# instruction_fetch_unit

$ cat config.mk
export PLATFORM = sky130hd
export DESIGN_NAME = instruction_fetch_unit
export DESIGN_NICKNAME = d
export VERILOG_FILES = /design/src/rtl/instruction_fetch_unit.sv
export SDC_FILE = /design/constraint.sdc
export NUM_CORES = 1
export LEC_CHECK = 0
export ABC_CLOCK_PERIOD_IN_PS = 4400
export CAP_MARGIN = 20
export CORE_MARGIN = 2
export CORE_UTILIZATION = 47
export DETAILED_ROUTE_END_ITERATION = 12
export GPL_TIMING_DRIVEN = 0
export HOLD_SLACK_MARGIN = 0.12
export PLACE_DENSITY_LB_ADDON = 0.3
export SLEW_MARGIN = 20
export SYNTH_ARGS = -nofsm -noshare
export SYNTH_HDL_FRONTEND = slang
export SYNTH_SLANG_ARGS = --single-unit
export TNS_END_PERCENT = 50
$ cat constraint.sdc
create_clock -name clk -period 4.4 [get_ports clk]
set_input_delay 0.66 -clock clk [delete_from_list [all_inputs] [get_ports clk]]
set_output_delay 0.66 -clock clk [all_outputs]
set_load 0.05 [all_outputs]
$ cat src/rtl/instruction_fetch_unit.sv
// Instruction fetch unit: owns the PC, fetches from a zero-wait combinational memory and
// queues {PC, word} pairs for decode. Optional PC bound check enabled by FETCH_BOUND_CHECK_EN.
module instruction_fetch_unit #(
   parameter int                PCSize               = 32,
   parameter int                InstructionSize      = 32,
   parameter int                AmountOfInstructions = 128,
   parameter int                BufferDepth          = 4,
   parameter logic [PCSize-1:0] ResetVector          = '0
) (
   input  logic                                 clk,
   input  logic                                 rst,
   output logic [PCSize-1:0]                    PC,
   input  logic [InstructionSize-1:0]           Instruction,
   input  logic                                 Redirect,
   input  logic [PCSize-1:0]                    RedirectTarget,
   output logic [InstructionSize-1:0]           InstrOut,
   output logic [PCSize-1:0]                    InstrPC,
   output logic                                 InstrValid,
   input  logic                                 InstrReady,
   output logic [$clog2(BufferDepth):0]         BufferCount,
   output logic                                 FetchFault
);
   localparam int               PtrW     = $clog2(BufferDepth);
   localparam int               CntW     = PtrW + 1;
   localparam logic [CntW-1:0]  DepthCnt = CntW'(BufferDepth);
   localparam logic [PtrW-1:0]  PtrOne   = PtrW'(1);
   localparam logic [PCSize-1:0] PcStep  = PCSize'(4);

   logic [PCSize-1:0]          pc_q, pc_d;
   logic [PtrW-1:0]            head_q, head_d;
   logic [PtrW-1:0]            tail_q, tail_d;
   logic [CntW-1:0]            count_q, count_d;
   logic                       fault_q, fault_d;
   logic [InstructionSize-1:0] out_instr_q, out_instr_d;
   logic [PCSize-1:0]          out_pc_q, out_pc_d;

   logic [InstructionSize-1:0] buf_instr_q [BufferDepth];
   logic [PCSize-1:0]          buf_pc_q    [BufferDepth];

   logic valid;
   logic pop;
   logic push_req;
   logic push;
   logic out_of_bounds;

   assign valid    = (count_q != '0);
   assign pop      = valid & InstrReady & ~Redirect;
   assign push_req = ~Redirect & ((count_q < DepthCnt) | pop) & ~fault_q;

`ifdef FETCH_BOUND_CHECK_EN
   localparam logic [PCSize:0] PcLimit = (PCSize+1)'(AmountOfInstructions * 4);
   assign out_of_bounds = ({1'b0, pc_q} >= PcLimit);
`else
   logic unused_bound;
   assign unused_bound  = (AmountOfInstructions > 0);
   assign out_of_bounds = 1'b0;
`endif

   assign push = push_req & ~out_of_bounds;

   always_comb begin
      pc_d        = pc_q;
      head_d      = head_q;
      tail_d      = tail_q;
      count_d     = count_q;
      fault_d     = fault_q;
      out_instr_d = out_instr_q;
      out_pc_d    = out_pc_q;
      if (Redirect) begin
         pc_d    = {RedirectTarget[PCSize-1:2], 2'b00};
         head_d  = '0;
         tail_d  = '0;
         count_d = '0;
         fault_d = 1'b0;
      end else begin
         if (push_req & out_of_bounds) begin
            fault_d = 1'b1;
         end
         if (pop) begin
            head_d = head_q + PtrOne;
         end
         if (push) begin
            tail_d = tail_q + PtrOne;
            pc_d   = pc_q + PcStep;
         end
         count_d = count_q + CntW'(push) - CntW'(pop);
         // New head is the slot being written this edge only when the buffer drains to it.
         if (count_d != '0) begin
            if (push && (head_d == tail_q)) begin
               out_instr_d = Instruction;
               out_pc_d    = pc_q;
            end else begin
               out_instr_d = buf_instr_q[head_d];
               out_pc_d    = buf_pc_q[head_d];
            end
         end
      end
   end

   always_ff @(posedge clk or posedge rst) begin
      if (rst) begin
         pc_q        <= ResetVector;
         head_q      <= '0;
         tail_q      <= '0;
         count_q     <= '0;
         fault_q     <= 1'b0;
         out_instr_q <= '0;
         out_pc_q    <= '0;
      end else begin
         pc_q        <= pc_d;
         head_q      <= head_d;
         tail_q      <= tail_d;
         count_q     <= count_d;
         fault_q     <= fault_d;
         out_instr_q <= out_instr_d;
         out_pc_q    <= out_pc_d;
      end
   end

   always_ff @(posedge clk) begin
      if (push) begin
         buf_instr_q[tail_q] <= Instruction;
         buf_pc_q[tail_q]    <= pc_q;
      end
   end

   assign PC          = pc_q;
   assign InstrOut    = out_instr_q;
   assign InstrPC     = out_pc_q;
   assign InstrValid  = valid;
   assign BufferCount = count_q;
   assign FetchFault  = fault_q;

endmodule

==> out/metrics.yaml <==
finalSetupViolCount: 0
ys.flop_type: "edfxtp_1"
syn_avg_cell_area_sq_um: 14.03
ys_sh_adder_pct: 0.7614
dr.max_layer_used: "met4"
final-clk-cell-share_pct: 6.932
comb_area_share_pct: 21.77
instances_no_fill: 1630
n_antenna_cell: 1
path_class: "in -> reg"
numSynthFlops: 347
cp_common_cell: "inv_1"
status: "finished clean"
drt_iter0_drc: 686
root_buffer: "clkbuf_16"
final_common_cell: "edfxtp_1"
cts_buffer_depth: 3
tap_cells: 390
dominant_cells: "sequential cells"
final_area_sq_um: 17620
htreeDepth: 2
rows: 63
drc_errors: 0
[critical path, delay by kind of cell]
kind	cells	cell delay, ns
buffers and inverters	7	1.68
adder cells (fa/ha/maj)	3	0.80
AND-OR/OR-AND	2	0.56
AND/OR/NAND/NOR	2	0.51
XOR/XNOR	2	0.33
[cells by family after synthesis]
kind of cell	after synthesis
XOR/XNOR	34
multiplexers	68
flip-flops	347
AND/OR/NAND/NOR	234
AND-OR/OR-AND	233
other	1
adder cells (fa/ha/maj)	8
buffers and inverters	82
[what timing repair did]
item                       CTS  global route
resized                      5             7
setup buffers                0             0
setup endpoints to repair   62            40
cloned                       0             0
hold buffers                 0             0
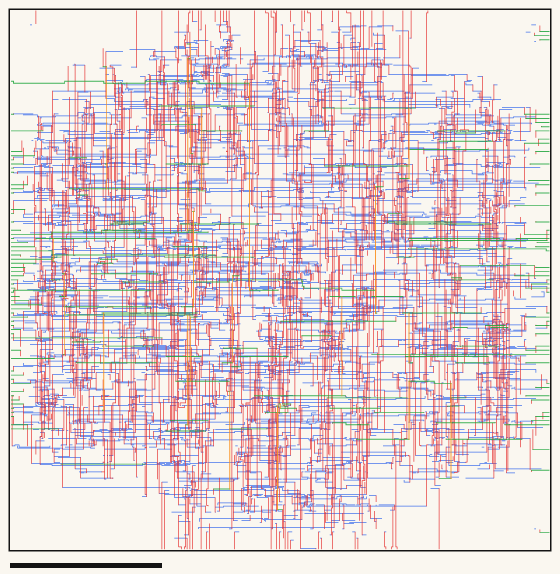
(instruction_fetch_unit/wires.png)
Bar = 50 um.
legend:
  blue:
    layer: metal 1
    wire_length: 14,700 um
  red:
    layer: metal 2
    wire_length: 16,400 um
  orange:
    layer: metal 4
    wire_length: 642 um
  green:
    layer: metal 3
    wire_length: 2,250 um
wire per inst: 20.81 um
via count: 9,022
overall routing resource usage: 21.71%
WL final: 33,920 um

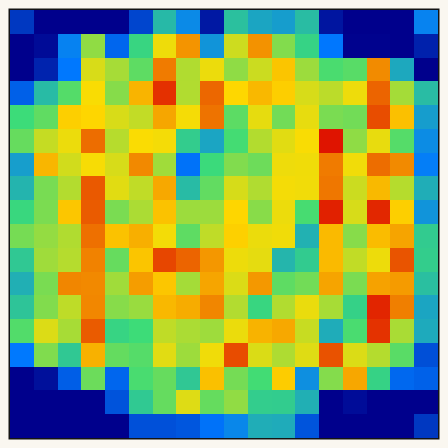
(instruction_fetch_unit/cell_density.png)
18 x 18 tiles, from dark blue (low) to red (high), 0 to 100% covered.
fullest tile: 98%
nearly empty tiles: 9.6%
mean over tiles: 54%
tiles over 75% full: 23%
Starting Density: 47.68%
Core ar.: 29,640 sq um
Final Core Density: 59.44%


# ppu_cmd_queue

==> ppu_cmd_queue/congestion.png <==
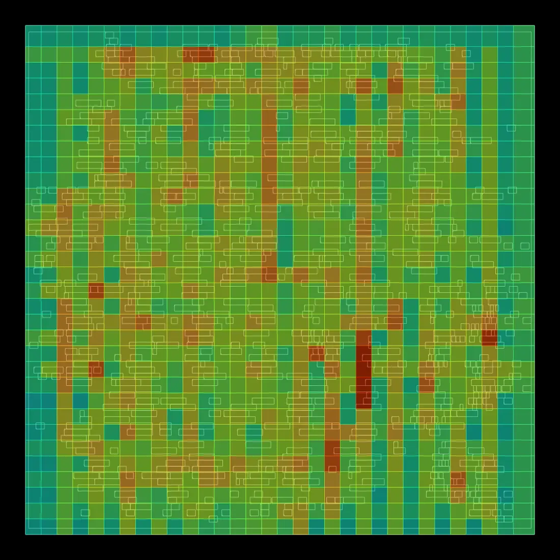
==> ppu_cmd_queue/cell_density.png <==
22 x 22 tiles, from dark blue (low) to red (high), 0 to 100% covered.
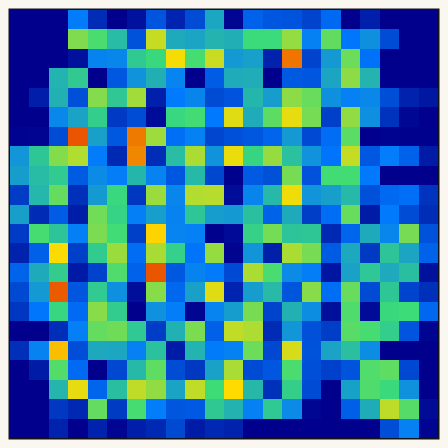
==> ppu_cmd_queue/logic_types.png <==
Bar = 50 um.
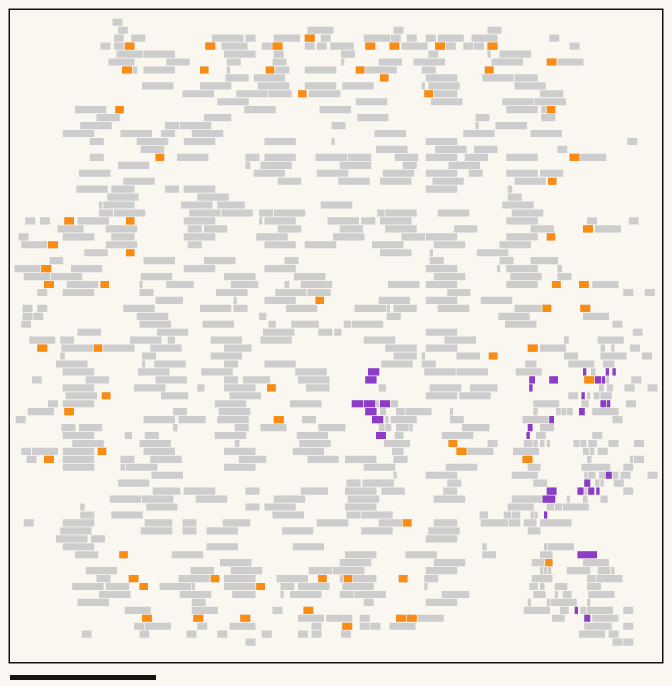
===== config.mk =====
export PLATFORM = sky130hd
export DESIGN_NAME = ppu_cmd_queue
export DESIGN_NICKNAME = d
export VERILOG_FILES = /design/src/rtl/ppu_cmd_queue.sv
export SDC_FILE = /design/constraint.sdc
export NUM_CORES = 1
export LEC_CHECK = 0
export CAP_MARGIN = 20
export CORE_UTILIZATION = 25
export CTS_BUF_LIST = sky130_fd_sc_hd__clkbuf_8
export DETAILED_ROUTE_END_ITERATION = 10
export HOLD_SLACK_MARGIN = 0.05
export PLACE_DENSITY_LB_ADDON = 0.05
export SLEW_MARGIN = 20
export SYNTH_ARGS = -nofsm -noshare
export SYNTH_HDL_FRONTEND = slang
export SYNTH_SLANG_ARGS = --single-unit

===== constraint.sdc =====
create_clock -name clk -period 6.3 [get_ports clk]
set_input_delay 1.26 -clock clk [delete_from_list [all_inputs] [get_ports clk]]
set_output_delay 1.26 -clock clk [all_outputs]
set_load 0.02 [all_outputs]

===== src/rtl/ppu_cmd_queue.sv =====
// ppu_cmd_queue: buffers PPU command words sent by the processor and presents
// them to the PPU over a valid/ready handshake. The queue holds DEPTH words in
// a circular array plus one more in the output register. Words that arrive
// while the queue is full are dropped and counted.
//
// Ports:
//   clk, rst        - clock (rising edge), asynchronous active-high reset
//   ppu_send, hold  - processor send strobe; ignored while the pipeline is held
//   interface_data  - command word that accompanies ppu_send
//   cmd_valid/data  - registered command presented to the PPU
//   cmd_ready       - PPU accepts cmd_data this cycle
//   count/full/empty- occupancy (array + output register), registered
//   overflow        - sticky flag: at least one word was dropped
//   overflow_clr    - clears overflow and drop_count
//   drop_count      - dropped-word count, saturates at 255
module ppu_cmd_queue #(
    parameter int unsigned DEPTH = 8,
    parameter int unsigned WIDTH = 32
) (
    input  logic                        clk,
    input  logic                        rst,
    input  logic                        ppu_send,
    input  logic                        hold,
    input  logic [WIDTH-1:0]            interface_data,
    output logic                        cmd_valid,
    output logic [WIDTH-1:0]            cmd_data,
    input  logic                        cmd_ready,
    output logic [$clog2(DEPTH+2)-1:0]  count,
    output logic                        full,
    output logic                        empty,
    output logic                        overflow,
    input  logic                        overflow_clr,
    output logic [7:0]                  drop_count
);

    localparam int unsigned AW  = $clog2(DEPTH);
    localparam int unsigned ACW = $clog2(DEPTH + 1);
    localparam int unsigned CW  = $clog2(DEPTH + 2);

    logic [WIDTH-1:0] r_mem [DEPTH];
    logic [AW-1:0]    r_wr_ptr,     w_wr_ptr_nxt;
    logic [AW-1:0]    r_rd_ptr,     w_rd_ptr_nxt;
    logic [ACW-1:0]   r_arr_cnt,    w_arr_cnt_nxt;
    logic             r_cmd_valid,  w_cmd_valid_nxt;
    logic [WIDTH-1:0] r_cmd_data,   w_cmd_data_nxt;
    logic [CW-1:0]    r_count,      w_count_nxt;
    logic             r_full,       w_full_nxt;
    logic             r_empty,      w_empty_nxt;
    logic             r_overflow,   w_overflow_nxt;
    logic [7:0]       r_drop_count, w_drop_count_nxt;

    logic w_push_req, w_pop, w_load, w_accept, w_drop;
    logic w_arr_rd, w_bypass, w_arr_wr;

    // Handshake decode. A full queue still accepts when the head leaves the
    // same cycle, because the head's array slot is freed for the new word.
    assign w_push_req = ppu_send & ~hold;
    assign w_pop      = r_cmd_valid & cmd_ready;
    assign w_load     = ~r_cmd_valid | w_pop;
    assign w_accept   = w_push_req & (~r_full | w_pop);
    assign w_drop     = w_push_req & ~w_accept;
    assign w_arr_rd   = w_load & (r_arr_cnt != '0);
    // Bypass only with an empty array so ordering is preserved.
    assign w_bypass   = w_load & (r_arr_cnt == '0) & w_accept;
    assign w_arr_wr   = w_accept & ~w_bypass;

    // Next-state computation for pointers, output register, occupancy and drops.
    always_comb begin
        w_wr_ptr_nxt     = r_wr_ptr;
        w_rd_ptr_nxt     = r_rd_ptr;
        w_cmd_valid_nxt  = r_cmd_valid;
        w_cmd_data_nxt   = r_cmd_data;
        w_overflow_nxt   = r_overflow;
        w_drop_count_nxt = r_drop_count;

        if (w_load) begin
            w_cmd_valid_nxt = w_arr_rd | w_bypass;
            if (w_arr_rd) begin
                w_cmd_data_nxt = r_mem[r_rd_ptr];
                w_rd_ptr_nxt   = r_rd_ptr + AW'(1);
            end else if (w_bypass) begin
                w_cmd_data_nxt = interface_data;
            end
        end

        if (w_arr_wr) begin
            w_wr_ptr_nxt = r_wr_ptr + AW'(1);
        end

        w_arr_cnt_nxt = r_arr_cnt + ACW'(w_arr_wr) - ACW'(w_arr_rd);
        w_count_nxt   = CW'(w_arr_cnt_nxt) + CW'(w_cmd_valid_nxt);
        w_full_nxt    = (w_count_nxt == CW'(DEPTH + 1));
        w_empty_nxt   = (w_count_nxt == '0);

        // A drop in the clearing cycle wins over the clear.
        if (overflow_clr) begin
            w_overflow_nxt   = w_drop;
            w_drop_count_nxt = 8'(w_drop);
        end else if (w_drop) begin
            w_overflow_nxt = 1'b1;
            if (r_drop_count != 8'hFF) begin
                w_drop_count_nxt = r_drop_count + 8'd1;
            end
        end
    end

    // State registers.
    always_ff @(posedge clk or posedge rst) begin
        if (rst) begin
            r_wr_ptr     <= '0;
            r_rd_ptr     <= '0;
            r_arr_cnt    <= '0;
            r_cmd_valid  <= 1'b0;
            r_cmd_data   <= '0;
            r_count      <= '0;
            r_full       <= 1'b0;
            r_empty      <= 1'b1;
            r_overflow   <= 1'b0;
            r_drop_count <= '0;
        end else begin
            r_wr_ptr     <= w_wr_ptr_nxt;
            r_rd_ptr     <= w_rd_ptr_nxt;
            r_arr_cnt    <= w_arr_cnt_nxt;
            r_cmd_valid  <= w_cmd_valid_nxt;
            r_cmd_data   <= w_cmd_data_nxt;
            r_count      <= w_count_nxt;
            r_full       <= w_full_nxt;
            r_empty      <= w_empty_nxt;
            r_overflow   <= w_overflow_nxt;
            r_drop_count <= w_drop_count_nxt;
        end
    end

    // Storage array; contents are don't-care until written, so no reset.
    always_ff @(posedge clk) begin
        if (w_arr_wr) begin
            r_mem[r_wr_ptr] <= interface_data;
        end
    end

    assign cmd_valid  = r_cmd_valid;
    assign cmd_data   = r_cmd_data;
    assign count      = r_count;
    assign full       = r_full;
    assign empty      = r_empty;
    assign overflow   = r_overflow;
    assign drop_count = r_drop_count;

endmodule

==> out/metrics.yaml <==
ys_seq_share_pct: 74.75
final-clk-cell-share_pct: 7.304
clk-power_mw: 1.83
worst_hold_slack_ns: 0.5009
n_clock_buffer: 66
relSlewSlack_pct: 26.86
grt_pass1_vias: 6817
clock.fmax_mhz: 240.2
grt_pass1_wl_um: 45110
yosysMostFrequentCell: "edfxtp_1"
fp_nets: 633
synth.distinct_cells: 47
crit_cells: 13
comb_area_sq_um: 2927
grt_antenna_before_repair: 0
ys_sh_mux_pct: 12.97
top_cell_area_share_pct: 62.87
fin_ws_ns: 2.136
die_w_um: 223.2
start_kind: "primary input"
rsz0062_at_grt: "no"
synth-edff-count: 256
clk_latency_ns: 0.61
numSynthFlops: 314
synthesis.area_sq_um: 12230
p_switching_mw: 1.986
signal_buffer_area_fraction_pct: 6.400
p_total_mw: 6.460
status: "finished clean"
crit_path_max_fanout: 6
p_leak_nw: 5.127
crit_family: "adder cells"
root_buffer: "clkbuf_8"
comb_power_share_pct: 29.1
fp.dieH_um: 223.2
drt_wl_total_um: 30520
hold_path_startpoint: "r_wr_ptr[2]"
critical-path-max-stage-delay_ns: 0.64
crit_buf_inv: 4
place_hpwl_um: 17000
n_fill_cell: 4630
critical_path_arrival_ns: 4.66
drv_slew: 0
synthAoiAreaFrac_pct: 5.843
cp_slowest_cell: "a2111oi_4"
About ppu_cmd_queue/congestion.png:
routing usage on met1: 16.85%
GR Layer Usage met2: 19.48%
wire per inst: 22.23 um
Final Core Density: 31.15%
GRT Max-Usage Layer: met2

About ppu_cmd_queue/cell_density.png:
tiles over 75% full: 1.9%
emptiest ninth of the die: north-east
fullest tile: 90%
nearly empty tiles: 16%
mean over tiles: 28%
Core ar.: 47,950 sq um
Starting Density: 25.50%

About ppu_cmd_queue/logic_types.png:
legend:
  orange:
    family: non-inverting ao/oa cells
    cells: 67
    where: widely spread
  purple:
    family: nor cells
    cells: 34
    where: east
multi-input combinational area share: 19.59%
Post-Layout Cell Count: 1,373

final timing paths:
kind,endpoint,slack [ns]
setup / recovery,full,2.14
hold / removal,r_wr_ptr[2],0.50
setup reg to reg,full,2.78
hold reg to reg,r_wr_ptr[2],0.50
max in group asynchronous,r_rd_ptr[0],4.12
min in group asynchronous,drop_count[0],1.07
metal layers:
layer	vias up	GRT usage, %	wire length (um)
met5	-	0	0
met4	0	4.828	743
met3	57	2.779	1729
met2	153	19.48	14170
met1	3344	16.85	13880
li1	2734	-	-

# bp_update_ctrl_flat

### src/rtl/bp_update_ctrl_if.sv
// Signal bundle between bp_update_ctrl, the fetch/execute stages and the
// external branch-history cache (2 read ports, 1 write port).
interface bp_update_ctrl_if #(
    parameter int unsigned PC_WIDTH = 32
);
    // fetch-side prediction
    logic [PC_WIDTH-1:0] pred_pc;
    logic                pred_taken;
    logic                pred_hit;
    // execute-side resolved-branch updates
    logic                upd_valid;
    logic [PC_WIDTH-1:0] upd_pc;
    logic                upd_taken;
    logic                upd_ready;
    logic                busy;
    // cache ports
    logic [PC_WIDTH-1:0] c_ra0;
    logic [1:0]          c_dout0;
    logic                c_hit0;
    logic [PC_WIDTH-1:0] c_ra1;
    logic [1:0]          c_dout1;
    logic                c_hit1;
    logic [PC_WIDTH-1:0] c_wa;
    logic [1:0]          c_din;
    logic                c_we;

    modport slave (
        input  pred_pc, upd_valid, upd_pc, upd_taken,
               c_dout0, c_hit0, c_dout1, c_hit1,
        output pred_taken, pred_hit, upd_ready, busy,
               c_ra0, c_ra1, c_wa, c_din, c_we
    );

    modport master (
        output pred_pc, upd_valid, upd_pc, upd_taken,
               c_dout0, c_hit0, c_dout1, c_hit1,
        input  pred_taken, pred_hit, upd_ready, busy,
               c_ra0, c_ra1, c_wa, c_din, c_we
    );
endinterface

### src/rtl/bp_update_ctrl.sv
// Branch-history cache sequencer: combinational prediction on read port 0, queued
// read-modify-write of 2-bit counters on read port 1 + write port. Optional macro BP_FWD_EN.
module bp_update_ctrl #(
    parameter int unsigned PC_WIDTH  = 32,
    parameter int unsigned UPD_DEPTH = 4
) (
    input  logic            clk,
    input  logic            reset,
    bp_update_ctrl_if.slave bus
);
    localparam int unsigned AW = $clog2(UPD_DEPTH);
    localparam logic [AW:0] PTR_ONE = (AW+1)'(1);

    typedef enum logic [1:0] {
        IDLE   = 2'd0,
        LOOKUP = 2'd1,
        COMMIT = 2'd2
    } state_e;

    state_e              state_q, state_d;
    logic [PC_WIDTH-1:0] q_pc_q [UPD_DEPTH];
    logic [UPD_DEPTH-1:0] q_taken_q;
    logic [AW:0]         wr_ptr_q, wr_ptr_d;
    logic [AW:0]         rd_ptr_q, rd_ptr_d;
    logic [AW-1:0]       wr_idx, rd_idx;
    logic                empty, full, push, pop;
    logic [PC_WIDTH-1:0] work_pc_q, work_pc_d;
    logic                work_taken_q, work_taken_d;
    logic [1:0]          ctr_q, ctr_d;
    logic [PC_WIDTH-1:0] work_addr;

    function automatic logic [1:0] ctr_next(input logic hit, input logic [1:0] ctr,
                                            input logic taken);
        logic [1:0] r;
        if (!hit)
            r = taken ? 2'b10 : 2'b01;
        else if (taken)
            r = (ctr == 2'b11) ? ctr : ctr + 2'd1;
        else
            r = (ctr == 2'b00) ? ctr : ctr - 2'd1;
        return r;
    endfunction

    // Update queue: extra pointer bit distinguishes full from empty
    assign wr_idx = wr_ptr_q[AW-1:0];
    assign rd_idx = rd_ptr_q[AW-1:0];
    assign empty  = (wr_ptr_q == rd_ptr_q);
    assign full   = (wr_ptr_q[AW] != rd_ptr_q[AW]) && (wr_idx == rd_idx);
    assign push   = bus.upd_valid && !full;

    always_comb begin
        wr_ptr_d = wr_ptr_q;
        rd_ptr_d = rd_ptr_q;
        if (push) wr_ptr_d = wr_ptr_q + PTR_ONE;
        if (pop)  rd_ptr_d = rd_ptr_q + PTR_ONE;
    end

    always_ff @(posedge clk) begin
        if (push) begin
            q_pc_q[wr_idx]    <= bus.upd_pc;
            q_taken_q[wr_idx] <= bus.upd_taken;
        end
    end

    always_comb begin
        state_d      = state_q;
        work_pc_d    = work_pc_q;
        work_taken_d = work_taken_q;
        ctr_d        = ctr_q;
        pop          = 1'b0;
        unique case (state_q)
            IDLE: begin
                if (!empty) begin
                    pop          = 1'b1;
                    work_pc_d    = q_pc_q[rd_idx];
                    work_taken_d = q_taken_q[rd_idx];
                    state_d      = LOOKUP;
                end
            end
            LOOKUP: begin
                ctr_d   = ctr_next(bus.c_hit1, bus.c_dout1, work_taken_q);
                state_d = COMMIT;
            end
            COMMIT:  state_d = IDLE;
            default: state_d = IDLE;
        endcase
    end

    always_ff @(posedge clk) begin
        if (reset) begin
            state_q      <= IDLE;
            wr_ptr_q     <= '0;
            rd_ptr_q     <= '0;
            work_pc_q    <= '0;
            work_taken_q <= 1'b0;
            ctr_q        <= '0;
        end else begin
            state_q      <= state_d;
            wr_ptr_q     <= wr_ptr_d;
            rd_ptr_q     <= rd_ptr_d;
            work_pc_q    <= work_pc_d;
            work_taken_q <= work_taken_d;
            ctr_q        <= ctr_d;
        end
    end

    assign work_addr     = work_pc_q >> 2;
    assign bus.c_ra0     = bus.pred_pc >> 2;
    assign bus.c_ra1     = work_addr;
    assign bus.c_wa      = work_addr;
    assign bus.c_din     = ctr_q;
    assign bus.c_we      = (state_q == COMMIT);
    assign bus.upd_ready = !full;
    assign bus.busy      = !empty || (state_q != IDLE);

`ifdef BP_FWD_EN
    // Fetch sees the counter being written this cycle instead of the stale cache value
    always_comb begin
        bus.pred_hit   = bus.c_hit0;
        bus.pred_taken = bus.c_hit0 & bus.c_dout0[1];
        if ((state_q == COMMIT) && (bus.c_ra0 == work_addr)) begin
            bus.pred_hit   = 1'b1;
            bus.pred_taken = ctr_q[1];
        end
    end
`else
    assign bus.pred_hit   = bus.c_hit0;
    assign bus.pred_taken = bus.c_hit0 & bus.c_dout0[1];
`endif

endmodule

### src/flat_wrapper.sv
// flat-port wrapper written by rule: the top's interface ports become plain ports
module bp_update_ctrl_flat 
#(
    parameter int unsigned PC_WIDTH  = 32,
    parameter int unsigned UPD_DEPTH = 4
)
  (clk, reset, bus_pred_pc, bus_upd_valid, bus_upd_pc, bus_upd_taken, bus_c_dout0, bus_c_hit0, bus_c_dout1, bus_c_hit1, bus_pred_taken, bus_pred_hit, bus_upd_ready, bus_busy, bus_c_ra0, bus_c_ra1, bus_c_wa, bus_c_din, bus_c_we);
  bp_update_ctrl_if #(.PC_WIDTH(PC_WIDTH)) bus_i ();
  input  logic clk;
  input  logic reset;
  input wire logic [$bits(bus_i.pred_pc)-1:0] bus_pred_pc;
  input wire logic [$bits(bus_i.upd_valid)-1:0] bus_upd_valid;
  input wire logic [$bits(bus_i.upd_pc)-1:0] bus_upd_pc;
  input wire logic [$bits(bus_i.upd_taken)-1:0] bus_upd_taken;
  input wire logic [$bits(bus_i.c_dout0)-1:0] bus_c_dout0;
  input wire logic [$bits(bus_i.c_hit0)-1:0] bus_c_hit0;
  input wire logic [$bits(bus_i.c_dout1)-1:0] bus_c_dout1;
  input wire logic [$bits(bus_i.c_hit1)-1:0] bus_c_hit1;
  output wire logic [$bits(bus_i.pred_taken)-1:0] bus_pred_taken;
  output wire logic [$bits(bus_i.pred_hit)-1:0] bus_pred_hit;
  output wire logic [$bits(bus_i.upd_ready)-1:0] bus_upd_ready;
  output wire logic [$bits(bus_i.busy)-1:0] bus_busy;
  output wire logic [$bits(bus_i.c_ra0)-1:0] bus_c_ra0;
  output wire logic [$bits(bus_i.c_ra1)-1:0] bus_c_ra1;
  output wire logic [$bits(bus_i.c_wa)-1:0] bus_c_wa;
  output wire logic [$bits(bus_i.c_din)-1:0] bus_c_din;
  output wire logic [$bits(bus_i.c_we)-1:0] bus_c_we;
  assign bus_i.pred_pc = bus_pred_pc;
  assign bus_i.upd_valid = bus_upd_valid;
  assign bus_i.upd_pc = bus_upd_pc;
  assign bus_i.upd_taken = bus_upd_taken;
  assign bus_i.c_dout0 = bus_c_dout0;
  assign bus_i.c_hit0 = bus_c_hit0;
  assign bus_i.c_dout1 = bus_c_dout1;
  assign bus_i.c_hit1 = bus_c_hit1;
  assign bus_pred_taken = bus_i.pred_taken;
  assign bus_pred_hit = bus_i.pred_hit;
  assign bus_upd_ready = bus_i.upd_ready;
  assign bus_busy = bus_i.busy;
  assign bus_c_ra0 = bus_i.c_ra0;
  assign bus_c_ra1 = bus_i.c_ra1;
  assign bus_c_wa = bus_i.c_wa;
  assign bus_c_din = bus_i.c_din;
  assign bus_c_we = bus_i.c_we;
  bp_update_ctrl #(.PC_WIDTH(PC_WIDTH), .UPD_DEPTH(UPD_DEPTH)) u_core (.clk(clk), .reset(reset), .bus(bus_i));
endmodule
### config.mk
export PLATFORM = sky130hd
export DESIGN_NAME = bp_update_ctrl_flat
export DESIGN_NICKNAME = d
export VERILOG_FILES = /design/src/rtl/bp_update_ctrl_if.sv /design/src/rtl/bp_update_ctrl.sv /design/src/flat_wrapper.sv
export SDC_FILE = /design/constraint.sdc
export NUM_CORES = 1
export LEC_CHECK = 0
export CORE_MARGIN = 2
export CORE_UTILIZATION = 39
export CTS_CLUSTER_DIAMETER = 150
export DETAILED_ROUTE_END_ITERATION = 16
export PLACE_DENSITY = 0.69
export RECOVER_POWER = 25
export SYNTH_ARGS = -nofsm -noshare
export SYNTH_HDL_FRONTEND = slang
export SYNTH_SLANG_ARGS = --single-unit
export TNS_END_PERCENT = 1
### constraint.sdc
create_clock -name clk -period 3.06 [get_ports clk]
set_input_delay 0.765 -clock clk [delete_from_list [all_inputs] [get_ports clk]]
set_output_delay 0.765 -clock clk [all_outputs]
set_load 0.05 [all_outputs]
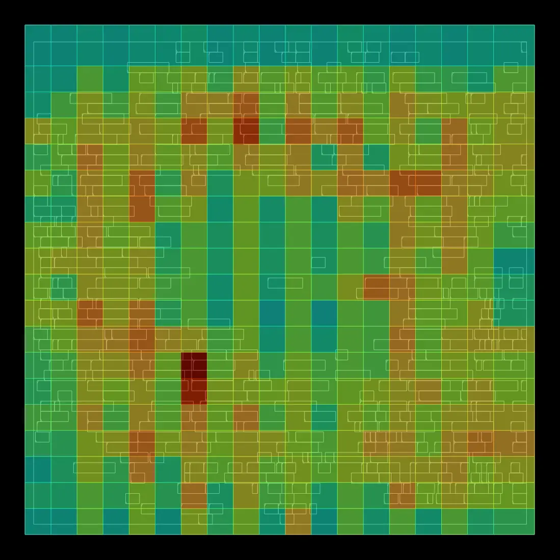
(bp_update_ctrl_flat/congestion.png)
Final Core Density: 48.88%
routing usage on met1: 15.52%
wire per inst: 17.26 um

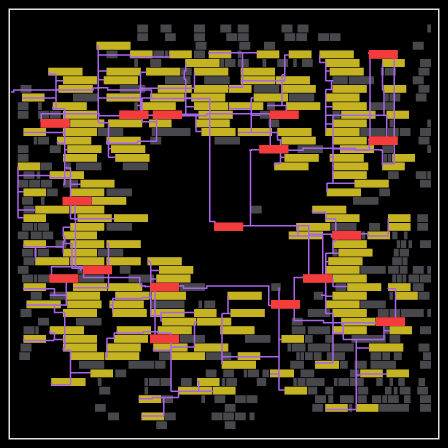
(bp_update_ctrl_flat/clk_routes.png)
legend:
  yellow:
    item: flip-flops
    count: 165
  purple:
    item: clock wires
    length: 1,850 um
  red:
    item: clock drivers
    count: 17
routed clock nets: 18
flops lie: widely spread
clk_skew: 0.01069 ns
clk latency of the worst-skew pair: 0.43 ns

==> out/metrics.yaml <==
status: "finished clean"
hold_path_startpoint: "u_core.bus.c_din[0]"
yosysMostFrequentCell: "edfxtp_1"
most-common-layout-cells: "124 x edfxtp_1, 76 x clkdlybuf4s50_1, 39 x dfxtp_1"
ys_seq_share_pct: 67.85
top_area_cell: "edfxtp_1"
power.internal_mw: 5.330
htreeDepth: 4
clkTransAtPathRegs_ns: 0.06
p_total_mw: 8.419
grt_pass1_wl_um: 18150
power_frac_seq_pct: 34.4
gp_congestion: 0.6418
p_per_area_nw_per_um2: 1031
hold-path-cell-count: 2
placed_cell_area_sq_um: 7542
crit_cells: 3
yosysWarnings: 0
die_w_um: 135.0
r2r_end: "u_core.work_pc_q[26]"
fin_ws_ns: 0.3387
io_pins: 177
dp_slack_ns: 0.6158
setup.worst_path.start: "u_core.wr_ptr_q[0]"
place_hpwl_um: 7418
p_switching_mw: 3.089
chip_area_sq_um: 18240
finalSetupViolCount: 0
cp_slowest_cell: "clkdlybuf4s50_1"
vias: 3260
cp-end-kind: "output pin"
regMostFlops: "u_core.q_pc_q"
drt_iter0_drc: 207
viasPerCell: 4.773
clk-power_mw: 2.18
per-layer routing:
layer  vias to the layer above  share of wire (%)  track usage, %
met5                         -                  0               0
met4                         0                4.7           8.044
met3                        56                7.7           5.593
met2                       113                 49           22.14
met1                      1589                 39           15.52
li1                       1502                  -               -
layout make-up:
class | instances | area [sq um]
sequential | 165 | 4547
antenna | 2 | 5.005
multi-input combinational | 146 | 1538
timing repair buffer | 113 | 1164
inverter | 5 | 18.77
fill | 1425 | 8537
clock buffer | 21 | 470.5
clock inverter | 11 | 146.4
tap | 220 | 275.3

# apb_req_queue_flat

==> apb_req_queue_flat/logic_types.png <==
Bar = 50 um.
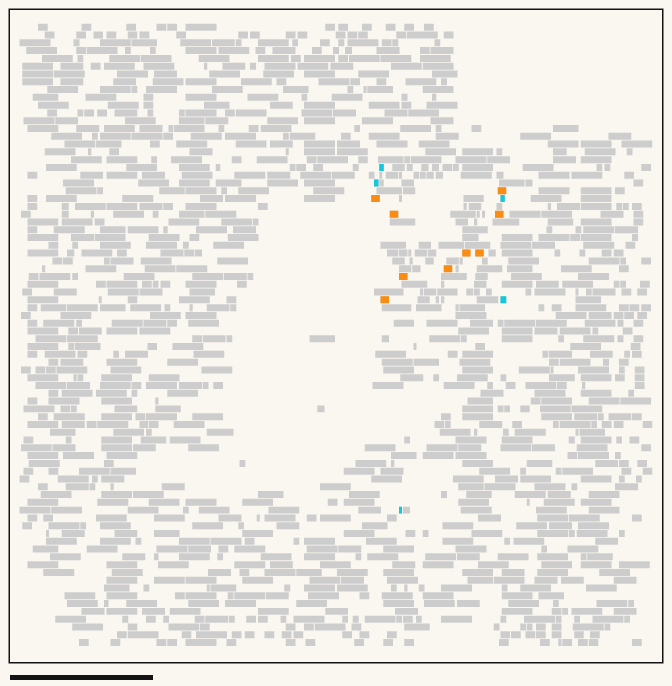
==> apb_req_queue_flat/clk_routes.png <==
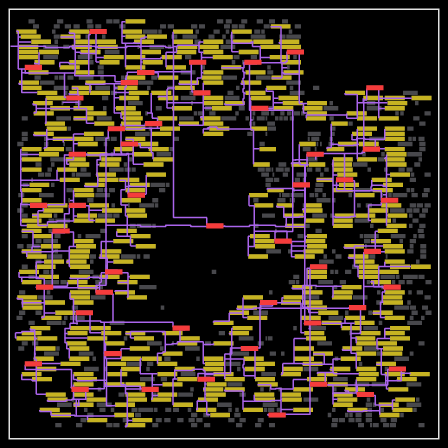
==> apb_req_queue_flat/wires.png <==
Bar = 50 um.
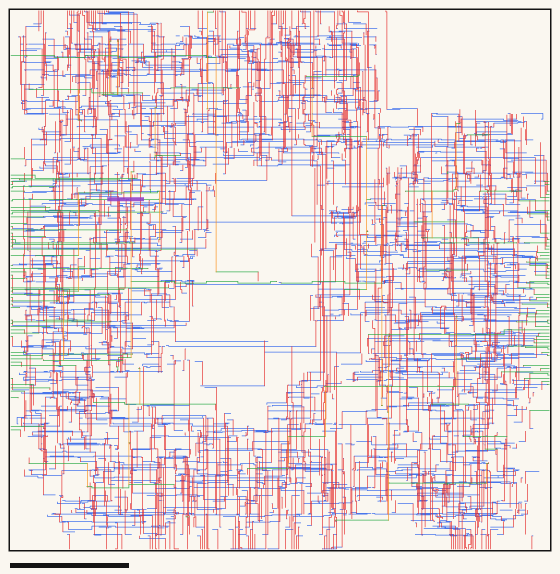
--- src/rtl/apb_req_queue_if.sv ---
// apb_req_queue_if
//   Bundles the request port, the head-request outputs towards the APB
//   master, the APB bus monitor inputs, the response port and the status
//   outputs of apb_req_queue. PCLK/PRESETn stay plain ports on the module.
//
//   modport slave  : the queue's view (what apb_req_queue uses as its port)
//   modport master : the surrounding system's view (request source, APB
//                    master/slave, response sink)
//
//   Signals:
//     cmd_valid/cmd_ready, cmd_write/addr/wdata/strb/prot   request port
//     SWRITE/SADDR/SWDATA/SSTRB/SPROT, transfer              head request to master
//     PSEL/PENABLE/PREADY/PSLVERR/PRDATA                     APB bus monitor
//     rsp_valid/rsp_ready, rsp_write/err/rdata               response port
//     busy, timeout_flag                                     status
interface apb_req_queue_if #(
   parameter int unsigned ADDR_W = 32,
   parameter int unsigned DATA_W = 32,
   parameter int unsigned STRB_W = 4,
   parameter int unsigned PROT_W = 3
) ();
   logic              cmd_valid;
   logic              cmd_ready;
   logic              cmd_write;
   logic [ADDR_W-1:0] cmd_addr;
   logic [DATA_W-1:0] cmd_wdata;
   logic [STRB_W-1:0] cmd_strb;
   logic [PROT_W-1:0] cmd_prot;

   logic              SWRITE;
   logic [ADDR_W-1:0] SADDR;
   logic [DATA_W-1:0] SWDATA;
   logic [STRB_W-1:0] SSTRB;
   logic [PROT_W-1:0] SPROT;
   logic              transfer;

   logic              PSEL;
   logic              PENABLE;
   logic              PREADY;
   logic              PSLVERR;
   logic [DATA_W-1:0] PRDATA;

   logic              rsp_valid;
   logic              rsp_ready;
   logic              rsp_write;
   logic              rsp_err;
   logic [DATA_W-1:0] rsp_rdata;

   logic              busy;
   logic              timeout_flag;

   modport slave (
      input  cmd_valid, cmd_write, cmd_addr, cmd_wdata, cmd_strb, cmd_prot,
      output cmd_ready,
      output SWRITE, SADDR, SWDATA, SSTRB, SPROT, transfer,
      input  PSEL, PENABLE, PREADY, PSLVERR, PRDATA,
      output rsp_valid, rsp_write, rsp_err, rsp_rdata,
      input  rsp_ready,
      output busy, timeout_flag
   );

   modport master (
      output cmd_valid, cmd_write, cmd_addr, cmd_wdata, cmd_strb, cmd_prot,
      input  cmd_ready,
      input  SWRITE, SADDR, SWDATA, SSTRB, SPROT, transfer,
      output PSEL, PENABLE, PREADY, PSLVERR, PRDATA,
      input  rsp_valid, rsp_write, rsp_err, rsp_rdata,
      output rsp_ready,
      input  busy, timeout_flag
   );
endinterface

--- src/rtl/apb_req_queue.sv ---
// apb_req_queue
//   Command/response queue in front of the APB master. Requests are buffered
//   in a DEPTH-entry command FIFO; the oldest one is presented on S* with
//   'transfer' asserted. An APB completion (PSEL & PENABLE & PREADY) pops the
//   command head and pushes {write, PSLVERR, read data} into a DEPTH-entry
//   response FIFO. Commands are only accepted while cmd_cnt + rsp_cnt < DEPTH,
//   so every issued command always has a response slot.
//
//   Ports:
//     PCLK     clock, rising edge
//     PRESETn  asynchronous active-low reset; discards all queued state
//     bus      apb_req_queue_if.slave (request, head, bus monitor, response,
//              busy, timeout_flag)
//
//   Optional feature: define APB_REQQ_TIMEOUT_EN to build the wait-state
//   counter driving the sticky timeout_flag (set after TIMEOUT_CYCLES
//   consecutive wait states). Without it timeout_flag is constant 0.
module apb_req_queue #(
   parameter int unsigned DEPTH          = 4,
   parameter int unsigned ADDR_W         = 32,
   parameter int unsigned DATA_W         = 32,
   parameter int unsigned STRB_W         = 4,
   parameter int unsigned PROT_W         = 3,
   parameter int unsigned TIMEOUT_CYCLES = 16
) (
   input  logic              PCLK,
   input  logic              PRESETn,
   apb_req_queue_if.slave    bus
);

   localparam int unsigned PTR_W = (DEPTH > 1) ? $clog2(DEPTH) : 1;
   localparam int unsigned CNT_W = PTR_W + 1;

   if (DEPTH < 2 || (DEPTH & (DEPTH - 1)) != 0) begin : g_depth_chk
      $error("apb_req_queue: DEPTH must be a power of two >= 2");
   end
   if (TIMEOUT_CYCLES < 1) begin : g_timeout_chk
      $error("apb_req_queue: TIMEOUT_CYCLES must be >= 1");
   end

   typedef struct packed {
      logic              write;
      logic [ADDR_W-1:0] addr;
      logic [DATA_W-1:0] wdata;
      logic [STRB_W-1:0] strb;
      logic [PROT_W-1:0] prot;
   } cmd_t;

   typedef struct packed {
      logic              write;
      logic              err;
      logic [DATA_W-1:0] rdata;
   } rsp_t;

   cmd_t             cmd_mem_q [DEPTH];
   cmd_t             cmd_mem_d [DEPTH];
   rsp_t             rsp_mem_q [DEPTH];
   rsp_t             rsp_mem_d [DEPTH];

   logic [PTR_W-1:0] cmd_wr_ptr_q, cmd_wr_ptr_d;
   logic [PTR_W-1:0] cmd_rd_ptr_q, cmd_rd_ptr_d;
   logic [PTR_W-1:0] rsp_wr_ptr_q, rsp_wr_ptr_d;
   logic [PTR_W-1:0] rsp_rd_ptr_q, rsp_rd_ptr_d;
   logic [CNT_W-1:0] cmd_cnt_q, cmd_cnt_d;
   logic [CNT_W-1:0] rsp_cnt_q, rsp_cnt_d;

   logic [CNT_W:0]   occupancy;
   logic             cmd_ready;
   logic             cmd_nonempty;
   logic             rsp_nonempty;
   logic             push;
   logic             done;
   logic             rsp_pop;
   cmd_t             cmd_in;
   cmd_t             cmd_head;
   rsp_t             rsp_head;
   rsp_t             rsp_new;

   // Readiness depends on registered counts only; no combinational path
   // from cmd_valid.
   assign occupancy    = {1'b0, cmd_cnt_q} + {1'b0, rsp_cnt_q};
   assign cmd_ready    = occupancy < (CNT_W + 1)'(DEPTH);
   assign cmd_nonempty = (cmd_cnt_q != '0);
   assign rsp_nonempty = (rsp_cnt_q != '0);

   assign push    = bus.cmd_valid & cmd_ready;
   // A completion with nothing queued is spurious and ignored.
   assign done    = bus.PSEL & bus.PENABLE & bus.PREADY & cmd_nonempty;
   assign rsp_pop = rsp_nonempty & bus.rsp_ready;

   always_comb begin
      cmd_in       = '0;
      cmd_in.write = bus.cmd_write;
      cmd_in.addr  = bus.cmd_addr;
      cmd_in.wdata = bus.cmd_wdata;
      cmd_in.strb  = bus.cmd_strb;
      cmd_in.prot  = bus.cmd_prot;

      cmd_head = cmd_nonempty ? cmd_mem_q[cmd_rd_ptr_q] : '0;
      rsp_head = rsp_nonempty ? rsp_mem_q[rsp_rd_ptr_q] : '0;

      rsp_new       = '0;
      rsp_new.write = cmd_head.write;
      rsp_new.err   = bus.PSLVERR;
      rsp_new.rdata = cmd_head.write ? '0 : bus.PRDATA;
   end

   always_comb begin
      cmd_mem_d    = cmd_mem_q;
      rsp_mem_d    = rsp_mem_q;
      cmd_wr_ptr_d = cmd_wr_ptr_q;
      cmd_rd_ptr_d = cmd_rd_ptr_q;
      rsp_wr_ptr_d = rsp_wr_ptr_q;
      rsp_rd_ptr_d = rsp_rd_ptr_q;

      if (push) begin
         cmd_mem_d[cmd_wr_ptr_q] = cmd_in;
         cmd_wr_ptr_d            = cmd_wr_ptr_q + PTR_W'(1);
      end
      if (done) begin
         cmd_rd_ptr_d            = cmd_rd_ptr_q + PTR_W'(1);
         rsp_mem_d[rsp_wr_ptr_q] = rsp_new;
         rsp_wr_ptr_d            = rsp_wr_ptr_q + PTR_W'(1);
      end
      if (rsp_pop) begin
         rsp_rd_ptr_d = rsp_rd_ptr_q + PTR_W'(1);
      end

      // Push, completion and pop may coincide; each count sees its own
      // increment and decrement so the total moves by push - pop.
      cmd_cnt_d = cmd_cnt_q + CNT_W'(push) - CNT_W'(done);
      rsp_cnt_d = rsp_cnt_q + CNT_W'(done) - CNT_W'(rsp_pop);
   end

   always_ff @(posedge PCLK or negedge PRESETn) begin
      if (!PRESETn) begin
         cmd_wr_ptr_q <= '0;
         cmd_rd_ptr_q <= '0;
         rsp_wr_ptr_q <= '0;
         rsp_rd_ptr_q <= '0;
         cmd_cnt_q    <= '0;
         rsp_cnt_q    <= '0;
      end else begin
         cmd_wr_ptr_q <= cmd_wr_ptr_d;
         cmd_rd_ptr_q <= cmd_rd_ptr_d;
         rsp_wr_ptr_q <= rsp_wr_ptr_d;
         rsp_rd_ptr_q <= rsp_rd_ptr_d;
         cmd_cnt_q    <= cmd_cnt_d;
         rsp_cnt_q    <= rsp_cnt_d;
      end
   end

   // Storage needs no reset: every read is gated by a non-zero count.
   always_ff @(posedge PCLK) begin
      cmd_mem_q <= cmd_mem_d;
      rsp_mem_q <= rsp_mem_d;
   end

   assign bus.cmd_ready = cmd_ready;
   assign bus.SWRITE    = cmd_head.write;
   assign bus.SADDR     = cmd_head.addr;
   assign bus.SWDATA    = cmd_head.wdata;
   assign bus.SSTRB     = cmd_head.strb;
   assign bus.SPROT     = cmd_head.prot;
   // When the head completes this cycle, only a further entry may start a
   // new SETUP; the completing head is never replayed and a command pushed
   // this same cycle is not bypassed.
   assign bus.transfer  = done ? (cmd_cnt_q >= CNT_W'(2)) : cmd_nonempty;

   assign bus.rsp_valid = rsp_nonempty;
   assign bus.rsp_write = rsp_head.write;
   assign bus.rsp_err   = rsp_head.err;
   assign bus.rsp_rdata = rsp_head.rdata;
   assign bus.busy      = cmd_nonempty | rsp_nonempty;

`ifdef APB_REQQ_TIMEOUT_EN
   localparam int unsigned WAIT_W = $clog2(TIMEOUT_CYCLES + 1);

   logic [WAIT_W-1:0] wait_cnt_q, wait_cnt_d;
   logic              timeout_q, timeout_d;
   logic              stalled;

   assign stalled = bus.PSEL & bus.PENABLE & ~bus.PREADY;

   always_comb begin
      wait_cnt_d = '0;
      timeout_d  = timeout_q;
      if (stalled) begin
         // Saturate so a very long stall cannot wrap the counter.
         wait_cnt_d = (wait_cnt_q == WAIT_W'(TIMEOUT_CYCLES)) ? wait_cnt_q
                                                             : wait_cnt_q + WAIT_W'(1);
         if (wait_cnt_q == WAIT_W'(TIMEOUT_CYCLES - 1)) begin
            timeout_d = 1'b1;
         end
      end
   end

   always_ff @(posedge PCLK or negedge PRESETn) begin
      if (!PRESETn) begin
         wait_cnt_q <= '0;
         timeout_q  <= 1'b0;
      end else begin
         wait_cnt_q <= wait_cnt_d;
         timeout_q  <= timeout_d;
      end
   end

   assign bus.timeout_flag = timeout_q;
`else
   assign bus.timeout_flag = 1'b0;
`endif

endmodule

--- src/flat_wrapper.sv ---
// flat-port wrapper written by rule: the top's interface ports become plain ports
module apb_req_queue_flat 
#(
   parameter int unsigned DEPTH          = 4,
   parameter int unsigned ADDR_W         = 32,
   parameter int unsigned DATA_W         = 32,
   parameter int unsigned STRB_W         = 4,
   parameter int unsigned PROT_W         = 3,
   parameter int unsigned TIMEOUT_CYCLES = 16
)
  (PCLK, PRESETn, bus_cmd_valid, bus_cmd_write, bus_cmd_addr, bus_cmd_wdata, bus_cmd_strb, bus_cmd_prot, bus_cmd_ready, bus_SWRITE, bus_SADDR, bus_SWDATA, bus_SSTRB, bus_SPROT, bus_transfer, bus_PSEL, bus_PENABLE, bus_PREADY, bus_PSLVERR, bus_PRDATA, bus_rsp_valid, bus_rsp_write, bus_rsp_err, bus_rsp_rdata, bus_rsp_ready, bus_busy, bus_timeout_flag);
  apb_req_queue_if #(.ADDR_W(ADDR_W), .DATA_W(DATA_W), .STRB_W(STRB_W), .PROT_W(PROT_W)) bus_i ();
  input  logic PCLK;
  input  logic PRESETn;
  input wire logic [$bits(bus_i.cmd_valid)-1:0] bus_cmd_valid;
  input wire logic [$bits(bus_i.cmd_write)-1:0] bus_cmd_write;
  input wire logic [$bits(bus_i.cmd_addr)-1:0] bus_cmd_addr;
  input wire logic [$bits(bus_i.cmd_wdata)-1:0] bus_cmd_wdata;
  input wire logic [$bits(bus_i.cmd_strb)-1:0] bus_cmd_strb;
  input wire logic [$bits(bus_i.cmd_prot)-1:0] bus_cmd_prot;
  output wire logic [$bits(bus_i.cmd_ready)-1:0] bus_cmd_ready;
  output wire logic [$bits(bus_i.SWRITE)-1:0] bus_SWRITE;
  output wire logic [$bits(bus_i.SADDR)-1:0] bus_SADDR;
  output wire logic [$bits(bus_i.SWDATA)-1:0] bus_SWDATA;
  output wire logic [$bits(bus_i.SSTRB)-1:0] bus_SSTRB;
  output wire logic [$bits(bus_i.SPROT)-1:0] bus_SPROT;
  output wire logic [$bits(bus_i.transfer)-1:0] bus_transfer;
  input wire logic [$bits(bus_i.PSEL)-1:0] bus_PSEL;
  input wire logic [$bits(bus_i.PENABLE)-1:0] bus_PENABLE;
  input wire logic [$bits(bus_i.PREADY)-1:0] bus_PREADY;
  input wire logic [$bits(bus_i.PSLVERR)-1:0] bus_PSLVERR;
  input wire logic [$bits(bus_i.PRDATA)-1:0] bus_PRDATA;
  output wire logic [$bits(bus_i.rsp_valid)-1:0] bus_rsp_valid;
  output wire logic [$bits(bus_i.rsp_write)-1:0] bus_rsp_write;
  output wire logic [$bits(bus_i.rsp_err)-1:0] bus_rsp_err;
  output wire logic [$bits(bus_i.rsp_rdata)-1:0] bus_rsp_rdata;
  input wire logic [$bits(bus_i.rsp_ready)-1:0] bus_rsp_ready;
  output wire logic [$bits(bus_i.busy)-1:0] bus_busy;
  output wire logic [$bits(bus_i.timeout_flag)-1:0] bus_timeout_flag;
  assign bus_i.cmd_valid = bus_cmd_valid;
  assign bus_i.cmd_write = bus_cmd_write;
  assign bus_i.cmd_addr = bus_cmd_addr;
  assign bus_i.cmd_wdata = bus_cmd_wdata;
  assign bus_i.cmd_strb = bus_cmd_strb;
  assign bus_i.cmd_prot = bus_cmd_prot;
  assign bus_cmd_ready = bus_i.cmd_ready;
  assign bus_SWRITE = bus_i.SWRITE;
  assign bus_SADDR = bus_i.SADDR;
  assign bus_SWDATA = bus_i.SWDATA;
  assign bus_SSTRB = bus_i.SSTRB;
  assign bus_SPROT = bus_i.SPROT;
  assign bus_transfer = bus_i.transfer;
  assign bus_i.PSEL = bus_PSEL;
  assign bus_i.PENABLE = bus_PENABLE;
  assign bus_i.PREADY = bus_PREADY;
  assign bus_i.PSLVERR = bus_PSLVERR;
  assign bus_i.PRDATA = bus_PRDATA;
  assign bus_rsp_valid = bus_i.rsp_valid;
  assign bus_rsp_write = bus_i.rsp_write;
  assign bus_rsp_err = bus_i.rsp_err;
  assign bus_rsp_rdata = bus_i.rsp_rdata;
  assign bus_i.rsp_ready = bus_rsp_ready;
  assign bus_busy = bus_i.busy;
  assign bus_timeout_flag = bus_i.timeout_flag;
  apb_req_queue #(.DEPTH(DEPTH), .ADDR_W(ADDR_W), .DATA_W(DATA_W), .STRB_W(STRB_W), .PROT_W(PROT_W), .TIMEOUT_CYCLES(TIMEOUT_CYCLES)) u_core (.PCLK(PCLK), .PRESETn(PRESETn), .bus(bus_i));
endmodule
--- config.mk ---
export PLATFORM = sky130hd
export DESIGN_NAME = apb_req_queue_flat
export DESIGN_NICKNAME = d
export VERILOG_FILES = /design/src/rtl/apb_req_queue_if.sv /design/src/rtl/apb_req_queue.sv /design/src/flat_wrapper.sv
export SDC_FILE = /design/constraint.sdc
export NUM_CORES = 1
export LEC_CHECK = 0
export CORE_MARGIN = 3
export CORE_UTILIZATION = 35
export DETAILED_ROUTE_END_ITERATION = 7
export PLACE_DENSITY = 0.53
export SLEW_MARGIN = 25
export SYNTH_ARGS = -nofsm -noshare
export SYNTH_HDL_FRONTEND = slang
export SYNTH_SLANG_ARGS = --single-unit
--- constraint.sdc ---
create_clock -name PCLK -period 8.3 [get_ports PCLK]
set_input_delay 2.49 -clock PCLK [delete_from_list [all_inputs] [get_ports PCLK]]
set_output_delay 2.49 -clock PCLK [all_outputs]
set_load 0.005 [all_outputs]
==> out/metrics.yaml <==
status: "finished clean"
dp_slack_ns: 1.910
p_per_area_nw_per_um2: 342.0
tritoncts: "built"
top_cell_area_share_pct: 74.01
period_needed_ns: 6.373
setup.worst_path.start: "bus_PREADY"
synth_cells: 791
power_combinational_mw: 2.50
hold-path-cell-count: 1
top_regs: "u_core.cmd_mem_q x288, u_core.rsp_mem_q x136"
finalSetupViolCount: 0
fp.dieH_um: 227.7
regMostFlops: "u_core.cmd_mem_q"
holdBufCountCts: 0
ys.flop_type: "edfxtp_1"
inv_count: 15
grt_max_degree: 62
top_cells_by_count: "424 x edfxtp_1, 142 x and2_1, 105 x mux4_2"
crit_path_max_fanout: 8
grt_busiest_layer: "met2"
yosysMostFrequentCell: "edfxtp_1"
r2r_end: "u_core.cmd_cnt_q[2]"
synth-edff-count: 424
nFlopsAndLatches: 438
relSlewSlack_pct: 47.92
rows: 80
syn_avg_cell_area_sq_um: 21.75
r2r-start: "u_core.cmd_cnt_q[1]"
grtUsageMet1_pct: 17.98
cts_buffer_depth: 3
wl_met1_um: 15360
drv_cap: 0
clkTransAtPathRegs_ns: 0.06
path_class: "in -> out"
power_frac_seq_pct: 40.0
## Picture notes: apb_req_queue_flat/logic_types.png
legend:
  orange:
    family: xor and xnor cells
    cells: 9
  cyan:
    family: nand cells
    cells: 5
multi-input combinational area share: 17.44%
Post-Layout Cell Count: 1,725
dominant logic cell type in the layout: edfxtp_1

## Picture notes: apb_req_queue_flat/clk_routes.png
legend:
  red:
    item: clock drivers
    count: 47
  yellow:
    item: flip-flops
    count: 438
  purple:
    item: clock wires
    length: 5,340 um
flops lie: widely spread
Clock Power: 1.90 mW
clk latency of the worst-skew pair: 0.56 ns
clk_skew: 0.01366 ns
clock power share: 26.0%

## Picture notes: apb_req_queue_flat/wires.png
legend:
  green:
    layer: metal 3
    wire_length: 2,430 um
  purple:
    layer: metal 5
    wire_length: 13.8 um
  blue:
    layer: metal 1
    wire_length: 15,400 um
  red:
    layer: metal 2
    wire_length: 17,500 um
  orange:
    layer: metal 4
    wire_length: 803 um
via count: 8,127
WL final: 36,140 um
overall routing resource usage: 13.96%
wire per inst: 20.95 um

## worst max-delay path by stage
stage | endpoint | depth (start not counted)
after floorplan | bus_transfer | 3
after global placement | bus_transfer | 4
after detailed placement | bus_transfer | 4
after CTS | bus_transfer | 4
after global routing | bus_transfer | 4
final | bus_transfer | 4
## cell families after synthesis
logic type / share of synthesized area, %
flip-flops: 76.04
AND/OR/NAND/NOR: 5.833
multiplexers: 13.96
buffers and inverters: 2.284
adder cells (fa/ha/maj): 1.324
XOR/XNOR: 0.4581
AND-OR/OR-AND: 0.07272
other: 0.02180

# id_ex_pipe

==> id_ex_pipe/clk_routes.png <==
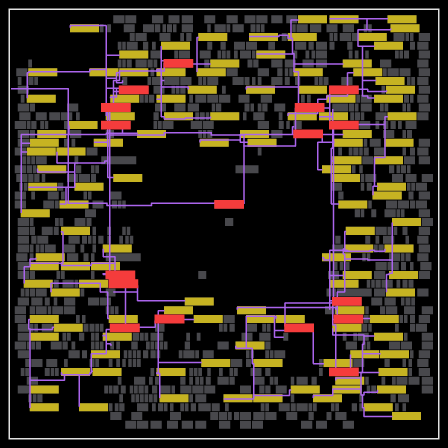
==> id_ex_pipe/logic_types.png <==
Bar = 50 um.
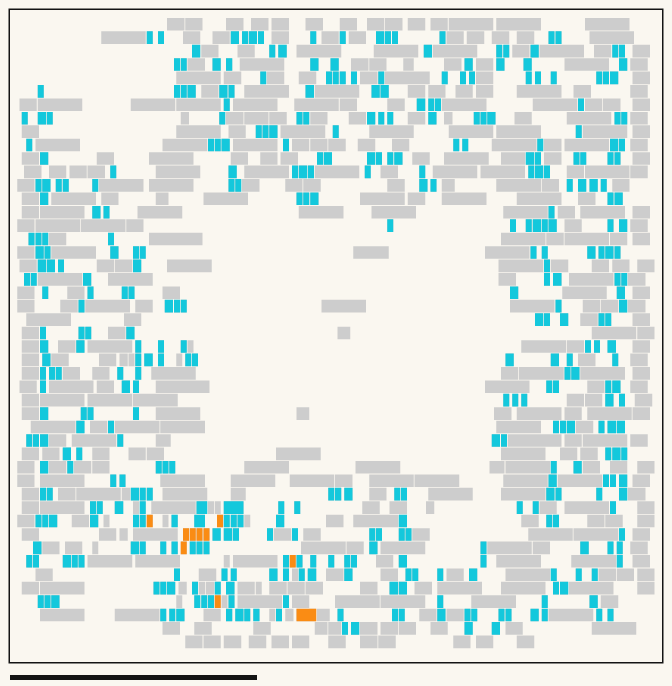
$ cat config.mk
export PLATFORM = sky130hd
export DESIGN_NAME = id_ex_pipe
export DESIGN_NICKNAME = d
export VERILOG_FILES = /design/src/rtl/pipe_pkg.sv /design/src/rtl/load_use_detect.sv /design/src/rtl/id_ex_pipe.sv
export SDC_FILE = /design/constraint.sdc
export NUM_CORES = 1
export LEC_CHECK = 0
export ABC_AREA = 1
export ABC_CLOCK_PERIOD_IN_PS = 4700
export CORE_UTILIZATION = 30
export CTS_BUF_LIST = sky130_fd_sc_hd__clkbuf_8 sky130_fd_sc_hd__clkbuf_16
export DETAILED_ROUTE_END_ITERATION = 12
export MAX_ROUTING_LAYER = met4
export PLACE_DENSITY = 0.71
export SLEW_MARGIN = 20
export SYNTH_ARGS = -nofsm -noshare
export SYNTH_HDL_FRONTEND = slang
export SYNTH_SLANG_ARGS = --single-unit
$ cat constraint.sdc
create_clock -name clk -period 4.7 [get_ports clk]
set_input_delay 0.47 -clock clk [delete_from_list [all_inputs] [get_ports clk]]
set_output_delay 0.47 -clock clk [all_outputs]
set_load 0.01 [all_outputs]
$ cat src/rtl/pipe_pkg.sv
// pipe_pkg: shared widths, register-zero constant, ALU op codes and the packed ID/EX control word
package pipe_pkg;
  localparam int DATA_W = 32;
  localparam int ADDR_W = 5;
  localparam int ALUOP_W = 4;
  localparam logic [ADDR_W-1:0] REG_ZERO = 5'd0;
  typedef enum logic [ALUOP_W-1:0] {
    ALU_ADD = 4'd0,
    ALU_SUB = 4'd1,
    ALU_AND = 4'd2,
    ALU_OR  = 4'd3,
    ALU_XOR = 4'd4,
    ALU_SLT = 4'd5,
    ALU_SLL = 4'd6,
    ALU_SRL = 4'd7
  } alu_op_t;
  typedef struct packed {
    logic reg_write;
    logic mem_read;
    logic mem_write;
    logic mem_to_reg;
    logic alu_src;
    logic [ALUOP_W-1:0] alu_op;
  } ctrl_t;
  localparam ctrl_t CTRL_BUBBLE = '0;
endpackage

$ cat src/rtl/load_use_detect.sv
// load_use_detect: combinational load-use hazard between the ID instruction and a load sitting in EX
module load_use_detect #(
  parameter int ADDR_W = 5
) (
  input  logic              id_valid,
  input  logic              id_uses_rs,
  input  logic              id_uses_rt,
  input  logic [ADDR_W-1:0] id_rs_addr,
  input  logic [ADDR_W-1:0] id_rt_addr,
  input  logic              ex_valid,
  input  logic              ex_mem_read,
  input  logic [ADDR_W-1:0] ex_dest,
  output logic              hz
);
  import pipe_pkg::*;
  logic ex_load;
  logic src_match;
  assign ex_load = ex_valid & ex_mem_read & (ex_dest != REG_ZERO);
  assign src_match = (id_uses_rs & (id_rs_addr == ex_dest)) | (id_uses_rt & (id_rt_addr == ex_dest));
  assign hz = ex_load & src_match & id_valid;
endmodule

$ cat src/rtl/id_ex_pipe.sv
// id_ex_pipe: ID/EX register with load-use bubble insertion, flush and EX hold.
// IDEX_PERF_CNT_EN adds a saturating count of hazard bubbles on bubble_cnt_o.
module id_ex_pipe #(
  parameter int DATA_W = 32,
  parameter int ADDR_W = 5,
  parameter int ALUOP_W = 4
) (
  input  logic               clk,
  input  logic               rst,
  input  logic               id_valid_i,
  input  logic [DATA_W-1:0]  id_rs_data_i,
  input  logic [DATA_W-1:0]  id_rt_data_i,
  input  logic [DATA_W-1:0]  id_imm_i,
  input  logic [ADDR_W-1:0]  id_rs_addr_i,
  input  logic [ADDR_W-1:0]  id_rt_addr_i,
  input  logic [ADDR_W-1:0]  id_rd_addr_i,
  input  logic               id_uses_rs_i,
  input  logic               id_uses_rt_i,
  input  logic               id_reg_write_i,
  input  logic               id_mem_read_i,
  input  logic               id_mem_write_i,
  input  logic               id_mem_to_reg_i,
  input  logic               id_alu_src_i,
  input  logic               id_reg_dst_i,
  input  logic [ALUOP_W-1:0] id_alu_op_i,
  input  logic               flush_i,
  input  logic               ex_hold_i,
  output logic               stall_o,
  output logic               ex_valid_o,
  output logic [DATA_W-1:0]  ex_rs_data_o,
  output logic [DATA_W-1:0]  ex_rt_data_o,
  output logic [DATA_W-1:0]  ex_imm_o,
  output logic [ADDR_W-1:0]  ex_rs_addr_o,
  output logic [ADDR_W-1:0]  ex_rt_addr_o,
  output logic [ADDR_W-1:0]  ex_dest_o,
  output logic               ex_reg_write_o,
  output logic               ex_mem_read_o,
  output logic               ex_mem_write_o,
  output logic               ex_mem_to_reg_o,
  output logic               ex_alu_src_o,
`ifdef IDEX_PERF_CNT_EN
  output logic [31:0]        bubble_cnt_o,
`endif
  output logic [ALUOP_W-1:0] ex_alu_op_o
);
  import pipe_pkg::*;
  logic hz;
  logic load_id;
  ctrl_t id_ctrl;
  ctrl_t ex_ctrl;
  load_use_detect #(.ADDR_W(ADDR_W)) u_detect (
    .id_valid    (id_valid_i),
    .id_uses_rs  (id_uses_rs_i),
    .id_uses_rt  (id_uses_rt_i),
    .id_rs_addr  (id_rs_addr_i),
    .id_rt_addr  (id_rt_addr_i),
    .ex_valid    (ex_valid_o),
    .ex_mem_read (ex_mem_read_o),
    .ex_dest     (ex_dest_o),
    .hz          (hz)
  );
  assign stall_o = ex_hold_i | (hz & ~flush_i);
  // flush, hazard and an empty ID slot all collapse to the same all-zero bubble
  assign load_id = id_valid_i & ~flush_i & ~hz;
  assign id_ctrl = '{reg_write: id_reg_write_i, mem_read: id_mem_read_i, mem_write: id_mem_write_i,
                     mem_to_reg: id_mem_to_reg_i, alu_src: id_alu_src_i, alu_op: id_alu_op_i};
  always_ff @(posedge clk or posedge rst) begin
    if (rst) begin
      ex_valid_o   <= 1'b0;
      ex_rs_data_o <= '0;
      ex_rt_data_o <= '0;
      ex_imm_o     <= '0;
      ex_rs_addr_o <= '0;
      ex_rt_addr_o <= '0;
      ex_dest_o    <= '0;
      ex_ctrl      <= CTRL_BUBBLE;
    end else if (!ex_hold_i) begin
      ex_valid_o   <= load_id;
      ex_rs_data_o <= load_id ? id_rs_data_i : '0;
      ex_rt_data_o <= load_id ? id_rt_data_i : '0;
      ex_imm_o     <= load_id ? id_imm_i : '0;
      ex_rs_addr_o <= load_id ? id_rs_addr_i : '0;
      ex_rt_addr_o <= load_id ? id_rt_addr_i : '0;
      ex_dest_o    <= load_id ? (id_reg_dst_i ? id_rd_addr_i : id_rt_addr_i) : '0;
      ex_ctrl      <= load_id ? id_ctrl : CTRL_BUBBLE;
    end
  end
  assign ex_reg_write_o  = ex_ctrl.reg_write;
  assign ex_mem_read_o   = ex_ctrl.mem_read;
  assign ex_mem_write_o  = ex_ctrl.mem_write;
  assign ex_mem_to_reg_o = ex_ctrl.mem_to_reg;
  assign ex_alu_src_o    = ex_ctrl.alu_src;
  assign ex_alu_op_o     = ex_ctrl.alu_op;
`ifdef IDEX_PERF_CNT_EN
  always_ff @(posedge clk or posedge rst) begin
    if (rst) bubble_cnt_o <= '0;
    else if (!ex_hold_i && !flush_i && hz && !(&bubble_cnt_o)) bubble_cnt_o <= bubble_cnt_o + 32'd1;
  end
`endif
endmodule

==> out/metrics.yaml <==
drv_cap: 0
clkSinkCount: 121
final_area_sq_um: 8265
htreeDepth: 4
status: "finished clean"
grt_use_met3_pct: 3.998
vias: 4857
worstPathRequired_ns: 4.23
placed_cell_area_sq_um: 7662
top_cells_by_area: "dfrtp_1 60%, nand2_1 21%, nand3_1 12%, buf_6 2.0%, clkbuf_1 1.3%"
top_area_cell: "dfrtp_1"
drt_iter0_drc: 274
worst_slew_pin_slew_ns: 0.7842
setup.worst_path.start: "id_rt_addr_i[4]"
synthXorXnorAreaFrac_pct: 0
ys_sh_mux_pct: 0
rsz0062_at_grt: "no"
drv_slew: 0
crit_chain: "clkdlybuf4s50_1, inv_1, nand2_1, nand2_1, nor2_1, nand3_1, nand2_1, nand2_4, o21ai_0, clkdlybuf4s50_1"
grt_busiest_layer: "met2"
hold_path_startpoint: "ex_imm_o[8]"
relSlewSlack_pct: 47.72
drive_gt1_share_pct: 5.226
yosysWarnings: 0
start_kind: "primary input"
power_combinational_mw: 0.393
fin_ws_ns: 1.533
n_all_buffers: 254
p_per_area_nw_per_um2: 346.4
drtAntennaViolNets: 0
dr.max_layer_used: "met4"
fp.dieH_um: 132.1
synthAoiAreaFrac_pct: 0.5916
reg2reg_depth: 10
synthTopLogicFamily: "simple AND/OR/NAND/NOR gates"
first_pass_iters: 4
drt_wl_total_um: 15450
top_cell_area_share_pct: 59.65
peakVddDrop_mv: 0.2344
syn_avg_cell_area_sq_um: 8.488
finalSetupViolCount: 0
Notes on id_ex_pipe/clk_routes.png above:
legend:
  purple:
    item: clock wires
    length: 1,770 um
  red:
    item: clock drivers
    count: 17
  yellow:
    item: flip-flops
    count: 121
routed clock nets: 18
clock power share: 46.6%
Clock Power: 1.34 mW
clk latency of the worst-skew pair: 0.41 ns

Notes on id_ex_pipe/logic_types.png above:
legend:
  orange:
    family: nor cells
    cells: 10
  cyan:
    family: nand cells
    cells: 403
    where: widely spread
multi-input combinational area share: 21.21%
Post-Layout Cell Count: 1,062
dominant logic cell type in the layout: nand2_1

## synthesized netlist by cell type
cell type    n
buf_4        2
nor2_1      10
nand2_1    278
buf_2       12
inv_1       12
inv_2        5
buf_6        9
nand2_2      1
buf_1        1
o21ai_0      6
clkbuf_1    17
dfrtp_1    121
nand4_1      2
nand3_1    122
## worst min-delay path, cell delays in order (launching register included)
cell and delay [ns]:
dfrtp_1 0.34, nand2_1 0.05, nand2_1 0.05

# verprefetch

==> verprefetch/logic_types.png <==
Bar = 50 um.
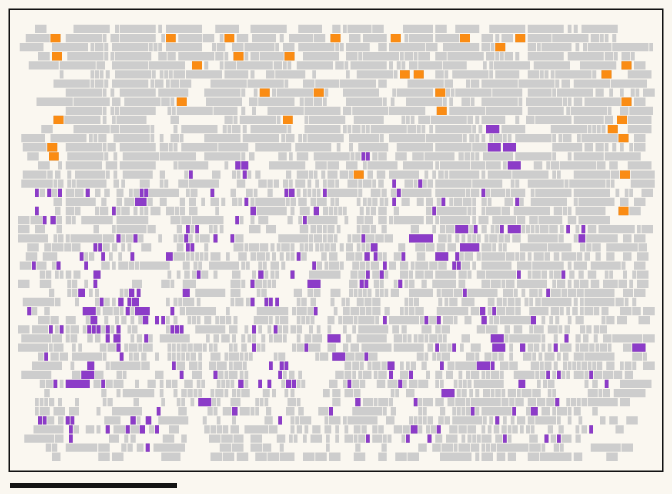
==> verprefetch/cell_density.png <==
19 x 14 tiles, from dark blue (low) to red (high), 0 to 100% covered.
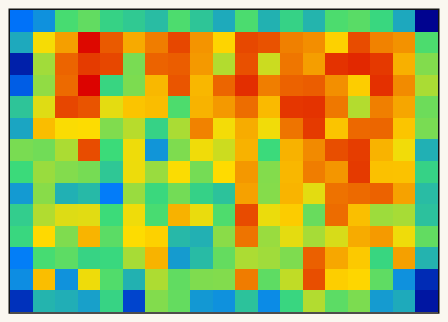
## config.mk

```make
export PLATFORM = sky130hd
export DESIGN_NAME = verprefetch
export DESIGN_NICKNAME = d
export VERILOG_FILES = /design/src/rtl/verdata_pkg.sv /design/src/rtl/verprefetch_pkg.sv /design/src/rtl/verprefetch_fifo.sv /design/src/rtl/verprefetch.sv
export SDC_FILE = /design/constraint.sdc
export NUM_CORES = 1
export LEC_CHECK = 0
export ABC_AREA = 1
export CAP_MARGIN = 20
export CORE_ASPECT_RATIO = 0.7
export CORE_MARGIN = 2
export CORE_UTILIZATION = 53
export CTS_CLUSTER_SIZE = 8
export DETAILED_ROUTE_END_ITERATION = 10
export PLACE_DENSITY = 0.78
export SYNTH_ARGS = -nofsm -noshare
export SYNTH_HDL_FRONTEND = slang
export SYNTH_HIERARCHICAL = 1
export SYNTH_SLANG_ARGS = --single-unit
export TNS_END_PERCENT = 5
```

## constraint.sdc

```tcl
create_clock -name clk -period 4.62 [get_ports clk]
set_clock_uncertainty 0.15 [all_clocks]
set_input_delay 0.462 -clock clk [delete_from_list [all_inputs] [get_ports clk]]
set_output_delay 0.462 -clock clk [all_outputs]
set_load 0.05 [all_outputs]
```

## src/rtl/verdata_pkg.sv

```systemverilog
// Shared data types for the instruction-side datapath.
//   word_t : 32-bit instruction / address word.
package verdata_pkg;

  typedef logic [31:0] word_t;

endpackage

```

## src/rtl/verprefetch_pkg.sv

```systemverilog
// Types, constants and address helpers for the instruction prefetch buffer.
//   prefetch_state_t : control FSM states (IDLE, FETCH, DRAIN).
//   WORD_INCR        : byte stride between consecutive instruction words.
//   addr_match       : word-granular address compare (bits [1:0] ignored).
//   word_align       : clears the byte-offset bits of an address.
package verprefetch_pkg;
  import verdata_pkg::*;

  typedef enum logic [1:0] {
    IDLE  = 2'd0,
    FETCH = 2'd1,
    DRAIN = 2'd2
  } prefetch_state_t;

  localparam word_t WORD_INCR = 32'd4;

  function automatic logic addr_match(input word_t a, input word_t b);
    return a[31:2] == b[31:2];
  endfunction

  function automatic word_t word_align(input word_t a);
    return {a[31:2], 2'b00};
  endfunction

endpackage

```

## src/rtl/verprefetch_fifo.sv

```systemverilog
// DEPTH-entry synchronous FIFO holding prefetched instruction words.
// Ports:
//   clk, reset        : clock, asynchronous active-low reset
//   push, wr_data     : write wr_data at the tail
//   pop               : discard the head entry
//   clear             : empty the FIFO (wins over push/pop)
//   count             : number of valid entries, 0..DEPTH
//   head_data         : oldest entry (meaningful when count > 0)
// The controller never pops an empty FIFO or pushes a full one.
module verprefetch_fifo
  import verdata_pkg::*;
#(
  parameter int DEPTH = 4,
  localparam int PTR_W = $clog2(DEPTH),
  localparam int CNT_W = PTR_W + 1
) (
  input  logic             clk,
  input  logic             reset,
  input  logic             push,
  input  logic             pop,
  input  logic             clear,
  input  word_t            wr_data,
  output logic [CNT_W-1:0] count,
  output word_t            head_data
);

  logic [PTR_W-1:0] rd_ptr;
  logic [PTR_W-1:0] wr_ptr;
  word_t            mem [DEPTH];

  always_ff @(posedge clk or negedge reset) begin
    if (!reset) begin
      rd_ptr <= '0;
      wr_ptr <= '0;
      count  <= '0;
    end else if (clear) begin
      rd_ptr <= '0;
      wr_ptr <= '0;
      count  <= '0;
    end else begin
      if (push) wr_ptr <= wr_ptr + PTR_W'(1);
      if (pop)  rd_ptr <= rd_ptr + PTR_W'(1);
      count <= count + CNT_W'(push) - CNT_W'(pop);
    end
  end

  // Storage needs no reset: entries are only read while count says they are valid.
  always_ff @(posedge clk) begin
    if (push && !clear) mem[wr_ptr] <= wr_data;
  end

  assign head_data = mem[rd_ptr];

endmodule

```

## src/rtl/verprefetch.sv

```systemverilog
// Instruction prefetch buffer between the core fetch port and instruction memory.
// Fetches sequential words ahead of the core into a FIFO; hits are answered in
// the same cycle, a PC discontinuity flushes and refetches from the new address.
// Ports:
//   clk, reset                 : clock, asynchronous active-low reset
//   core_valid, core_address   : core fetch request (held until core_ready)
//   core_ready, core_rdata     : one-cycle completion with the instruction word
//   flush                      : one-cycle pulse discarding all buffered words
//   mem_valid, mem_address     : memory request, stable until mem_ready
//   mem_ready, mem_rdata       : memory response
//
// state | meaning
// IDLE  | FIFO full, no memory request outstanding
// FETCH | request for fetch_addr outstanding; response is pushed or bypassed
// DRAIN | stale request outstanding; its response is dropped, then refetch head
module verprefetch
  import verdata_pkg::*;
  import verprefetch_pkg::*;
#(
  parameter int    DEPTH      = 4,
  parameter word_t RESET_ADDR = '0
) (
  input  logic  clk,
  input  logic  reset,
  input  logic  core_valid,
  output logic  core_ready,
  input  word_t core_address,
  output word_t core_rdata,
  input  logic  flush,
  output logic  mem_valid,
  input  logic  mem_ready,
  output word_t mem_address,
  input  word_t mem_rdata
);

  localparam int               CNT_W     = $clog2(DEPTH) + 1;
  localparam logic [CNT_W-1:0] FULL      = CNT_W'(DEPTH);
  localparam word_t            START_PC  = {RESET_ADDR[31:2], 2'b00};

  prefetch_state_t  state, state_next;
  word_t            head_addr, head_next;
  word_t            fetch_addr, fetch_next;
  word_t            core_word;
  word_t            head_data;
  logic [CNT_W-1:0] fifo_count, count_next;
  logic             hit, bypass, hold, miss;
  logic             push, pop, clear;
  logic             addr_lsb_unused;

  assign core_word       = word_align(core_address);
  assign addr_lsb_unused = ^core_address[1:0];

  assign hit    = core_valid && (fifo_count != '0) && addr_match(core_address, head_addr);
  assign bypass = core_valid && (state == FETCH) && (fifo_count == '0) && mem_ready &&
                  addr_match(core_address, fetch_addr);
  assign hold   = core_valid && (fifo_count == '0) && !mem_ready &&
                  addr_match(core_address, head_addr);
  assign miss   = core_valid && !hit && !bypass && !hold;

  assign pop   = hit;
  assign clear = miss || flush;

  assign core_ready  = hit || bypass;
  assign core_rdata  = hit ? head_data : (bypass ? mem_rdata : '0);
  assign mem_address = fetch_addr;

  always_comb begin
    state_next = state;
    head_next  = head_addr;
    fetch_next = fetch_addr;
    push       = 1'b0;

    if (hit)         head_next = head_addr + WORD_INCR;
    else if (bypass) head_next = fetch_addr + WORD_INCR;
    else if (miss)   head_next = core_word;

    case (state)
      FETCH: begin
        // A miss or flush restarts at the (new) head; an unanswered request
        // cannot be withdrawn, so its response must be drained first.
        if (miss || flush) begin
          if (mem_ready) fetch_next = head_next;
          else           state_next = DRAIN;
        end else if (mem_ready) begin
          fetch_next = fetch_addr + WORD_INCR;
          push       = !bypass;
        end
      end
      DRAIN: begin
        if (mem_ready) begin
          state_next = FETCH;
          fetch_next = head_next;
        end
      end
      IDLE:    state_next = IDLE;
      default: state_next = FETCH;
    endcase

    count_next = clear ? '0 : fifo_count + CNT_W'(push) - CNT_W'(pop);

    // Resume prefetching right behind the last buffered word once room appears.
    if (state == IDLE && count_next != FULL) begin
      state_next = FETCH;
      fetch_next = head_next + (word_t'(count_next) << 2);
    end
    if (state == FETCH && push && count_next == FULL) state_next = IDLE;
  end

  always_ff @(posedge clk or negedge reset) begin
    if (!reset) begin
      state      <= FETCH;
      mem_valid  <= 1'b1;
      head_addr  <= START_PC;
      fetch_addr <= START_PC;
    end else begin
      state      <= state_next;
      mem_valid  <= (state_next != IDLE);
      head_addr  <= head_next;
      fetch_addr <= fetch_next;
    end
  end

  verprefetch_fifo #(.DEPTH(DEPTH)) u_fifo (
    .clk       (clk),
    .reset     (reset),
    .push      (push),
    .pop       (pop),
    .clear     (clear),
    .wr_data   (mem_rdata),
    .count     (fifo_count),
    .head_data (head_data)
  );

endmodule

```

==> out/metrics.yaml <==
status: "complete, but fails checks"
violations: "setup timing"
start_kind: "flop"
grt_use_met3_pct: 10.94
rrSetupSlack_ns: -0.33
place_inst: 2346
path_class: "reg -> reg"
grt_busiest_layer: "met2"
rsz0062_at_grt: "yes"
die_w_um: 194.8
synthAoiAreaFrac_pct: 13.72
peakVddDrop_mv: 0.3769
power.group.top: "combinational cells"
finalSetupViolCount: 24
fin_ws_ns: -0.3341
synthXorXnorAreaFrac_pct: 4.214
hold_path_startpoint: "head_addr[0]"
overflow: 0
power_combinational_mw: 3.31
dr.max_layer_used: "met4"
wl_met1_um: 20930
p_per_area_nw_per_um2: 428.8
track_usage_pct: 37.66
crit_path_max_fanout: 5
grtUsageMet2_pct: 55.85
post-cts-setup-buffers: 3
comb_power_share_pct: 43.2
cts.repair.resized: 24
grt_max_degree: 65
p_leak_nw: 7.935
rows: 48
worst_hold_slack_ns: 0.3937
reg2reg_depth: 32
gp_congestion: 1.045
final_area_sq_um: 17860
drtAntennaViolNets: 0
synthArstFlopShare_pct: 36.63
synthesis.area_sq_um: 13510
syn2layout_area_growth_pct: 32.22
Notes on verprefetch/logic_types.png above:
legend:
  purple:
    family: nor cells
    cells: 218
  orange:
    family: non-inverting ao/oa cells
    cells: 32
dominant logic cell type in the layout: nand2_1
Post-Layout Cell Count: 2,407

Notes on verprefetch/cell_density.png above:
tiles over 75% full: 40%
fullest tile: 100%
mean over tiles: 65%
Starting Density: 54.33%
Final Core Density: 71.84%
Core ar.: 24,860 sq um

## flip-flops by register name (all words and copies together), names as in the netlist
signal and flops:
u_fifo/count 3, u_fifo/wr_ptr 2, u_fifo/mem 128, state 2
u_fifo/rd_ptr 2, mem_valid 1, head_addr 32, mem_address 32
## cell type report
type,count,area [sq um]
fill,1938,7002
multi-input combinational,1241,6671
sequential,202,5723
timing repair buffer,331,3242
inverter,254,964.7
clock buffer,53,845.8
tap,325,406.6
clock inverter,1,8.758

# data_cache_sa

$ cat config.mk
export PLATFORM = sky130hd
export DESIGN_NAME = data_cache_sa
export DESIGN_NICKNAME = d
export VERILOG_FILES = /design/src/rtl/data_cache_sa.sv
export SDC_FILE = /design/constraint.sdc
export NUM_CORES = 1
export LEC_CHECK = 0
export ABC_AREA = 1
export CORE_MARGIN = 3
export CORE_UTILIZATION = 42
export CTS_CLUSTER_SIZE = 12
export DETAILED_ROUTE_END_ITERATION = 16
export SYNTH_ARGS = -nofsm -noshare
export SYNTH_HDL_FRONTEND = slang
export SYNTH_SLANG_ARGS = --single-unit
$ cat constraint.sdc
create_clock -name clk -period 6.2 [get_ports clk]
set_input_delay 0.62 -clock clk [delete_from_list [all_inputs] [get_ports clk]]
set_output_delay 0.62 -clock clk [all_outputs]
set_load 0.02 [all_outputs]
$ cat src/rtl/data_cache_sa.sv
// data_cache_sa: N-way set-associative, write-through, no-write-allocate data
// cache with one word per line, per-set round-robin (FIFO) victim selection,
// req/ack refill and a single-cycle flush.
// Optional build macro: DATA_CACHE_STATS_EN adds hit/miss counters and stats_clr.
//
// Handshake: the requester raises cpu_req with stable operands and holds them
// until the single-cycle cpu_ready pulse; the cache raises mem_req (with mem_we,
// mem_addr, mem_wdata stable) and holds it until the one-cycle mem_ack, which
// is ignored in any state that is not waiting for it.
module data_cache_sa #(
  parameter int ADDR_W = 32,
  parameter int DATA_W = 32,
  parameter int SETS   = 8,
  parameter int WAYS   = 2
) (
  input  logic              clk,
  input  logic              rst_n,
  input  logic              flush,
  input  logic              cpu_req,
  input  logic              cpu_we,
  input  logic [ADDR_W-1:0] cpu_addr,
  input  logic [DATA_W-1:0] cpu_wdata,
  output logic [DATA_W-1:0] cpu_rdata,
  output logic              cpu_ready,
  output logic              mem_req,
  output logic              mem_we,
  output logic [ADDR_W-1:0] mem_addr,
  output logic [DATA_W-1:0] mem_wdata,
  input  logic [DATA_W-1:0] mem_rdata,
  input  logic              mem_ack,
  output logic [1:0]        dbg_state
`ifdef DATA_CACHE_STATS_EN
  ,
  input  logic              stats_clr,
  output logic [31:0]       hit_count,
  output logic [31:0]       miss_count
`endif
);

  localparam int IDX_W = $clog2(SETS);
  localparam int TAG_W = ADDR_W - IDX_W - 2;
  localparam int PTR_W = (WAYS > 1) ? $clog2(WAYS) : 1;

  typedef enum logic [1:0] {S_IDLE, S_FILL, S_WRITE, S_DONE} state_t;

  state_t r_state, w_next;

  logic [WAYS-1:0]   r_valid [SETS];
  logic [TAG_W-1:0]  r_tag   [SETS][WAYS];
  logic [DATA_W-1:0] r_data  [SETS][WAYS];
  logic [PTR_W-1:0]  r_ptr   [SETS];

  logic [DATA_W-1:0] r_cpu_rdata;
  logic              r_mem_req;
  logic              r_mem_we;
  logic [ADDR_W-1:0] r_mem_addr;
  logic [DATA_W-1:0] r_mem_wdata;

  logic [IDX_W-1:0]  w_idx, w_fidx;
  logic [TAG_W-1:0]  w_tag, w_ftag;
  logic              w_hit, w_accept, w_unused;
  logic [PTR_W-1:0]  w_hit_way, w_victim;

  // Lookup uses the live request; the refill target is recovered from the
  // latched memory address so FILL does not depend on the requester's inputs.
  assign w_idx    = cpu_addr[IDX_W+1:2];
  assign w_tag    = cpu_addr[ADDR_W-1:IDX_W+2];
  assign w_fidx   = r_mem_addr[IDX_W+1:2];
  assign w_ftag   = r_mem_addr[ADDR_W-1:IDX_W+2];
  assign w_victim = r_ptr[w_fidx];
  assign w_accept = (r_state == S_IDLE) && cpu_req && !flush;
  assign w_unused = ^cpu_addr[1:0];

  assign cpu_rdata = r_cpu_rdata;
  assign cpu_ready = (r_state == S_DONE);
  assign mem_req   = r_mem_req;
  assign mem_we    = r_mem_we;
  assign mem_addr  = r_mem_addr;
  assign mem_wdata = r_mem_wdata;
  assign dbg_state = r_state;

  // Parallel tag compare across the ways of the indexed set.
  always_comb begin
    w_hit     = 1'b0;
    w_hit_way = '0;
    for (int w = 0; w < WAYS; w++) begin
      if (r_valid[w_idx][w] && (r_tag[w_idx][w] == w_tag)) begin
        w_hit     = 1'b1;
        w_hit_way = PTR_W'(w);
      end
    end
  end

  // State register.
  always_ff @(posedge clk or negedge rst_n) begin
    if (!rst_n) r_state <= S_IDLE;
    else        r_state <= w_next;
  end

  // Next-state logic.
  always_comb begin
    w_next = r_state;
    case (r_state)
      S_IDLE:  if (w_accept) w_next = cpu_we ? S_WRITE : (w_hit ? S_DONE : S_FILL);
      S_FILL:  if (mem_ack) w_next = S_DONE;
      S_WRITE: if (mem_ack) w_next = S_DONE;
      S_DONE:  w_next = S_IDLE;
      default: w_next = S_IDLE;
    endcase
  end

  // Valid bits, victim pointers and the registered CPU/memory outputs.
  always_ff @(posedge clk or negedge rst_n) begin
    if (!rst_n) begin
      for (int s = 0; s < SETS; s++) begin
        r_valid[s] <= '0;
        r_ptr[s]   <= '0;
      end
      r_cpu_rdata <= '0;
      r_mem_req   <= 1'b0;
      r_mem_we    <= 1'b0;
      r_mem_addr  <= '0;
      r_mem_wdata <= '0;
    end else begin
      case (r_state)
        S_IDLE: begin
          if (flush) begin
            for (int s = 0; s < SETS; s++) begin
              r_valid[s] <= '0;
              r_ptr[s]   <= '0;
            end
          end else if (cpu_req) begin
            if (!cpu_we && w_hit) begin
              r_cpu_rdata <= r_data[w_idx][w_hit_way];
            end else begin
              r_mem_req  <= 1'b1;
              r_mem_we   <= cpu_we;
              r_mem_addr <= {cpu_addr[ADDR_W-1:2], 2'b00};
              if (cpu_we) r_mem_wdata <= cpu_wdata;
            end
          end
        end
        S_FILL: begin
          if (mem_ack) begin
            r_valid[w_fidx][w_victim] <= 1'b1;
            if (WAYS > 1) r_ptr[w_fidx] <= w_victim + 1'b1;
            r_cpu_rdata <= mem_rdata;
            r_mem_req   <= 1'b0;
          end
        end
        S_WRITE: begin
          if (mem_ack) begin
            r_mem_req <= 1'b0;
            r_mem_we  <= 1'b0;
          end
        end
        default: ;
      endcase
    end
  end

  // Tag/data arrays carry no reset; validity is governed by r_valid alone.
  always_ff @(posedge clk) begin
    if (w_accept && cpu_we && w_hit) begin
      r_data[w_idx][w_hit_way] <= cpu_wdata;
    end
    if ((r_state == S_FILL) && mem_ack) begin
      r_tag[w_fidx][w_victim]  <= w_ftag;
      r_data[w_fidx][w_victim] <= mem_rdata;
    end
  end

`ifdef DATA_CACHE_STATS_EN
  logic [31:0] r_hit_count, r_miss_count;
  assign hit_count  = r_hit_count;
  assign miss_count = r_miss_count;

  // One counter steps per accepted access; clear wins over a same-cycle step.
  always_ff @(posedge clk or negedge rst_n) begin
    if (!rst_n) begin
      r_hit_count  <= '0;
      r_miss_count <= '0;
    end else if (stats_clr) begin
      r_hit_count  <= '0;
      r_miss_count <= '0;
    end else if (w_accept) begin
      if (w_hit) r_hit_count  <= r_hit_count + 32'd1;
      else       r_miss_count <= r_miss_count + 32'd1;
    end
  end
`endif

endmodule

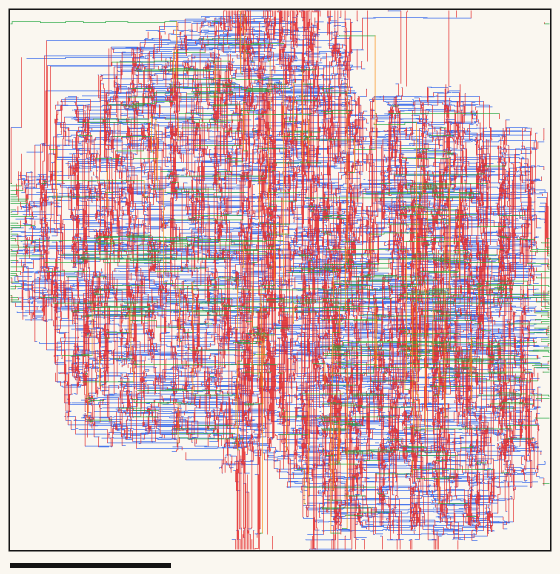
(data_cache_sa/wires.png)
Bar = 100 um.
legend:
  blue:
    layer: metal 1
    wire_length: 55.2 mm
  green:
    layer: metal 3
    wire_length: 9,690 um
  orange:
    layer: metal 4
    wire_length: 3,130 um
  red:
    layer: metal 2
    wire_length: 62.9 mm
via count: 31,820
WL final: 130,900 um
overall routing resource usage: 22.90%
wire per inst: 22.23 um

==> out/metrics.yaml <==
crit_path_max_fanout: 65
cts_buffer_depth: 3
htreeDepth: 3
crit_cells: 17
first_pass_iters: 6
drive_gt1_share_pct: 8.635
n_antenna_cell: 2
skew_ns: 0.02891
hold-path-cell-count: 2
power.internal_mw: 14.06
grt_pass1_wl_um: 192800
reg2reg_depth: 9
drc_errors: 0
yosysWarnings: 0
path_class: "in -> reg"
final_nets: 4496
n_all_buffers: 314
comb_area_sq_um: 11820
syn_avg_cell_area_sq_um: 10.82
cp_slowest_cell: "nor2_4"
seq_power_mw: 9.60
worst_slew_pin_slew_ns: 1.182
synthesis.area_sq_um: 45550
setup_tns_ns: 0
crit_family: "simple AND/OR/NAND/NOR gates"
grt_use_met3_pct: 3.705
rrSetupSlack_ns: 1.86
ys_sh_adder_pct: 0.1099
gp_congestion: 0.8467
ys_cells: 4210
tap_cells: 1403
synthAoiAreaFrac_pct: 7.785
status: "finished clean"
flip-flops by register name, indices dropped and copies added, names as in the netlist:
register   count
r_data       512
r_tag        432
cpu_rdata     32
mem_wdata     32
mem_addr      30
r_valid       16
r_ptr          8
dbg_state      2
mem_req        1
mem_we         1
what timing repair did:
action	4_1_cts	5_1_grt
setup buffers	0	0
resized	0	0
endpoints found under the hold margin	31	0
hold buffers	1	0
how the worst max path moves through the flow:
stage and endpoint:
2_1_floorplan r_data[0][32], 3_3_place_gp r_data[7][31], 3_5_place_dp r_data[5][31], 4_1_cts r_data[5][24], 5_1_grt r_data[7][24], 6_report r_data[7][24]

# adder_entry_ctrl

==> adder_entry_ctrl/clk_routes.png <==
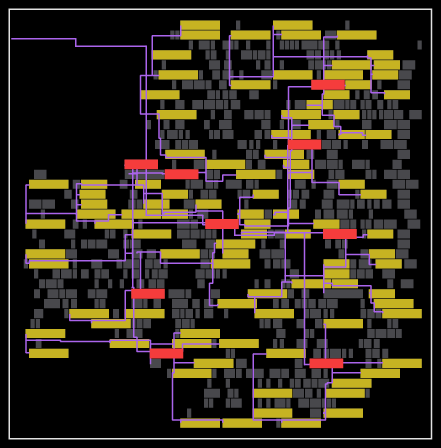
==> adder_entry_ctrl/cell_density.png <==
12 x 12 tiles, from dark blue (low) to red (high), 0 to 100% covered.
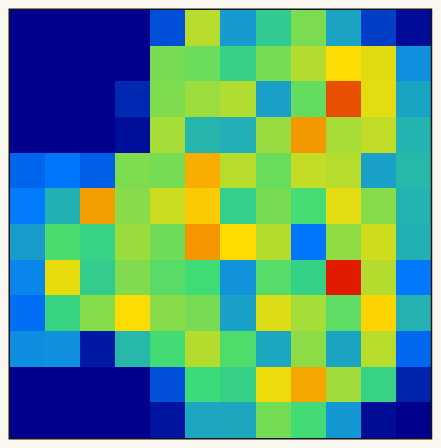
**src/rtl/adder_entry_ctrl.sv**
```systemverilog
// Operand-entry and compute sequencer for the 4-bit adder lab: debounced keys, A/B capture,
// result latch and digit selection. Optional carry blink enabled by defining CARRY_BLINK_EN.
module adder_entry_ctrl #(
    parameter logic [19:0] DEB_CYCLES   = 20'd500000,
    parameter logic [24:0] BLINK_CYCLES = 25'd12500000
) (
    input  logic       clk,
    input  logic       rst,
    input  logic [3:0] sw,
    input  logic       key_a_n,
    input  logic       key_b_n,
    input  logic       key_cal_n,
    input  logic [3:0] sum,
    input  logic       cout,
    output logic [3:0] op_a,
    output logic [3:0] op_b,
    output logic [3:0] disp0,
    output logic [3:0] disp1,
    output logic       disp_blank,
    output logic [1:0] state
);

    typedef enum logic [1:0] {
        ENTER_A = 2'd0,
        ENTER_B = 2'd1,
        READY   = 2'd2,
        RESULT  = 2'd3
    } state_t;

    // Key index 0 = A, 1 = B, 2 = CAL
    logic [2:0]  keys_s;
    logic [2:0]  sync1_r;
    logic [2:0]  sync2_r;
    logic [2:0]  level_r;
    logic [2:0]  ignore_r;
    logic [2:0]  press_r;
    logic [19:0] cnt_r [3];

    state_t      state_r;
    state_t      state_nxt_s;
    logic [3:0]  op_a_r, op_a_nxt_s;
    logic [3:0]  op_b_r, op_b_nxt_s;
    logic [3:0]  res_sum_r, res_sum_nxt_s;
    logic        res_c_r, res_c_nxt_s;
    logic [3:0]  disp0_r;
    logic [3:0]  disp1_r;
    logic        ev_a_s;
    logic        ev_b_s;
    logic        ev_cal_s;

    assign keys_s = {key_cal_n, key_b_n, key_a_n};

    // Synchronize and debounce each key; ignore_r masks a key held through reset until a
    // debounced release has been seen, so it cannot produce a spurious press.
    always_ff @(posedge clk) begin
        if (rst) begin
            sync1_r  <= 3'b111;
            sync2_r  <= 3'b111;
            level_r  <= 3'b111;
            ignore_r <= 3'b111;
            press_r  <= 3'b000;
            for (int k = 0; k < 3; k++) begin
                cnt_r[k] <= 20'd0;
            end
        end else begin
            sync1_r <= keys_s;
            sync2_r <= sync1_r;
            press_r <= 3'b000;
            for (int k = 0; k < 3; k++) begin
                if (ignore_r[k]) begin
                    if (sync2_r[k]) begin
                        if (cnt_r[k] == DEB_CYCLES - 20'd1) begin
                            cnt_r[k]    <= 20'd0;
                            ignore_r[k] <= 1'b0;
                        end else begin
                            cnt_r[k] <= cnt_r[k] + 20'd1;
                        end
                    end else begin
                        cnt_r[k] <= 20'd0;
                    end
                end else if (sync2_r[k] != level_r[k]) begin
                    if (cnt_r[k] == DEB_CYCLES - 20'd1) begin
                        cnt_r[k]   <= 20'd0;
                        level_r[k] <= sync2_r[k];
                        press_r[k] <= ~sync2_r[k];
                    end else begin
                        cnt_r[k] <= cnt_r[k] + 20'd1;
                    end
                end else begin
                    cnt_r[k] <= 20'd0;
                end
            end
        end
    end

    assign ev_cal_s = press_r[2];
    assign ev_a_s   = press_r[0] & ~press_r[2];
    assign ev_b_s   = press_r[1] & ~press_r[2] & ~press_r[0];

    // State register
    always_ff @(posedge clk) begin
        if (rst) begin
            state_r <= ENTER_A;
        end else begin
            state_r <= state_nxt_s;
        end
    end

    // Next-state logic
    always_comb begin
        state_nxt_s = state_r;
        case (state_r)
            ENTER_A: begin
                if (ev_a_s) state_nxt_s = ENTER_B;
                else        state_nxt_s = ENTER_A;
            end
            ENTER_B: begin
                if (ev_b_s) state_nxt_s = READY;
                else        state_nxt_s = ENTER_B;
            end
            READY: begin
                if (ev_cal_s) state_nxt_s = RESULT;
                else          state_nxt_s = READY;
            end
            RESULT: begin
                if (ev_cal_s) state_nxt_s = ENTER_A;
                else          state_nxt_s = RESULT;
            end
            default: state_nxt_s = ENTER_A;
        endcase
    end

    // Next values of operand and result registers
    always_comb begin
        op_a_nxt_s    = op_a_r;
        op_b_nxt_s    = op_b_r;
        res_sum_nxt_s = res_sum_r;
        res_c_nxt_s   = res_c_r;
        case (state_r)
            ENTER_A, ENTER_B, READY: begin
                if (ev_cal_s && state_r == READY) begin
                    res_sum_nxt_s = sum;
                    res_c_nxt_s   = cout;
                end else if (ev_a_s) begin
                    op_a_nxt_s = sw;
                end else if (ev_b_s) begin
                    op_b_nxt_s = sw;
                end else begin
                    op_a_nxt_s = op_a_r;
                end
            end
            RESULT: begin
                if (ev_cal_s) begin
                    op_a_nxt_s    = 4'd0;
                    op_b_nxt_s    = 4'd0;
                    res_sum_nxt_s = 4'd0;
                    res_c_nxt_s   = 1'b0;
                end else begin
                    op_a_nxt_s = op_a_r;
                end
            end
            default: begin
                op_a_nxt_s = 4'd0;
                op_b_nxt_s = 4'd0;
            end
        endcase
    end

    // Operand and result registers
    always_ff @(posedge clk) begin
        if (rst) begin
            op_a_r    <= 4'd0;
            op_b_r    <= 4'd0;
            res_sum_r <= 4'd0;
            res_c_r   <= 1'b0;
        end else begin
            op_a_r    <= op_a_nxt_s;
            op_b_r    <= op_b_nxt_s;
            res_sum_r <= res_sum_nxt_s;
            res_c_r   <= res_c_nxt_s;
        end
    end

    // Digit selection, one cycle behind state and registers
    always_ff @(posedge clk) begin
        if (rst) begin
            disp0_r <= 4'd0;
            disp1_r <= 4'd0;
        end else begin
            case (state_r)
                RESULT: begin
                    disp0_r <= res_sum_r;
                    disp1_r <= {3'b000, res_c_r};
                end
                default: begin
                    disp0_r <= op_a_r;
                    disp1_r <= op_b_r;
                end
            endcase
        end
    end

`ifdef CARRY_BLINK_EN
    logic [24:0] blink_cnt_r;
    logic        blink_r;

    // Carry blink: toggles only while a carry result is displayed
    always_ff @(posedge clk) begin
        if (rst) begin
            blink_cnt_r <= 25'd0;
            blink_r     <= 1'b0;
        end else if (state_r == RESULT && res_c_r) begin
            if (blink_cnt_r == BLINK_CYCLES - 25'd1) begin
                blink_cnt_r <= 25'd0;
                blink_r     <= ~blink_r;
            end else begin
                blink_cnt_r <= blink_cnt_r + 25'd1;
            end
        end else begin
            blink_cnt_r <= 25'd0;
            blink_r     <= 1'b0;
        end
    end

    assign disp_blank = blink_r;
`else
    logic unused_blink_s;
    assign unused_blink_s = ^BLINK_CYCLES;
    assign disp_blank     = 1'b0;
`endif

    assign op_a  = op_a_r;
    assign op_b  = op_b_r;
    assign disp0 = disp0_r;
    assign disp1 = disp1_r;
    assign state = state_r;

endmodule

```
**config.mk**
```make
export PLATFORM = sky130hd
export DESIGN_NAME = adder_entry_ctrl
export DESIGN_NICKNAME = d
export VERILOG_FILES = /design/src/rtl/adder_entry_ctrl.sv
export SDC_FILE = /design/constraint.sdc
export NUM_CORES = 1
export LEC_CHECK = 0
export CAP_MARGIN = 20
export CORE_AREA = 2 2 113 115
export CTS_CLUSTER_DIAMETER = 120
export DETAILED_ROUTE_END_ITERATION = 6
export DIE_AREA = 0 0 115 117
export PLACE_DENSITY = 0.64
export SYNTH_ARGS = -nofsm -noshare
export SYNTH_HDL_FRONTEND = slang
export SYNTH_SLANG_ARGS = --single-unit
```
**constraint.sdc**
```tcl
create_clock -name clk -period 4.32 [get_ports clk]
set_clock_uncertainty 0.2 [all_clocks]
set_input_delay 0.864 -clock clk [delete_from_list [all_inputs] [get_ports clk]]
set_output_delay 0.864 -clock clk [all_outputs]
set_load 0.02 [all_outputs]
```
==> out/metrics.yaml <==
synthTopLogicFamily: "simple AND/OR/NAND/NOR gates"
worst_hold_slack_ns: 0.2179
power.internal_mw: 1.604
final_nets: 581
hold_violations: 0
yosys_area_sq_um: 4817
p_switching_mw: 0.4781
top_cells_by_count: "60 x edfxtp_1, 45 x nor2_1, 42 x nand2_1"
p_leak_nw: 1.960
instances_no_fill: 719
drtAntennaViolNets: 0
critical-path-max-stage-delay_ns: 0.69
path_class: "reg -> out"
wl_met1_um: 4647
start_kind: "flop"
seq_power_mw: 1.08
cts_buffers: 9
status: "finished clean"
crit_chain: "clkdlybuf4s50_1"
Notes on adder_entry_ctrl/clk_routes.png above:
legend:
  purple:
    item: clock wires
    length: 1,250 um
  red:
    item: clock drivers
    count: 9
  yellow:
    item: flip-flops
    count: 98
flops lie: widely spread
routed clock nets: 10
Clock Power: 0.891 mW
clk latency of the worst-skew pair: 0.35 ns

Notes on adder_entry_ctrl/cell_density.png above:
emptiest ninth of the die: north-west
fullest tile: 97%
densest ninth of the die: center
mean over tiles: 42%
Starting Density: 39.13%
Core ar.: 12,310 sq um
Final Core Density: 47.12%

## final cells by class
| type | instances | area, sq um | share of cell area (%) |
|---|---|---|---|
| Clock buffer | 9 | 225.2 | 3.882 |
| Clock inverter | 7 | 105.1 | 1.812 |
| Inverter | 10 | 37.54 | 0.6470 |
| Multi-Input combinational cell | 411 | 2351 | 40.52 |
| Sequential cell | 98 | 2562 | 44.17 |
| Tap cell | 150 | 187.7 | 3.235 |
| Timing Repair Buffer | 34 | 332.8 | 5.736 |

# move_receiver

==> move_receiver/congestion.png <==
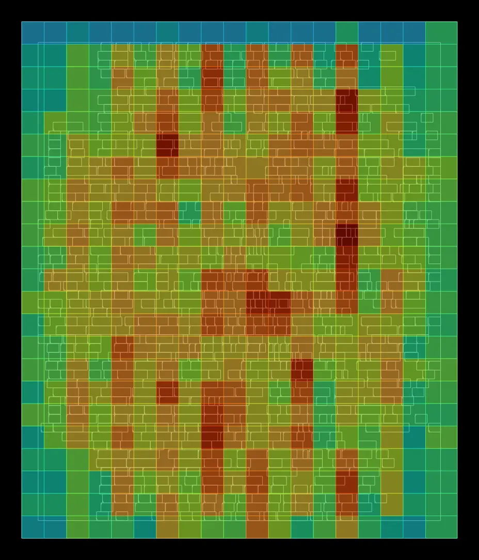
==> move_receiver/logic_types.png <==
Bar = 50 um.
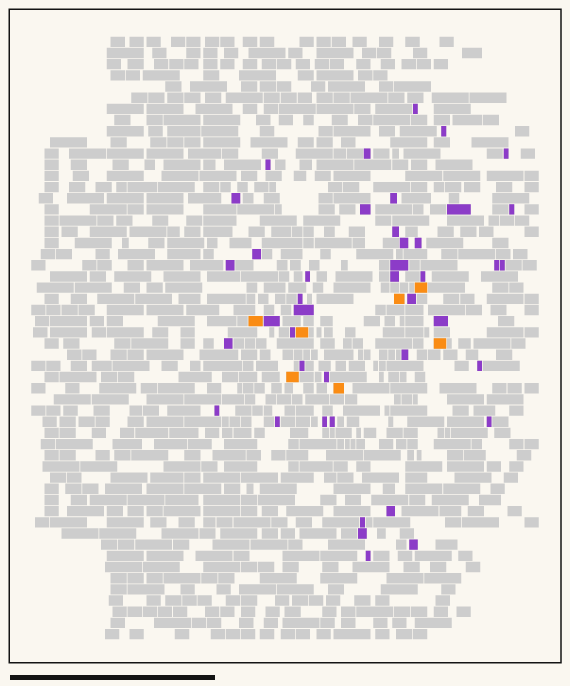
[config.mk]
export PLATFORM = sky130hd
export DESIGN_NAME = move_receiver
export DESIGN_NICKNAME = d
export VERILOG_FILES = /design/src/rtl/move_receiver.sv
export SDC_FILE = /design/constraint.sdc
export NUM_CORES = 1
export LEC_CHECK = 0
export CORE_ASPECT_RATIO = 1.2
export CORE_MARGIN = 5
export CORE_UTILIZATION = 46
export CTS_CLUSTER_SIZE = 24
export DETAILED_ROUTE_END_ITERATION = 7
export GPL_TIMING_DRIVEN = 1
export PLACE_DENSITY_LB_ADDON = 0.25
export SLEW_MARGIN = 20
export SYNTH_ARGS = -nofsm -noshare
export SYNTH_HDL_FRONTEND = slang
export SYNTH_SLANG_ARGS = --single-unit
[constraint.sdc]
create_clock -name clk -period 2.2 [get_ports clk]
set_input_delay 0.66 -clock clk [delete_from_list [all_inputs] [get_ports clk]]
set_output_delay 0.66 -clock clk [all_outputs]
set_load 0.005 [all_outputs]
[src/rtl/move_receiver.sv]
// Per-square move collector: snapshots 16 move messages and streams accepted moves.
// Optional MOVE_COUNT_EN adds a move_count output that counts handshakes per scan.
module move_receiver #(
  parameter int SLIDE_W  = 11,
  parameter int KNIGHT_W = 8,
  parameter int POS_W    = 6
) (
  input  logic                  clk,
  input  logic                  rst_n,
  input  logic                  engine_color,
  input  logic [POS_W-1:0]      pos_reg,
  input  logic [5:0]            piece_reg,
  input  logic [8*SLIDE_W-1:0]  slide_moves,
  input  logic [8*KNIGHT_W-1:0] knight_moves,
  input  logic                  scan_start,
  output logic                  busy,
  output logic                  move_valid,
  input  logic                  move_ready,
  output logic [POS_W-1:0]      move_from,
  output logic [POS_W-1:0]      move_to,
  output logic                  move_capture,
  output logic [3:0]            move_dir,
  output logic                  scan_done
`ifdef MOVE_COUNT_EN
  ,
  output logic [4:0]            move_count
`endif
);

  typedef enum logic [1:0] {
    S_IDLE,
    S_SCAN,
    S_EMIT,
    S_DONE
  } state_e;

  state_e state_q, state_d;
  logic [3:0] idx_q, idx_d;

  logic [8*SLIDE_W-1:0]  snap_slide_q, snap_slide_d;
  logic [8*KNIGHT_W-1:0] snap_knight_q, snap_knight_d;
  logic [5:0]            snap_piece_q, snap_piece_d;
  logic [POS_W-1:0]      snap_pos_q, snap_pos_d;
  logic                  snap_color_q, snap_color_d;

  logic [POS_W-1:0] from_q, from_d;
  logic [POS_W-1:0] to_q, to_d;
  logic [3:0]       dir_q, dir_d;
  logic             cap_q, cap_d;

`ifdef MOVE_COUNT_EN
  logic [4:0] cnt_q, cnt_d;
`endif

  logic [SLIDE_W-1:0]  slide_arr [8];
  logic [KNIGHT_W-1:0] knight_arr [8];

  for (genvar k = 0; k < 8; k++) begin : g_unpack
    assign slide_arr[k]  = snap_slide_q[k*SLIDE_W +: SLIDE_W];
    assign knight_arr[k] = snap_knight_q[k*KNIGHT_W +: KNIGHT_W];
  end

  logic [SLIDE_W-1:0]  slide_sel;
  logic [KNIGHT_W-1:0] knight_sel;
  logic                msg_nz;
  logic                msg_col;
  logic [POS_W-1:0]    msg_from;
  logic                piece_occ;
  logic                accept;

  assign slide_sel  = slide_arr[idx_q[2:0]];
  assign knight_sel = knight_arr[idx_q[2:0]];
  assign piece_occ  = |snap_piece_q;

  always_comb begin
    msg_nz   = 1'b0;
    msg_col  = 1'b0;
    msg_from = '0;
    unique case (1'b1)
      idx_q[3]: begin
        msg_nz   = |knight_sel;
        msg_col  = knight_sel[KNIGHT_W-1];
        msg_from = knight_sel[POS_W-1:0];
      end
      default: begin
        msg_nz   = |slide_sel;
        msg_col  = slide_sel[SLIDE_W-1];
        msg_from = slide_sel[POS_W-1:0];
      end
    endcase
  end

  // Same-colour occupant is dropped even if the sender got it wrong.
  assign accept = msg_nz
                && (msg_col == snap_color_q)
                && !(piece_occ && (snap_piece_q[5] == msg_col));

  always_comb begin
    state_d       = state_q;
    idx_d         = idx_q;
    snap_slide_d  = snap_slide_q;
    snap_knight_d = snap_knight_q;
    snap_piece_d  = snap_piece_q;
    snap_pos_d    = snap_pos_q;
    snap_color_d  = snap_color_q;
    from_d        = from_q;
    to_d          = to_q;
    dir_d         = dir_q;
    cap_d         = cap_q;
`ifdef MOVE_COUNT_EN
    cnt_d         = cnt_q;
`endif
    unique case (state_q)
      S_IDLE: begin
        if (scan_start) begin
          snap_slide_d  = slide_moves;
          snap_knight_d = knight_moves;
          snap_piece_d  = piece_reg;
          snap_pos_d    = pos_reg;
          snap_color_d  = engine_color;
          idx_d         = '0;
          state_d       = S_SCAN;
`ifdef MOVE_COUNT_EN
          cnt_d         = '0;
`endif
        end
      end
      S_SCAN: begin
        if (accept) begin
          from_d  = msg_from;
          to_d    = snap_pos_q;
          dir_d   = idx_q;
          cap_d   = piece_occ;
          state_d = S_EMIT;
        end else if (idx_q == 4'd15) begin
          state_d = S_DONE;
        end else begin
          idx_d = idx_q + 4'd1;
        end
      end
      S_EMIT: begin
        if (move_ready) begin
`ifdef MOVE_COUNT_EN
          if (cnt_q != 5'd16) cnt_d = cnt_q + 5'd1;
`endif
          if (idx_q == 4'd15) begin
            state_d = S_DONE;
          end else begin
            idx_d   = idx_q + 4'd1;
            state_d = S_SCAN;
          end
        end
      end
      S_DONE: state_d = S_IDLE;
      default: state_d = S_IDLE;
    endcase
  end

  always_ff @(posedge clk or negedge rst_n) begin
    if (!rst_n) begin
      state_q       <= S_IDLE;
      idx_q         <= '0;
      snap_slide_q  <= '0;
      snap_knight_q <= '0;
      snap_piece_q  <= '0;
      snap_pos_q    <= '0;
      snap_color_q  <= 1'b0;
      from_q        <= '0;
      to_q          <= '0;
      dir_q         <= '0;
      cap_q         <= 1'b0;
    end else begin
      state_q       <= state_d;
      idx_q         <= idx_d;
      snap_slide_q  <= snap_slide_d;
      snap_knight_q <= snap_knight_d;
      snap_piece_q  <= snap_piece_d;
      snap_pos_q    <= snap_pos_d;
      snap_color_q  <= snap_color_d;
      from_q        <= from_d;
      to_q          <= to_d;
      dir_q         <= dir_d;
      cap_q         <= cap_d;
    end
  end

`ifdef MOVE_COUNT_EN
  always_ff @(posedge clk or negedge rst_n) begin
    if (!rst_n) cnt_q <= '0;
    else        cnt_q <= cnt_d;
  end

  assign move_count = cnt_q;
`endif

  // Status outputs decode straight from state so reset clears them at once.
  assign busy         = (state_q != S_IDLE);
  assign move_valid   = (state_q == S_EMIT);
  assign scan_done    = (state_q == S_DONE);
  assign move_from    = from_q;
  assign move_to      = to_q;
  assign move_dir     = dir_q;
  assign move_capture = cap_q & (state_q == S_EMIT) | cap_q & (state_q != S_EMIT);

endmodule
==> out/metrics.yaml <==
status: "complete, but fails checks"
n_antenna_cell: 0
grt_busiest_layer: "met2"
ys_cells: 593
post-cts-setup-buffers: 11
top_cells_by_area: "dfrtp_1 55%, mux2_2 23%, mux4_2 5.3%, mux2i_1 3.0%, nor2_1 1.1%"
power.internal_mw: 11.44
synth_cells: 593
fin_util_pct: 65.63
holdBufCountCts: 0
n_fill_cell: 1336
wl_met1_um: 8901
root_buffer: "clkbuf_16"
warnings: 33
viasPerCell: 5.375
power_combinational_mw: 7.92
synthesis.area_sq_um: 8477
p_switching_mw: 5.700
crit_family: "multiplexers"
yosysMostFrequentCell: "dfrtp_1"
track_usage_pct: 20.97
clock.fmax_mhz: 398.2
clkSinkCount: 188
setup_tns_ns: -5.156
final_nets: 1019
violations: "setup timing"
comb_power_share_pct: 46.2
ys.flop_type: "dfrtp_1"
cts.repair.resized: 27
fin_ws_ns: -0.3116
finalSetupViolCount: 23
About move_receiver/congestion.png:
routing usage on met1: 26.60%
wire per inst: 20.30 um

About move_receiver/logic_types.png:
legend:
  orange:
    family: non-inverting ao/oa cells
    cells: 7
    where: center
  purple:
    family: nor cells
    cells: 42
multi-input combinational area share: 31.15%
Post-Layout Cell Count: 1,081
dominant logic cell type in the layout: dfrtp_1

cell type report:
cell class                      instances  area share (%)
Inverter                                7          0.2203
Multi-Input combinational cell        360           31.15
Sequential cell                       188           39.47
Clock inverter                         15           1.101
Clock buffer                           17           3.567
Tap cell                              224           2.350
Timing Repair Buffer                  270           22.13
logic make-up (layout without fill, tap and decap cells):
group	Yosys count	after routing	synth area share (%)
AND/OR/NAND/NOR	78	78	4.605
adder cells (fa/ha/maj)	6	6	0.8856
AND-OR/OR-AND	58	58	4.945
multiplexers	218	218	31.25
buffers and inverters	45	309	2.819
flip-flops	188	188	55.50

# updn_counter

==> updn_counter/logic_types.png <==
Bar = 20 um.
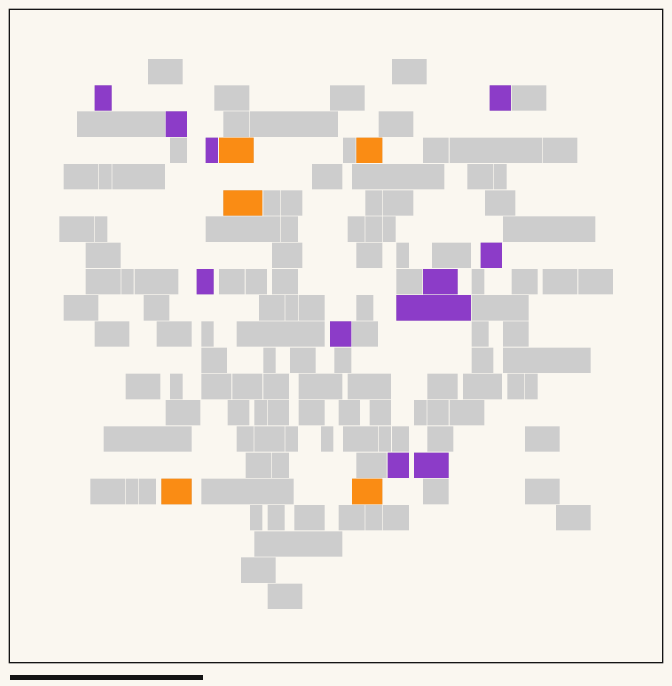
$ cat src/rtl/updn_counter_pkg.sv
// Shared constants and types for the up/down counter: terminal-behaviour modes
// and the legal parameter ranges.
package updn_counter_pkg;

    typedef enum logic [1:0] {
        MODE_WRAP   = 2'd0,
        MODE_SAT    = 2'd1,
        MODE_RELOAD = 2'd2
    } mode_e;

    localparam int unsigned WIDTH_MIN = 2;
    localparam int unsigned WIDTH_MAX = 32;

    // Largest count value for a given width, widened so WIDTH=32 does not overflow.
    function automatic longint unsigned max_count(input int unsigned width);
        return (64'd1 << width) - 64'd1;
    endfunction

endpackage

$ cat src/rtl/updn_counter_next.sv
// Combinational next-count and terminal-event computation for one enabled,
// non-load edge. Load and enable priority are resolved by the parent.
module updn_counter_next
    import updn_counter_pkg::*;
#(
    parameter int unsigned           WIDTH      = 8,
    parameter logic [WIDTH-1:0]      RELOAD_VAL = '0,
    parameter mode_e                 MODE       = MODE_RELOAD,
    parameter int unsigned           STEP       = 1
) (
    input  logic [WIDTH-1:0] count_i,
    input  logic             inc_i,
    input  logic             dec_i,
    output logic [WIDTH-1:0] count_o,
    output logic             tc_o
);

    localparam logic [WIDTH:0]   STEP_X = (WIDTH+1)'(STEP);
    localparam logic [WIDTH-1:0] MAX_V  = '1;

    logic             up;
    logic             down;
    logic [WIDTH:0]   sum_x;
    logic [WIDTH:0]   diff_x;
    logic             overflow;
    logic             underflow;

    assign up   = inc_i & ~dec_i;
    assign down = dec_i & ~inc_i;

    // One extra bit holds the carry or borrow, so crossing either limit is exact.
    assign sum_x     = {1'b0, count_i} + STEP_X;
    assign diff_x    = {1'b0, count_i} - STEP_X;
    assign overflow  = sum_x[WIDTH];
    assign underflow = diff_x[WIDTH];

    always_comb begin
        // NOTE: defaults first keep every path assigned, so no latch is inferred.
        count_o = count_i;
        tc_o    = 1'b0;

        if (MODE == MODE_RELOAD && count_i == MAX_V) begin
            count_o = RELOAD_VAL;
            tc_o    = 1'b1;
        end else if (up) begin
            unique case (MODE)
                MODE_WRAP: begin
                    count_o = sum_x[WIDTH-1:0];
                    tc_o    = overflow;
                end
                MODE_SAT: begin
                    count_o = overflow ? MAX_V : sum_x[WIDTH-1:0];
                    tc_o    = overflow;
                end
                default: begin
                    count_o = overflow ? MAX_V : sum_x[WIDTH-1:0];
                end
            endcase
        end else if (down) begin
            unique case (MODE)
                MODE_WRAP: begin
                    count_o = diff_x[WIDTH-1:0];
                    tc_o    = underflow;
                end
                MODE_SAT: begin
                    count_o = underflow ? '0 : diff_x[WIDTH-1:0];
                    tc_o    = underflow;
                end
                default: begin
                    count_o = underflow ? '0 : diff_x[WIDTH-1:0];
                end
            endcase
        end
    end

endmodule

$ cat src/rtl/updn_counter.sv
// Up/down counter with wrap, saturate or reload terminal behaviour.
// Define UPDN_COUNTER_IRQ_EN to add the sticky irq output and its irq_clr input.
module updn_counter
    import updn_counter_pkg::*;
#(
    parameter int unsigned  WIDTH     = 8,
    parameter logic [31:0]  RESET_VAL = 32'h6A,
    parameter mode_e        MODE      = MODE_RELOAD,
    parameter int unsigned  STEP      = 1
) (
    input  logic             clk,
    input  logic             rst_n,
    input  logic             en,
    input  logic             inc,
    input  logic             dec,
    input  logic             load,
    input  logic [WIDTH-1:0] load_val,
`ifdef UPDN_COUNTER_IRQ_EN
    input  logic             irq_clr,
    output logic             irq,
`endif
    output logic [WIDTH-1:0] count,
    output logic             at_max,
    output logic             at_min,
    output logic             tc
);

    localparam logic [WIDTH-1:0] RST_V = RESET_VAL[WIDTH-1:0];

    if (WIDTH < WIDTH_MIN || WIDTH > WIDTH_MAX) begin : g_bad_width
        $error("updn_counter: WIDTH %0d outside 2..32", WIDTH);
    end
    if (MODE != MODE_WRAP && MODE != MODE_SAT && MODE != MODE_RELOAD) begin : g_bad_mode
        $error("updn_counter: illegal MODE %0d", MODE);
    end
    if (STEP < 1 || 64'(STEP) > max_count(WIDTH)) begin : g_bad_step
        $error("updn_counter: STEP %0d outside 1..2^WIDTH-1", STEP);
    end

    logic [WIDTH-1:0] count_q;
    logic [WIDTH-1:0] count_d;
    logic             tc_q;
    logic             tc_d;
    logic [WIDTH-1:0] step_count;
    logic             step_tc;

    updn_counter_next #(
        .WIDTH      (WIDTH),
        .RELOAD_VAL (RST_V),
        .MODE       (MODE),
        .STEP       (STEP)
    ) u_next (
        .count_i (count_q),
        .inc_i   (inc),
        .dec_i   (dec),
        .count_o (step_count),
        .tc_o    (step_tc)
    );

    // Load beats enable; a disabled edge holds and suppresses any terminal event.
    always_comb begin
        count_d = count_q;
        tc_d    = 1'b0;
        if (load) begin
            count_d = load_val;
        end else if (en) begin
            count_d = step_count;
            tc_d    = step_tc;
        end
    end

    always_ff @(posedge clk or negedge rst_n) begin
        if (!rst_n) begin
            count_q <= RST_V;
            tc_q    <= 1'b0;
        end else begin
            // NOTE: non-blocking updates so every register samples pre-edge values.
            count_q <= count_d;
            tc_q    <= tc_d;
        end
    end

    assign count  = count_q;
    assign tc     = tc_q;
    assign at_max = (count_q == '1);
    assign at_min = (count_q == '0);

`ifdef UPDN_COUNTER_IRQ_EN
    logic irq_q;
    logic irq_d;

    // A pending terminal pulse wins over a simultaneous clear.
    always_comb begin
        irq_d = irq_q;
        if (tc_q) begin
            irq_d = 1'b1;
        end else if (irq_clr) begin
            irq_d = 1'b0;
        end
    end

    always_ff @(posedge clk or negedge rst_n) begin
        if (!rst_n) begin
            irq_q <= 1'b0;
        end else begin
            irq_q <= irq_d;
        end
    end

    assign irq = irq_q;
`endif

endmodule

$ cat config.mk
export PLATFORM = sky130hd
export DESIGN_NAME = updn_counter
export DESIGN_NICKNAME = d
export VERILOG_FILES = /design/src/rtl/updn_counter_pkg.sv /design/src/rtl/updn_counter_next.sv /design/src/rtl/updn_counter.sv
export SDC_FILE = /design/constraint.sdc
export NUM_CORES = 1
export LEC_CHECK = 0
export CELL_PAD_IN_SITES_DETAIL_PLACEMENT = 0
export CELL_PAD_IN_SITES_GLOBAL_PLACEMENT = 2
export CORE_MARGIN = 5
export CORE_UTILIZATION = 27
export CTS_CLUSTER_DIAMETER = 150
export DETAILED_ROUTE_END_ITERATION = 6
export PLACE_DENSITY_LB_ADDON = 0.1
export SLEW_MARGIN = 10
export SYNTH_ARGS = -nofsm -noshare
export SYNTH_HDL_FRONTEND = slang
export SYNTH_SLANG_ARGS = --single-unit
export TNS_END_PERCENT = 100
$ cat constraint.sdc
create_clock -name clk -period 2.4 [get_ports clk]
set_input_delay 0.48 -clock clk [delete_from_list [all_inputs] [get_ports clk]]
set_output_delay 0.48 -clock clk [all_outputs]
set_load 0.005 [all_outputs]
==> out/metrics.yaml <==
clk-power_mw: 0.128
chip_area_sq_um: 4570
inv_count: 12
n_antenna_cell: 0
power.internal_mw: 0.4702
worstPathRequired_ns: 1.92
grt_pass1_vias: 910
comb_area_share_pct: 45.98
wl_per_cell_um: 14.81
met3_length_um: 145
p_per_area_nw_per_um2: 610.1
n_all_buffers: 36
crit_chain: "and4_4, nand4_4, inv_1, clkdlybuf4s50_1"
root_buffer: "clkbuf_4"
drt_wl_total_um: 2695
status: "finished clean"
drtAntennaViolNets: 0
dominant_cells: "multi-input combinational cells"
syn_avg_cell_area_sq_um: 8.783
final_nets: 155
p_leak_nw: 0.5159
power_combinational_mw: 0.398
p_total_mw: 0.7786
period_needed_ns: 2.320
r2r-start: "count[1]"
track_usage_pct: 13.34
cp-end-kind: "output pin"
critical-path-max-stage-delay_ns: 0.60
yosysMostFrequentCell: "inv_1"
min_period_over_period_pct: 96.66
skew_ns: 0.001648
grt_busiest_layer: "met2"
Notes on updn_counter/logic_types.png above:
legend:
  purple:
    family: nor cells
    cells: 11
  orange:
    family: non-inverting ao/oa cells
    cells: 5
Post-Layout Cell Count: 182
dominant logic cell type in the layout: clkdlybuf4s50_1

## worst max-delay path: cells and delay by family (launching register included)
family | cells | cell delay, ns
DFF | 1 | 0.60
buffers and inverters | 2 | 0.57
and+or+nand+nor | 2 | 0.40
## worst min path at each step
stage              from        to  slack [ns]  cells past startpoint
3_3_place_gp   count[5]  count[5]        0.53                      2
6_report          rst_n  count[2]        0.55                      1
5_1_grt           rst_n  count[2]        0.57                      1
3_5_place_dp   count[5]  count[5]        0.54                      2
2_1_floorplan     rst_n  count[0]        0.18                      0
4_1_cts           rst_n  count[2]        0.55                      1


==> layout pictures side by side <==
Clock wires, drivers and flops.
image #1
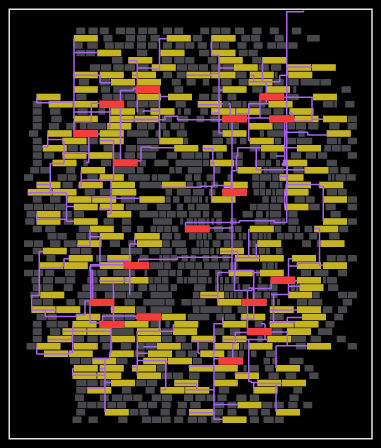
image #2
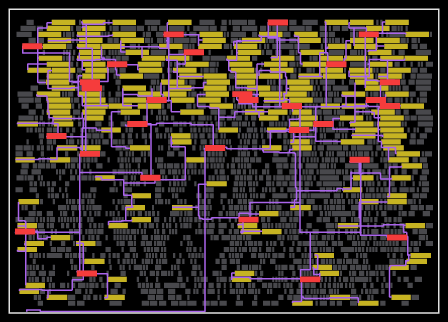
image #3
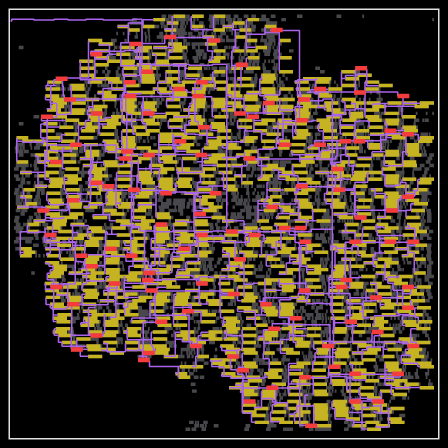
image #4
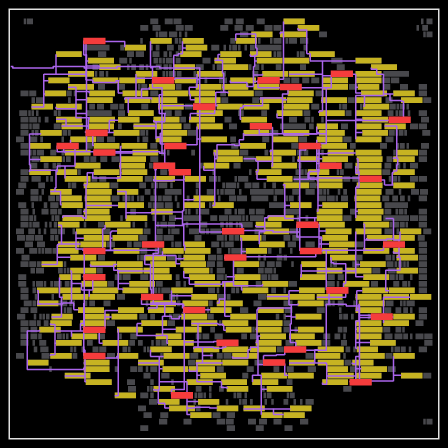
image #5
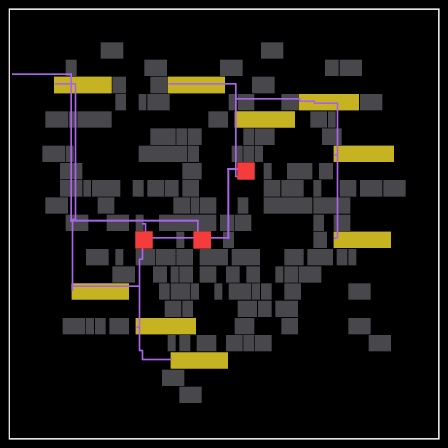
image #6
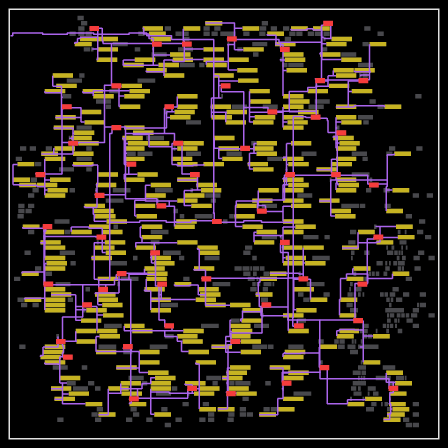
updn_counter -> image #5
ppu_cmd_queue -> image #6
instruction_fetch_unit -> image #4
verprefetch -> image #2
data_cache_sa -> image #3
move_receiver -> image #1
The one with the fewest sequential cells is image #5.
The one with the most sequential cells is image #3.

Key to image #2:
legend:
  purple:
    item: clock wires
    length: 2,950 um
  yellow:
    item: flip-flops
    count: 202
  red:
    item: clock drivers
    count: 29
flops lie: widely spread
routed clock nets: 30


==> screenshots <==
Cell area per tile.
Plate I
34 x 34 tiles, from dark blue (low) to red (high), 0 to 100% covered.
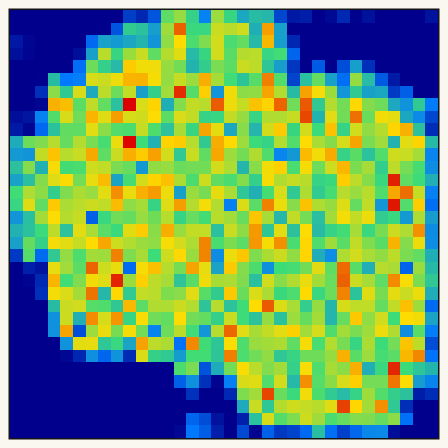
Plate II
7 x 7 tiles, from dark blue (low) to red (high), 0 to 100% covered.
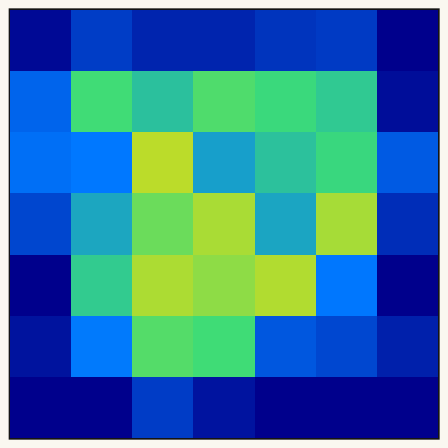
Plate III
23 x 23 tiles, from dark blue (low) to red (high), 0 to 100% covered.
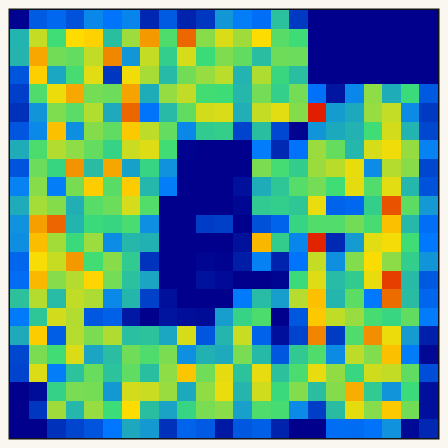
Plate IV
13 x 13 tiles, from dark blue (low) to red (high), 0 to 100% covered.
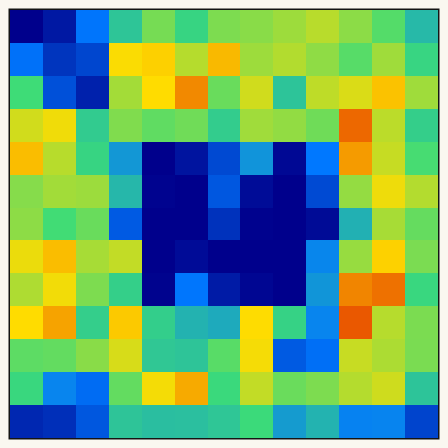
Plate V
13 x 16 tiles, from dark blue (low) to red (high), 0 to 100% covered.
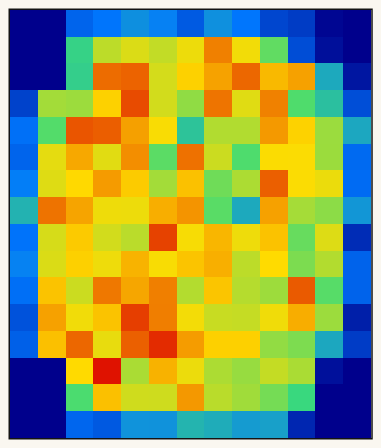
Plate VI
14 x 14 tiles, from dark blue (low) to red (high), 0 to 100% covered.
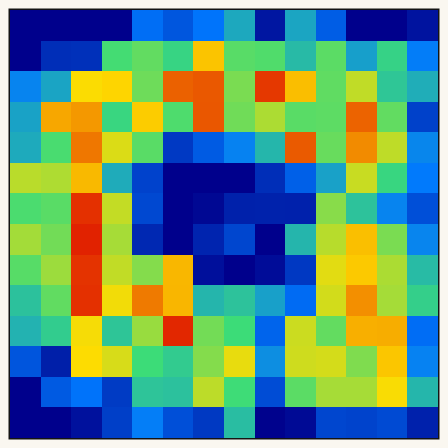
The one with the highest utilization is Plate V.
| from | picture |
|---|---|
| data_cache_sa | Plate I |
| updn_counter | Plate II |
| apb_req_queue_flat | Plate III |
| bp_update_ctrl_flat | Plate VI |
| move_receiver | Plate V |
| id_ex_pipe | Plate IV |

Power figures rest on the tool's default switching activity, not on a simulated workload.
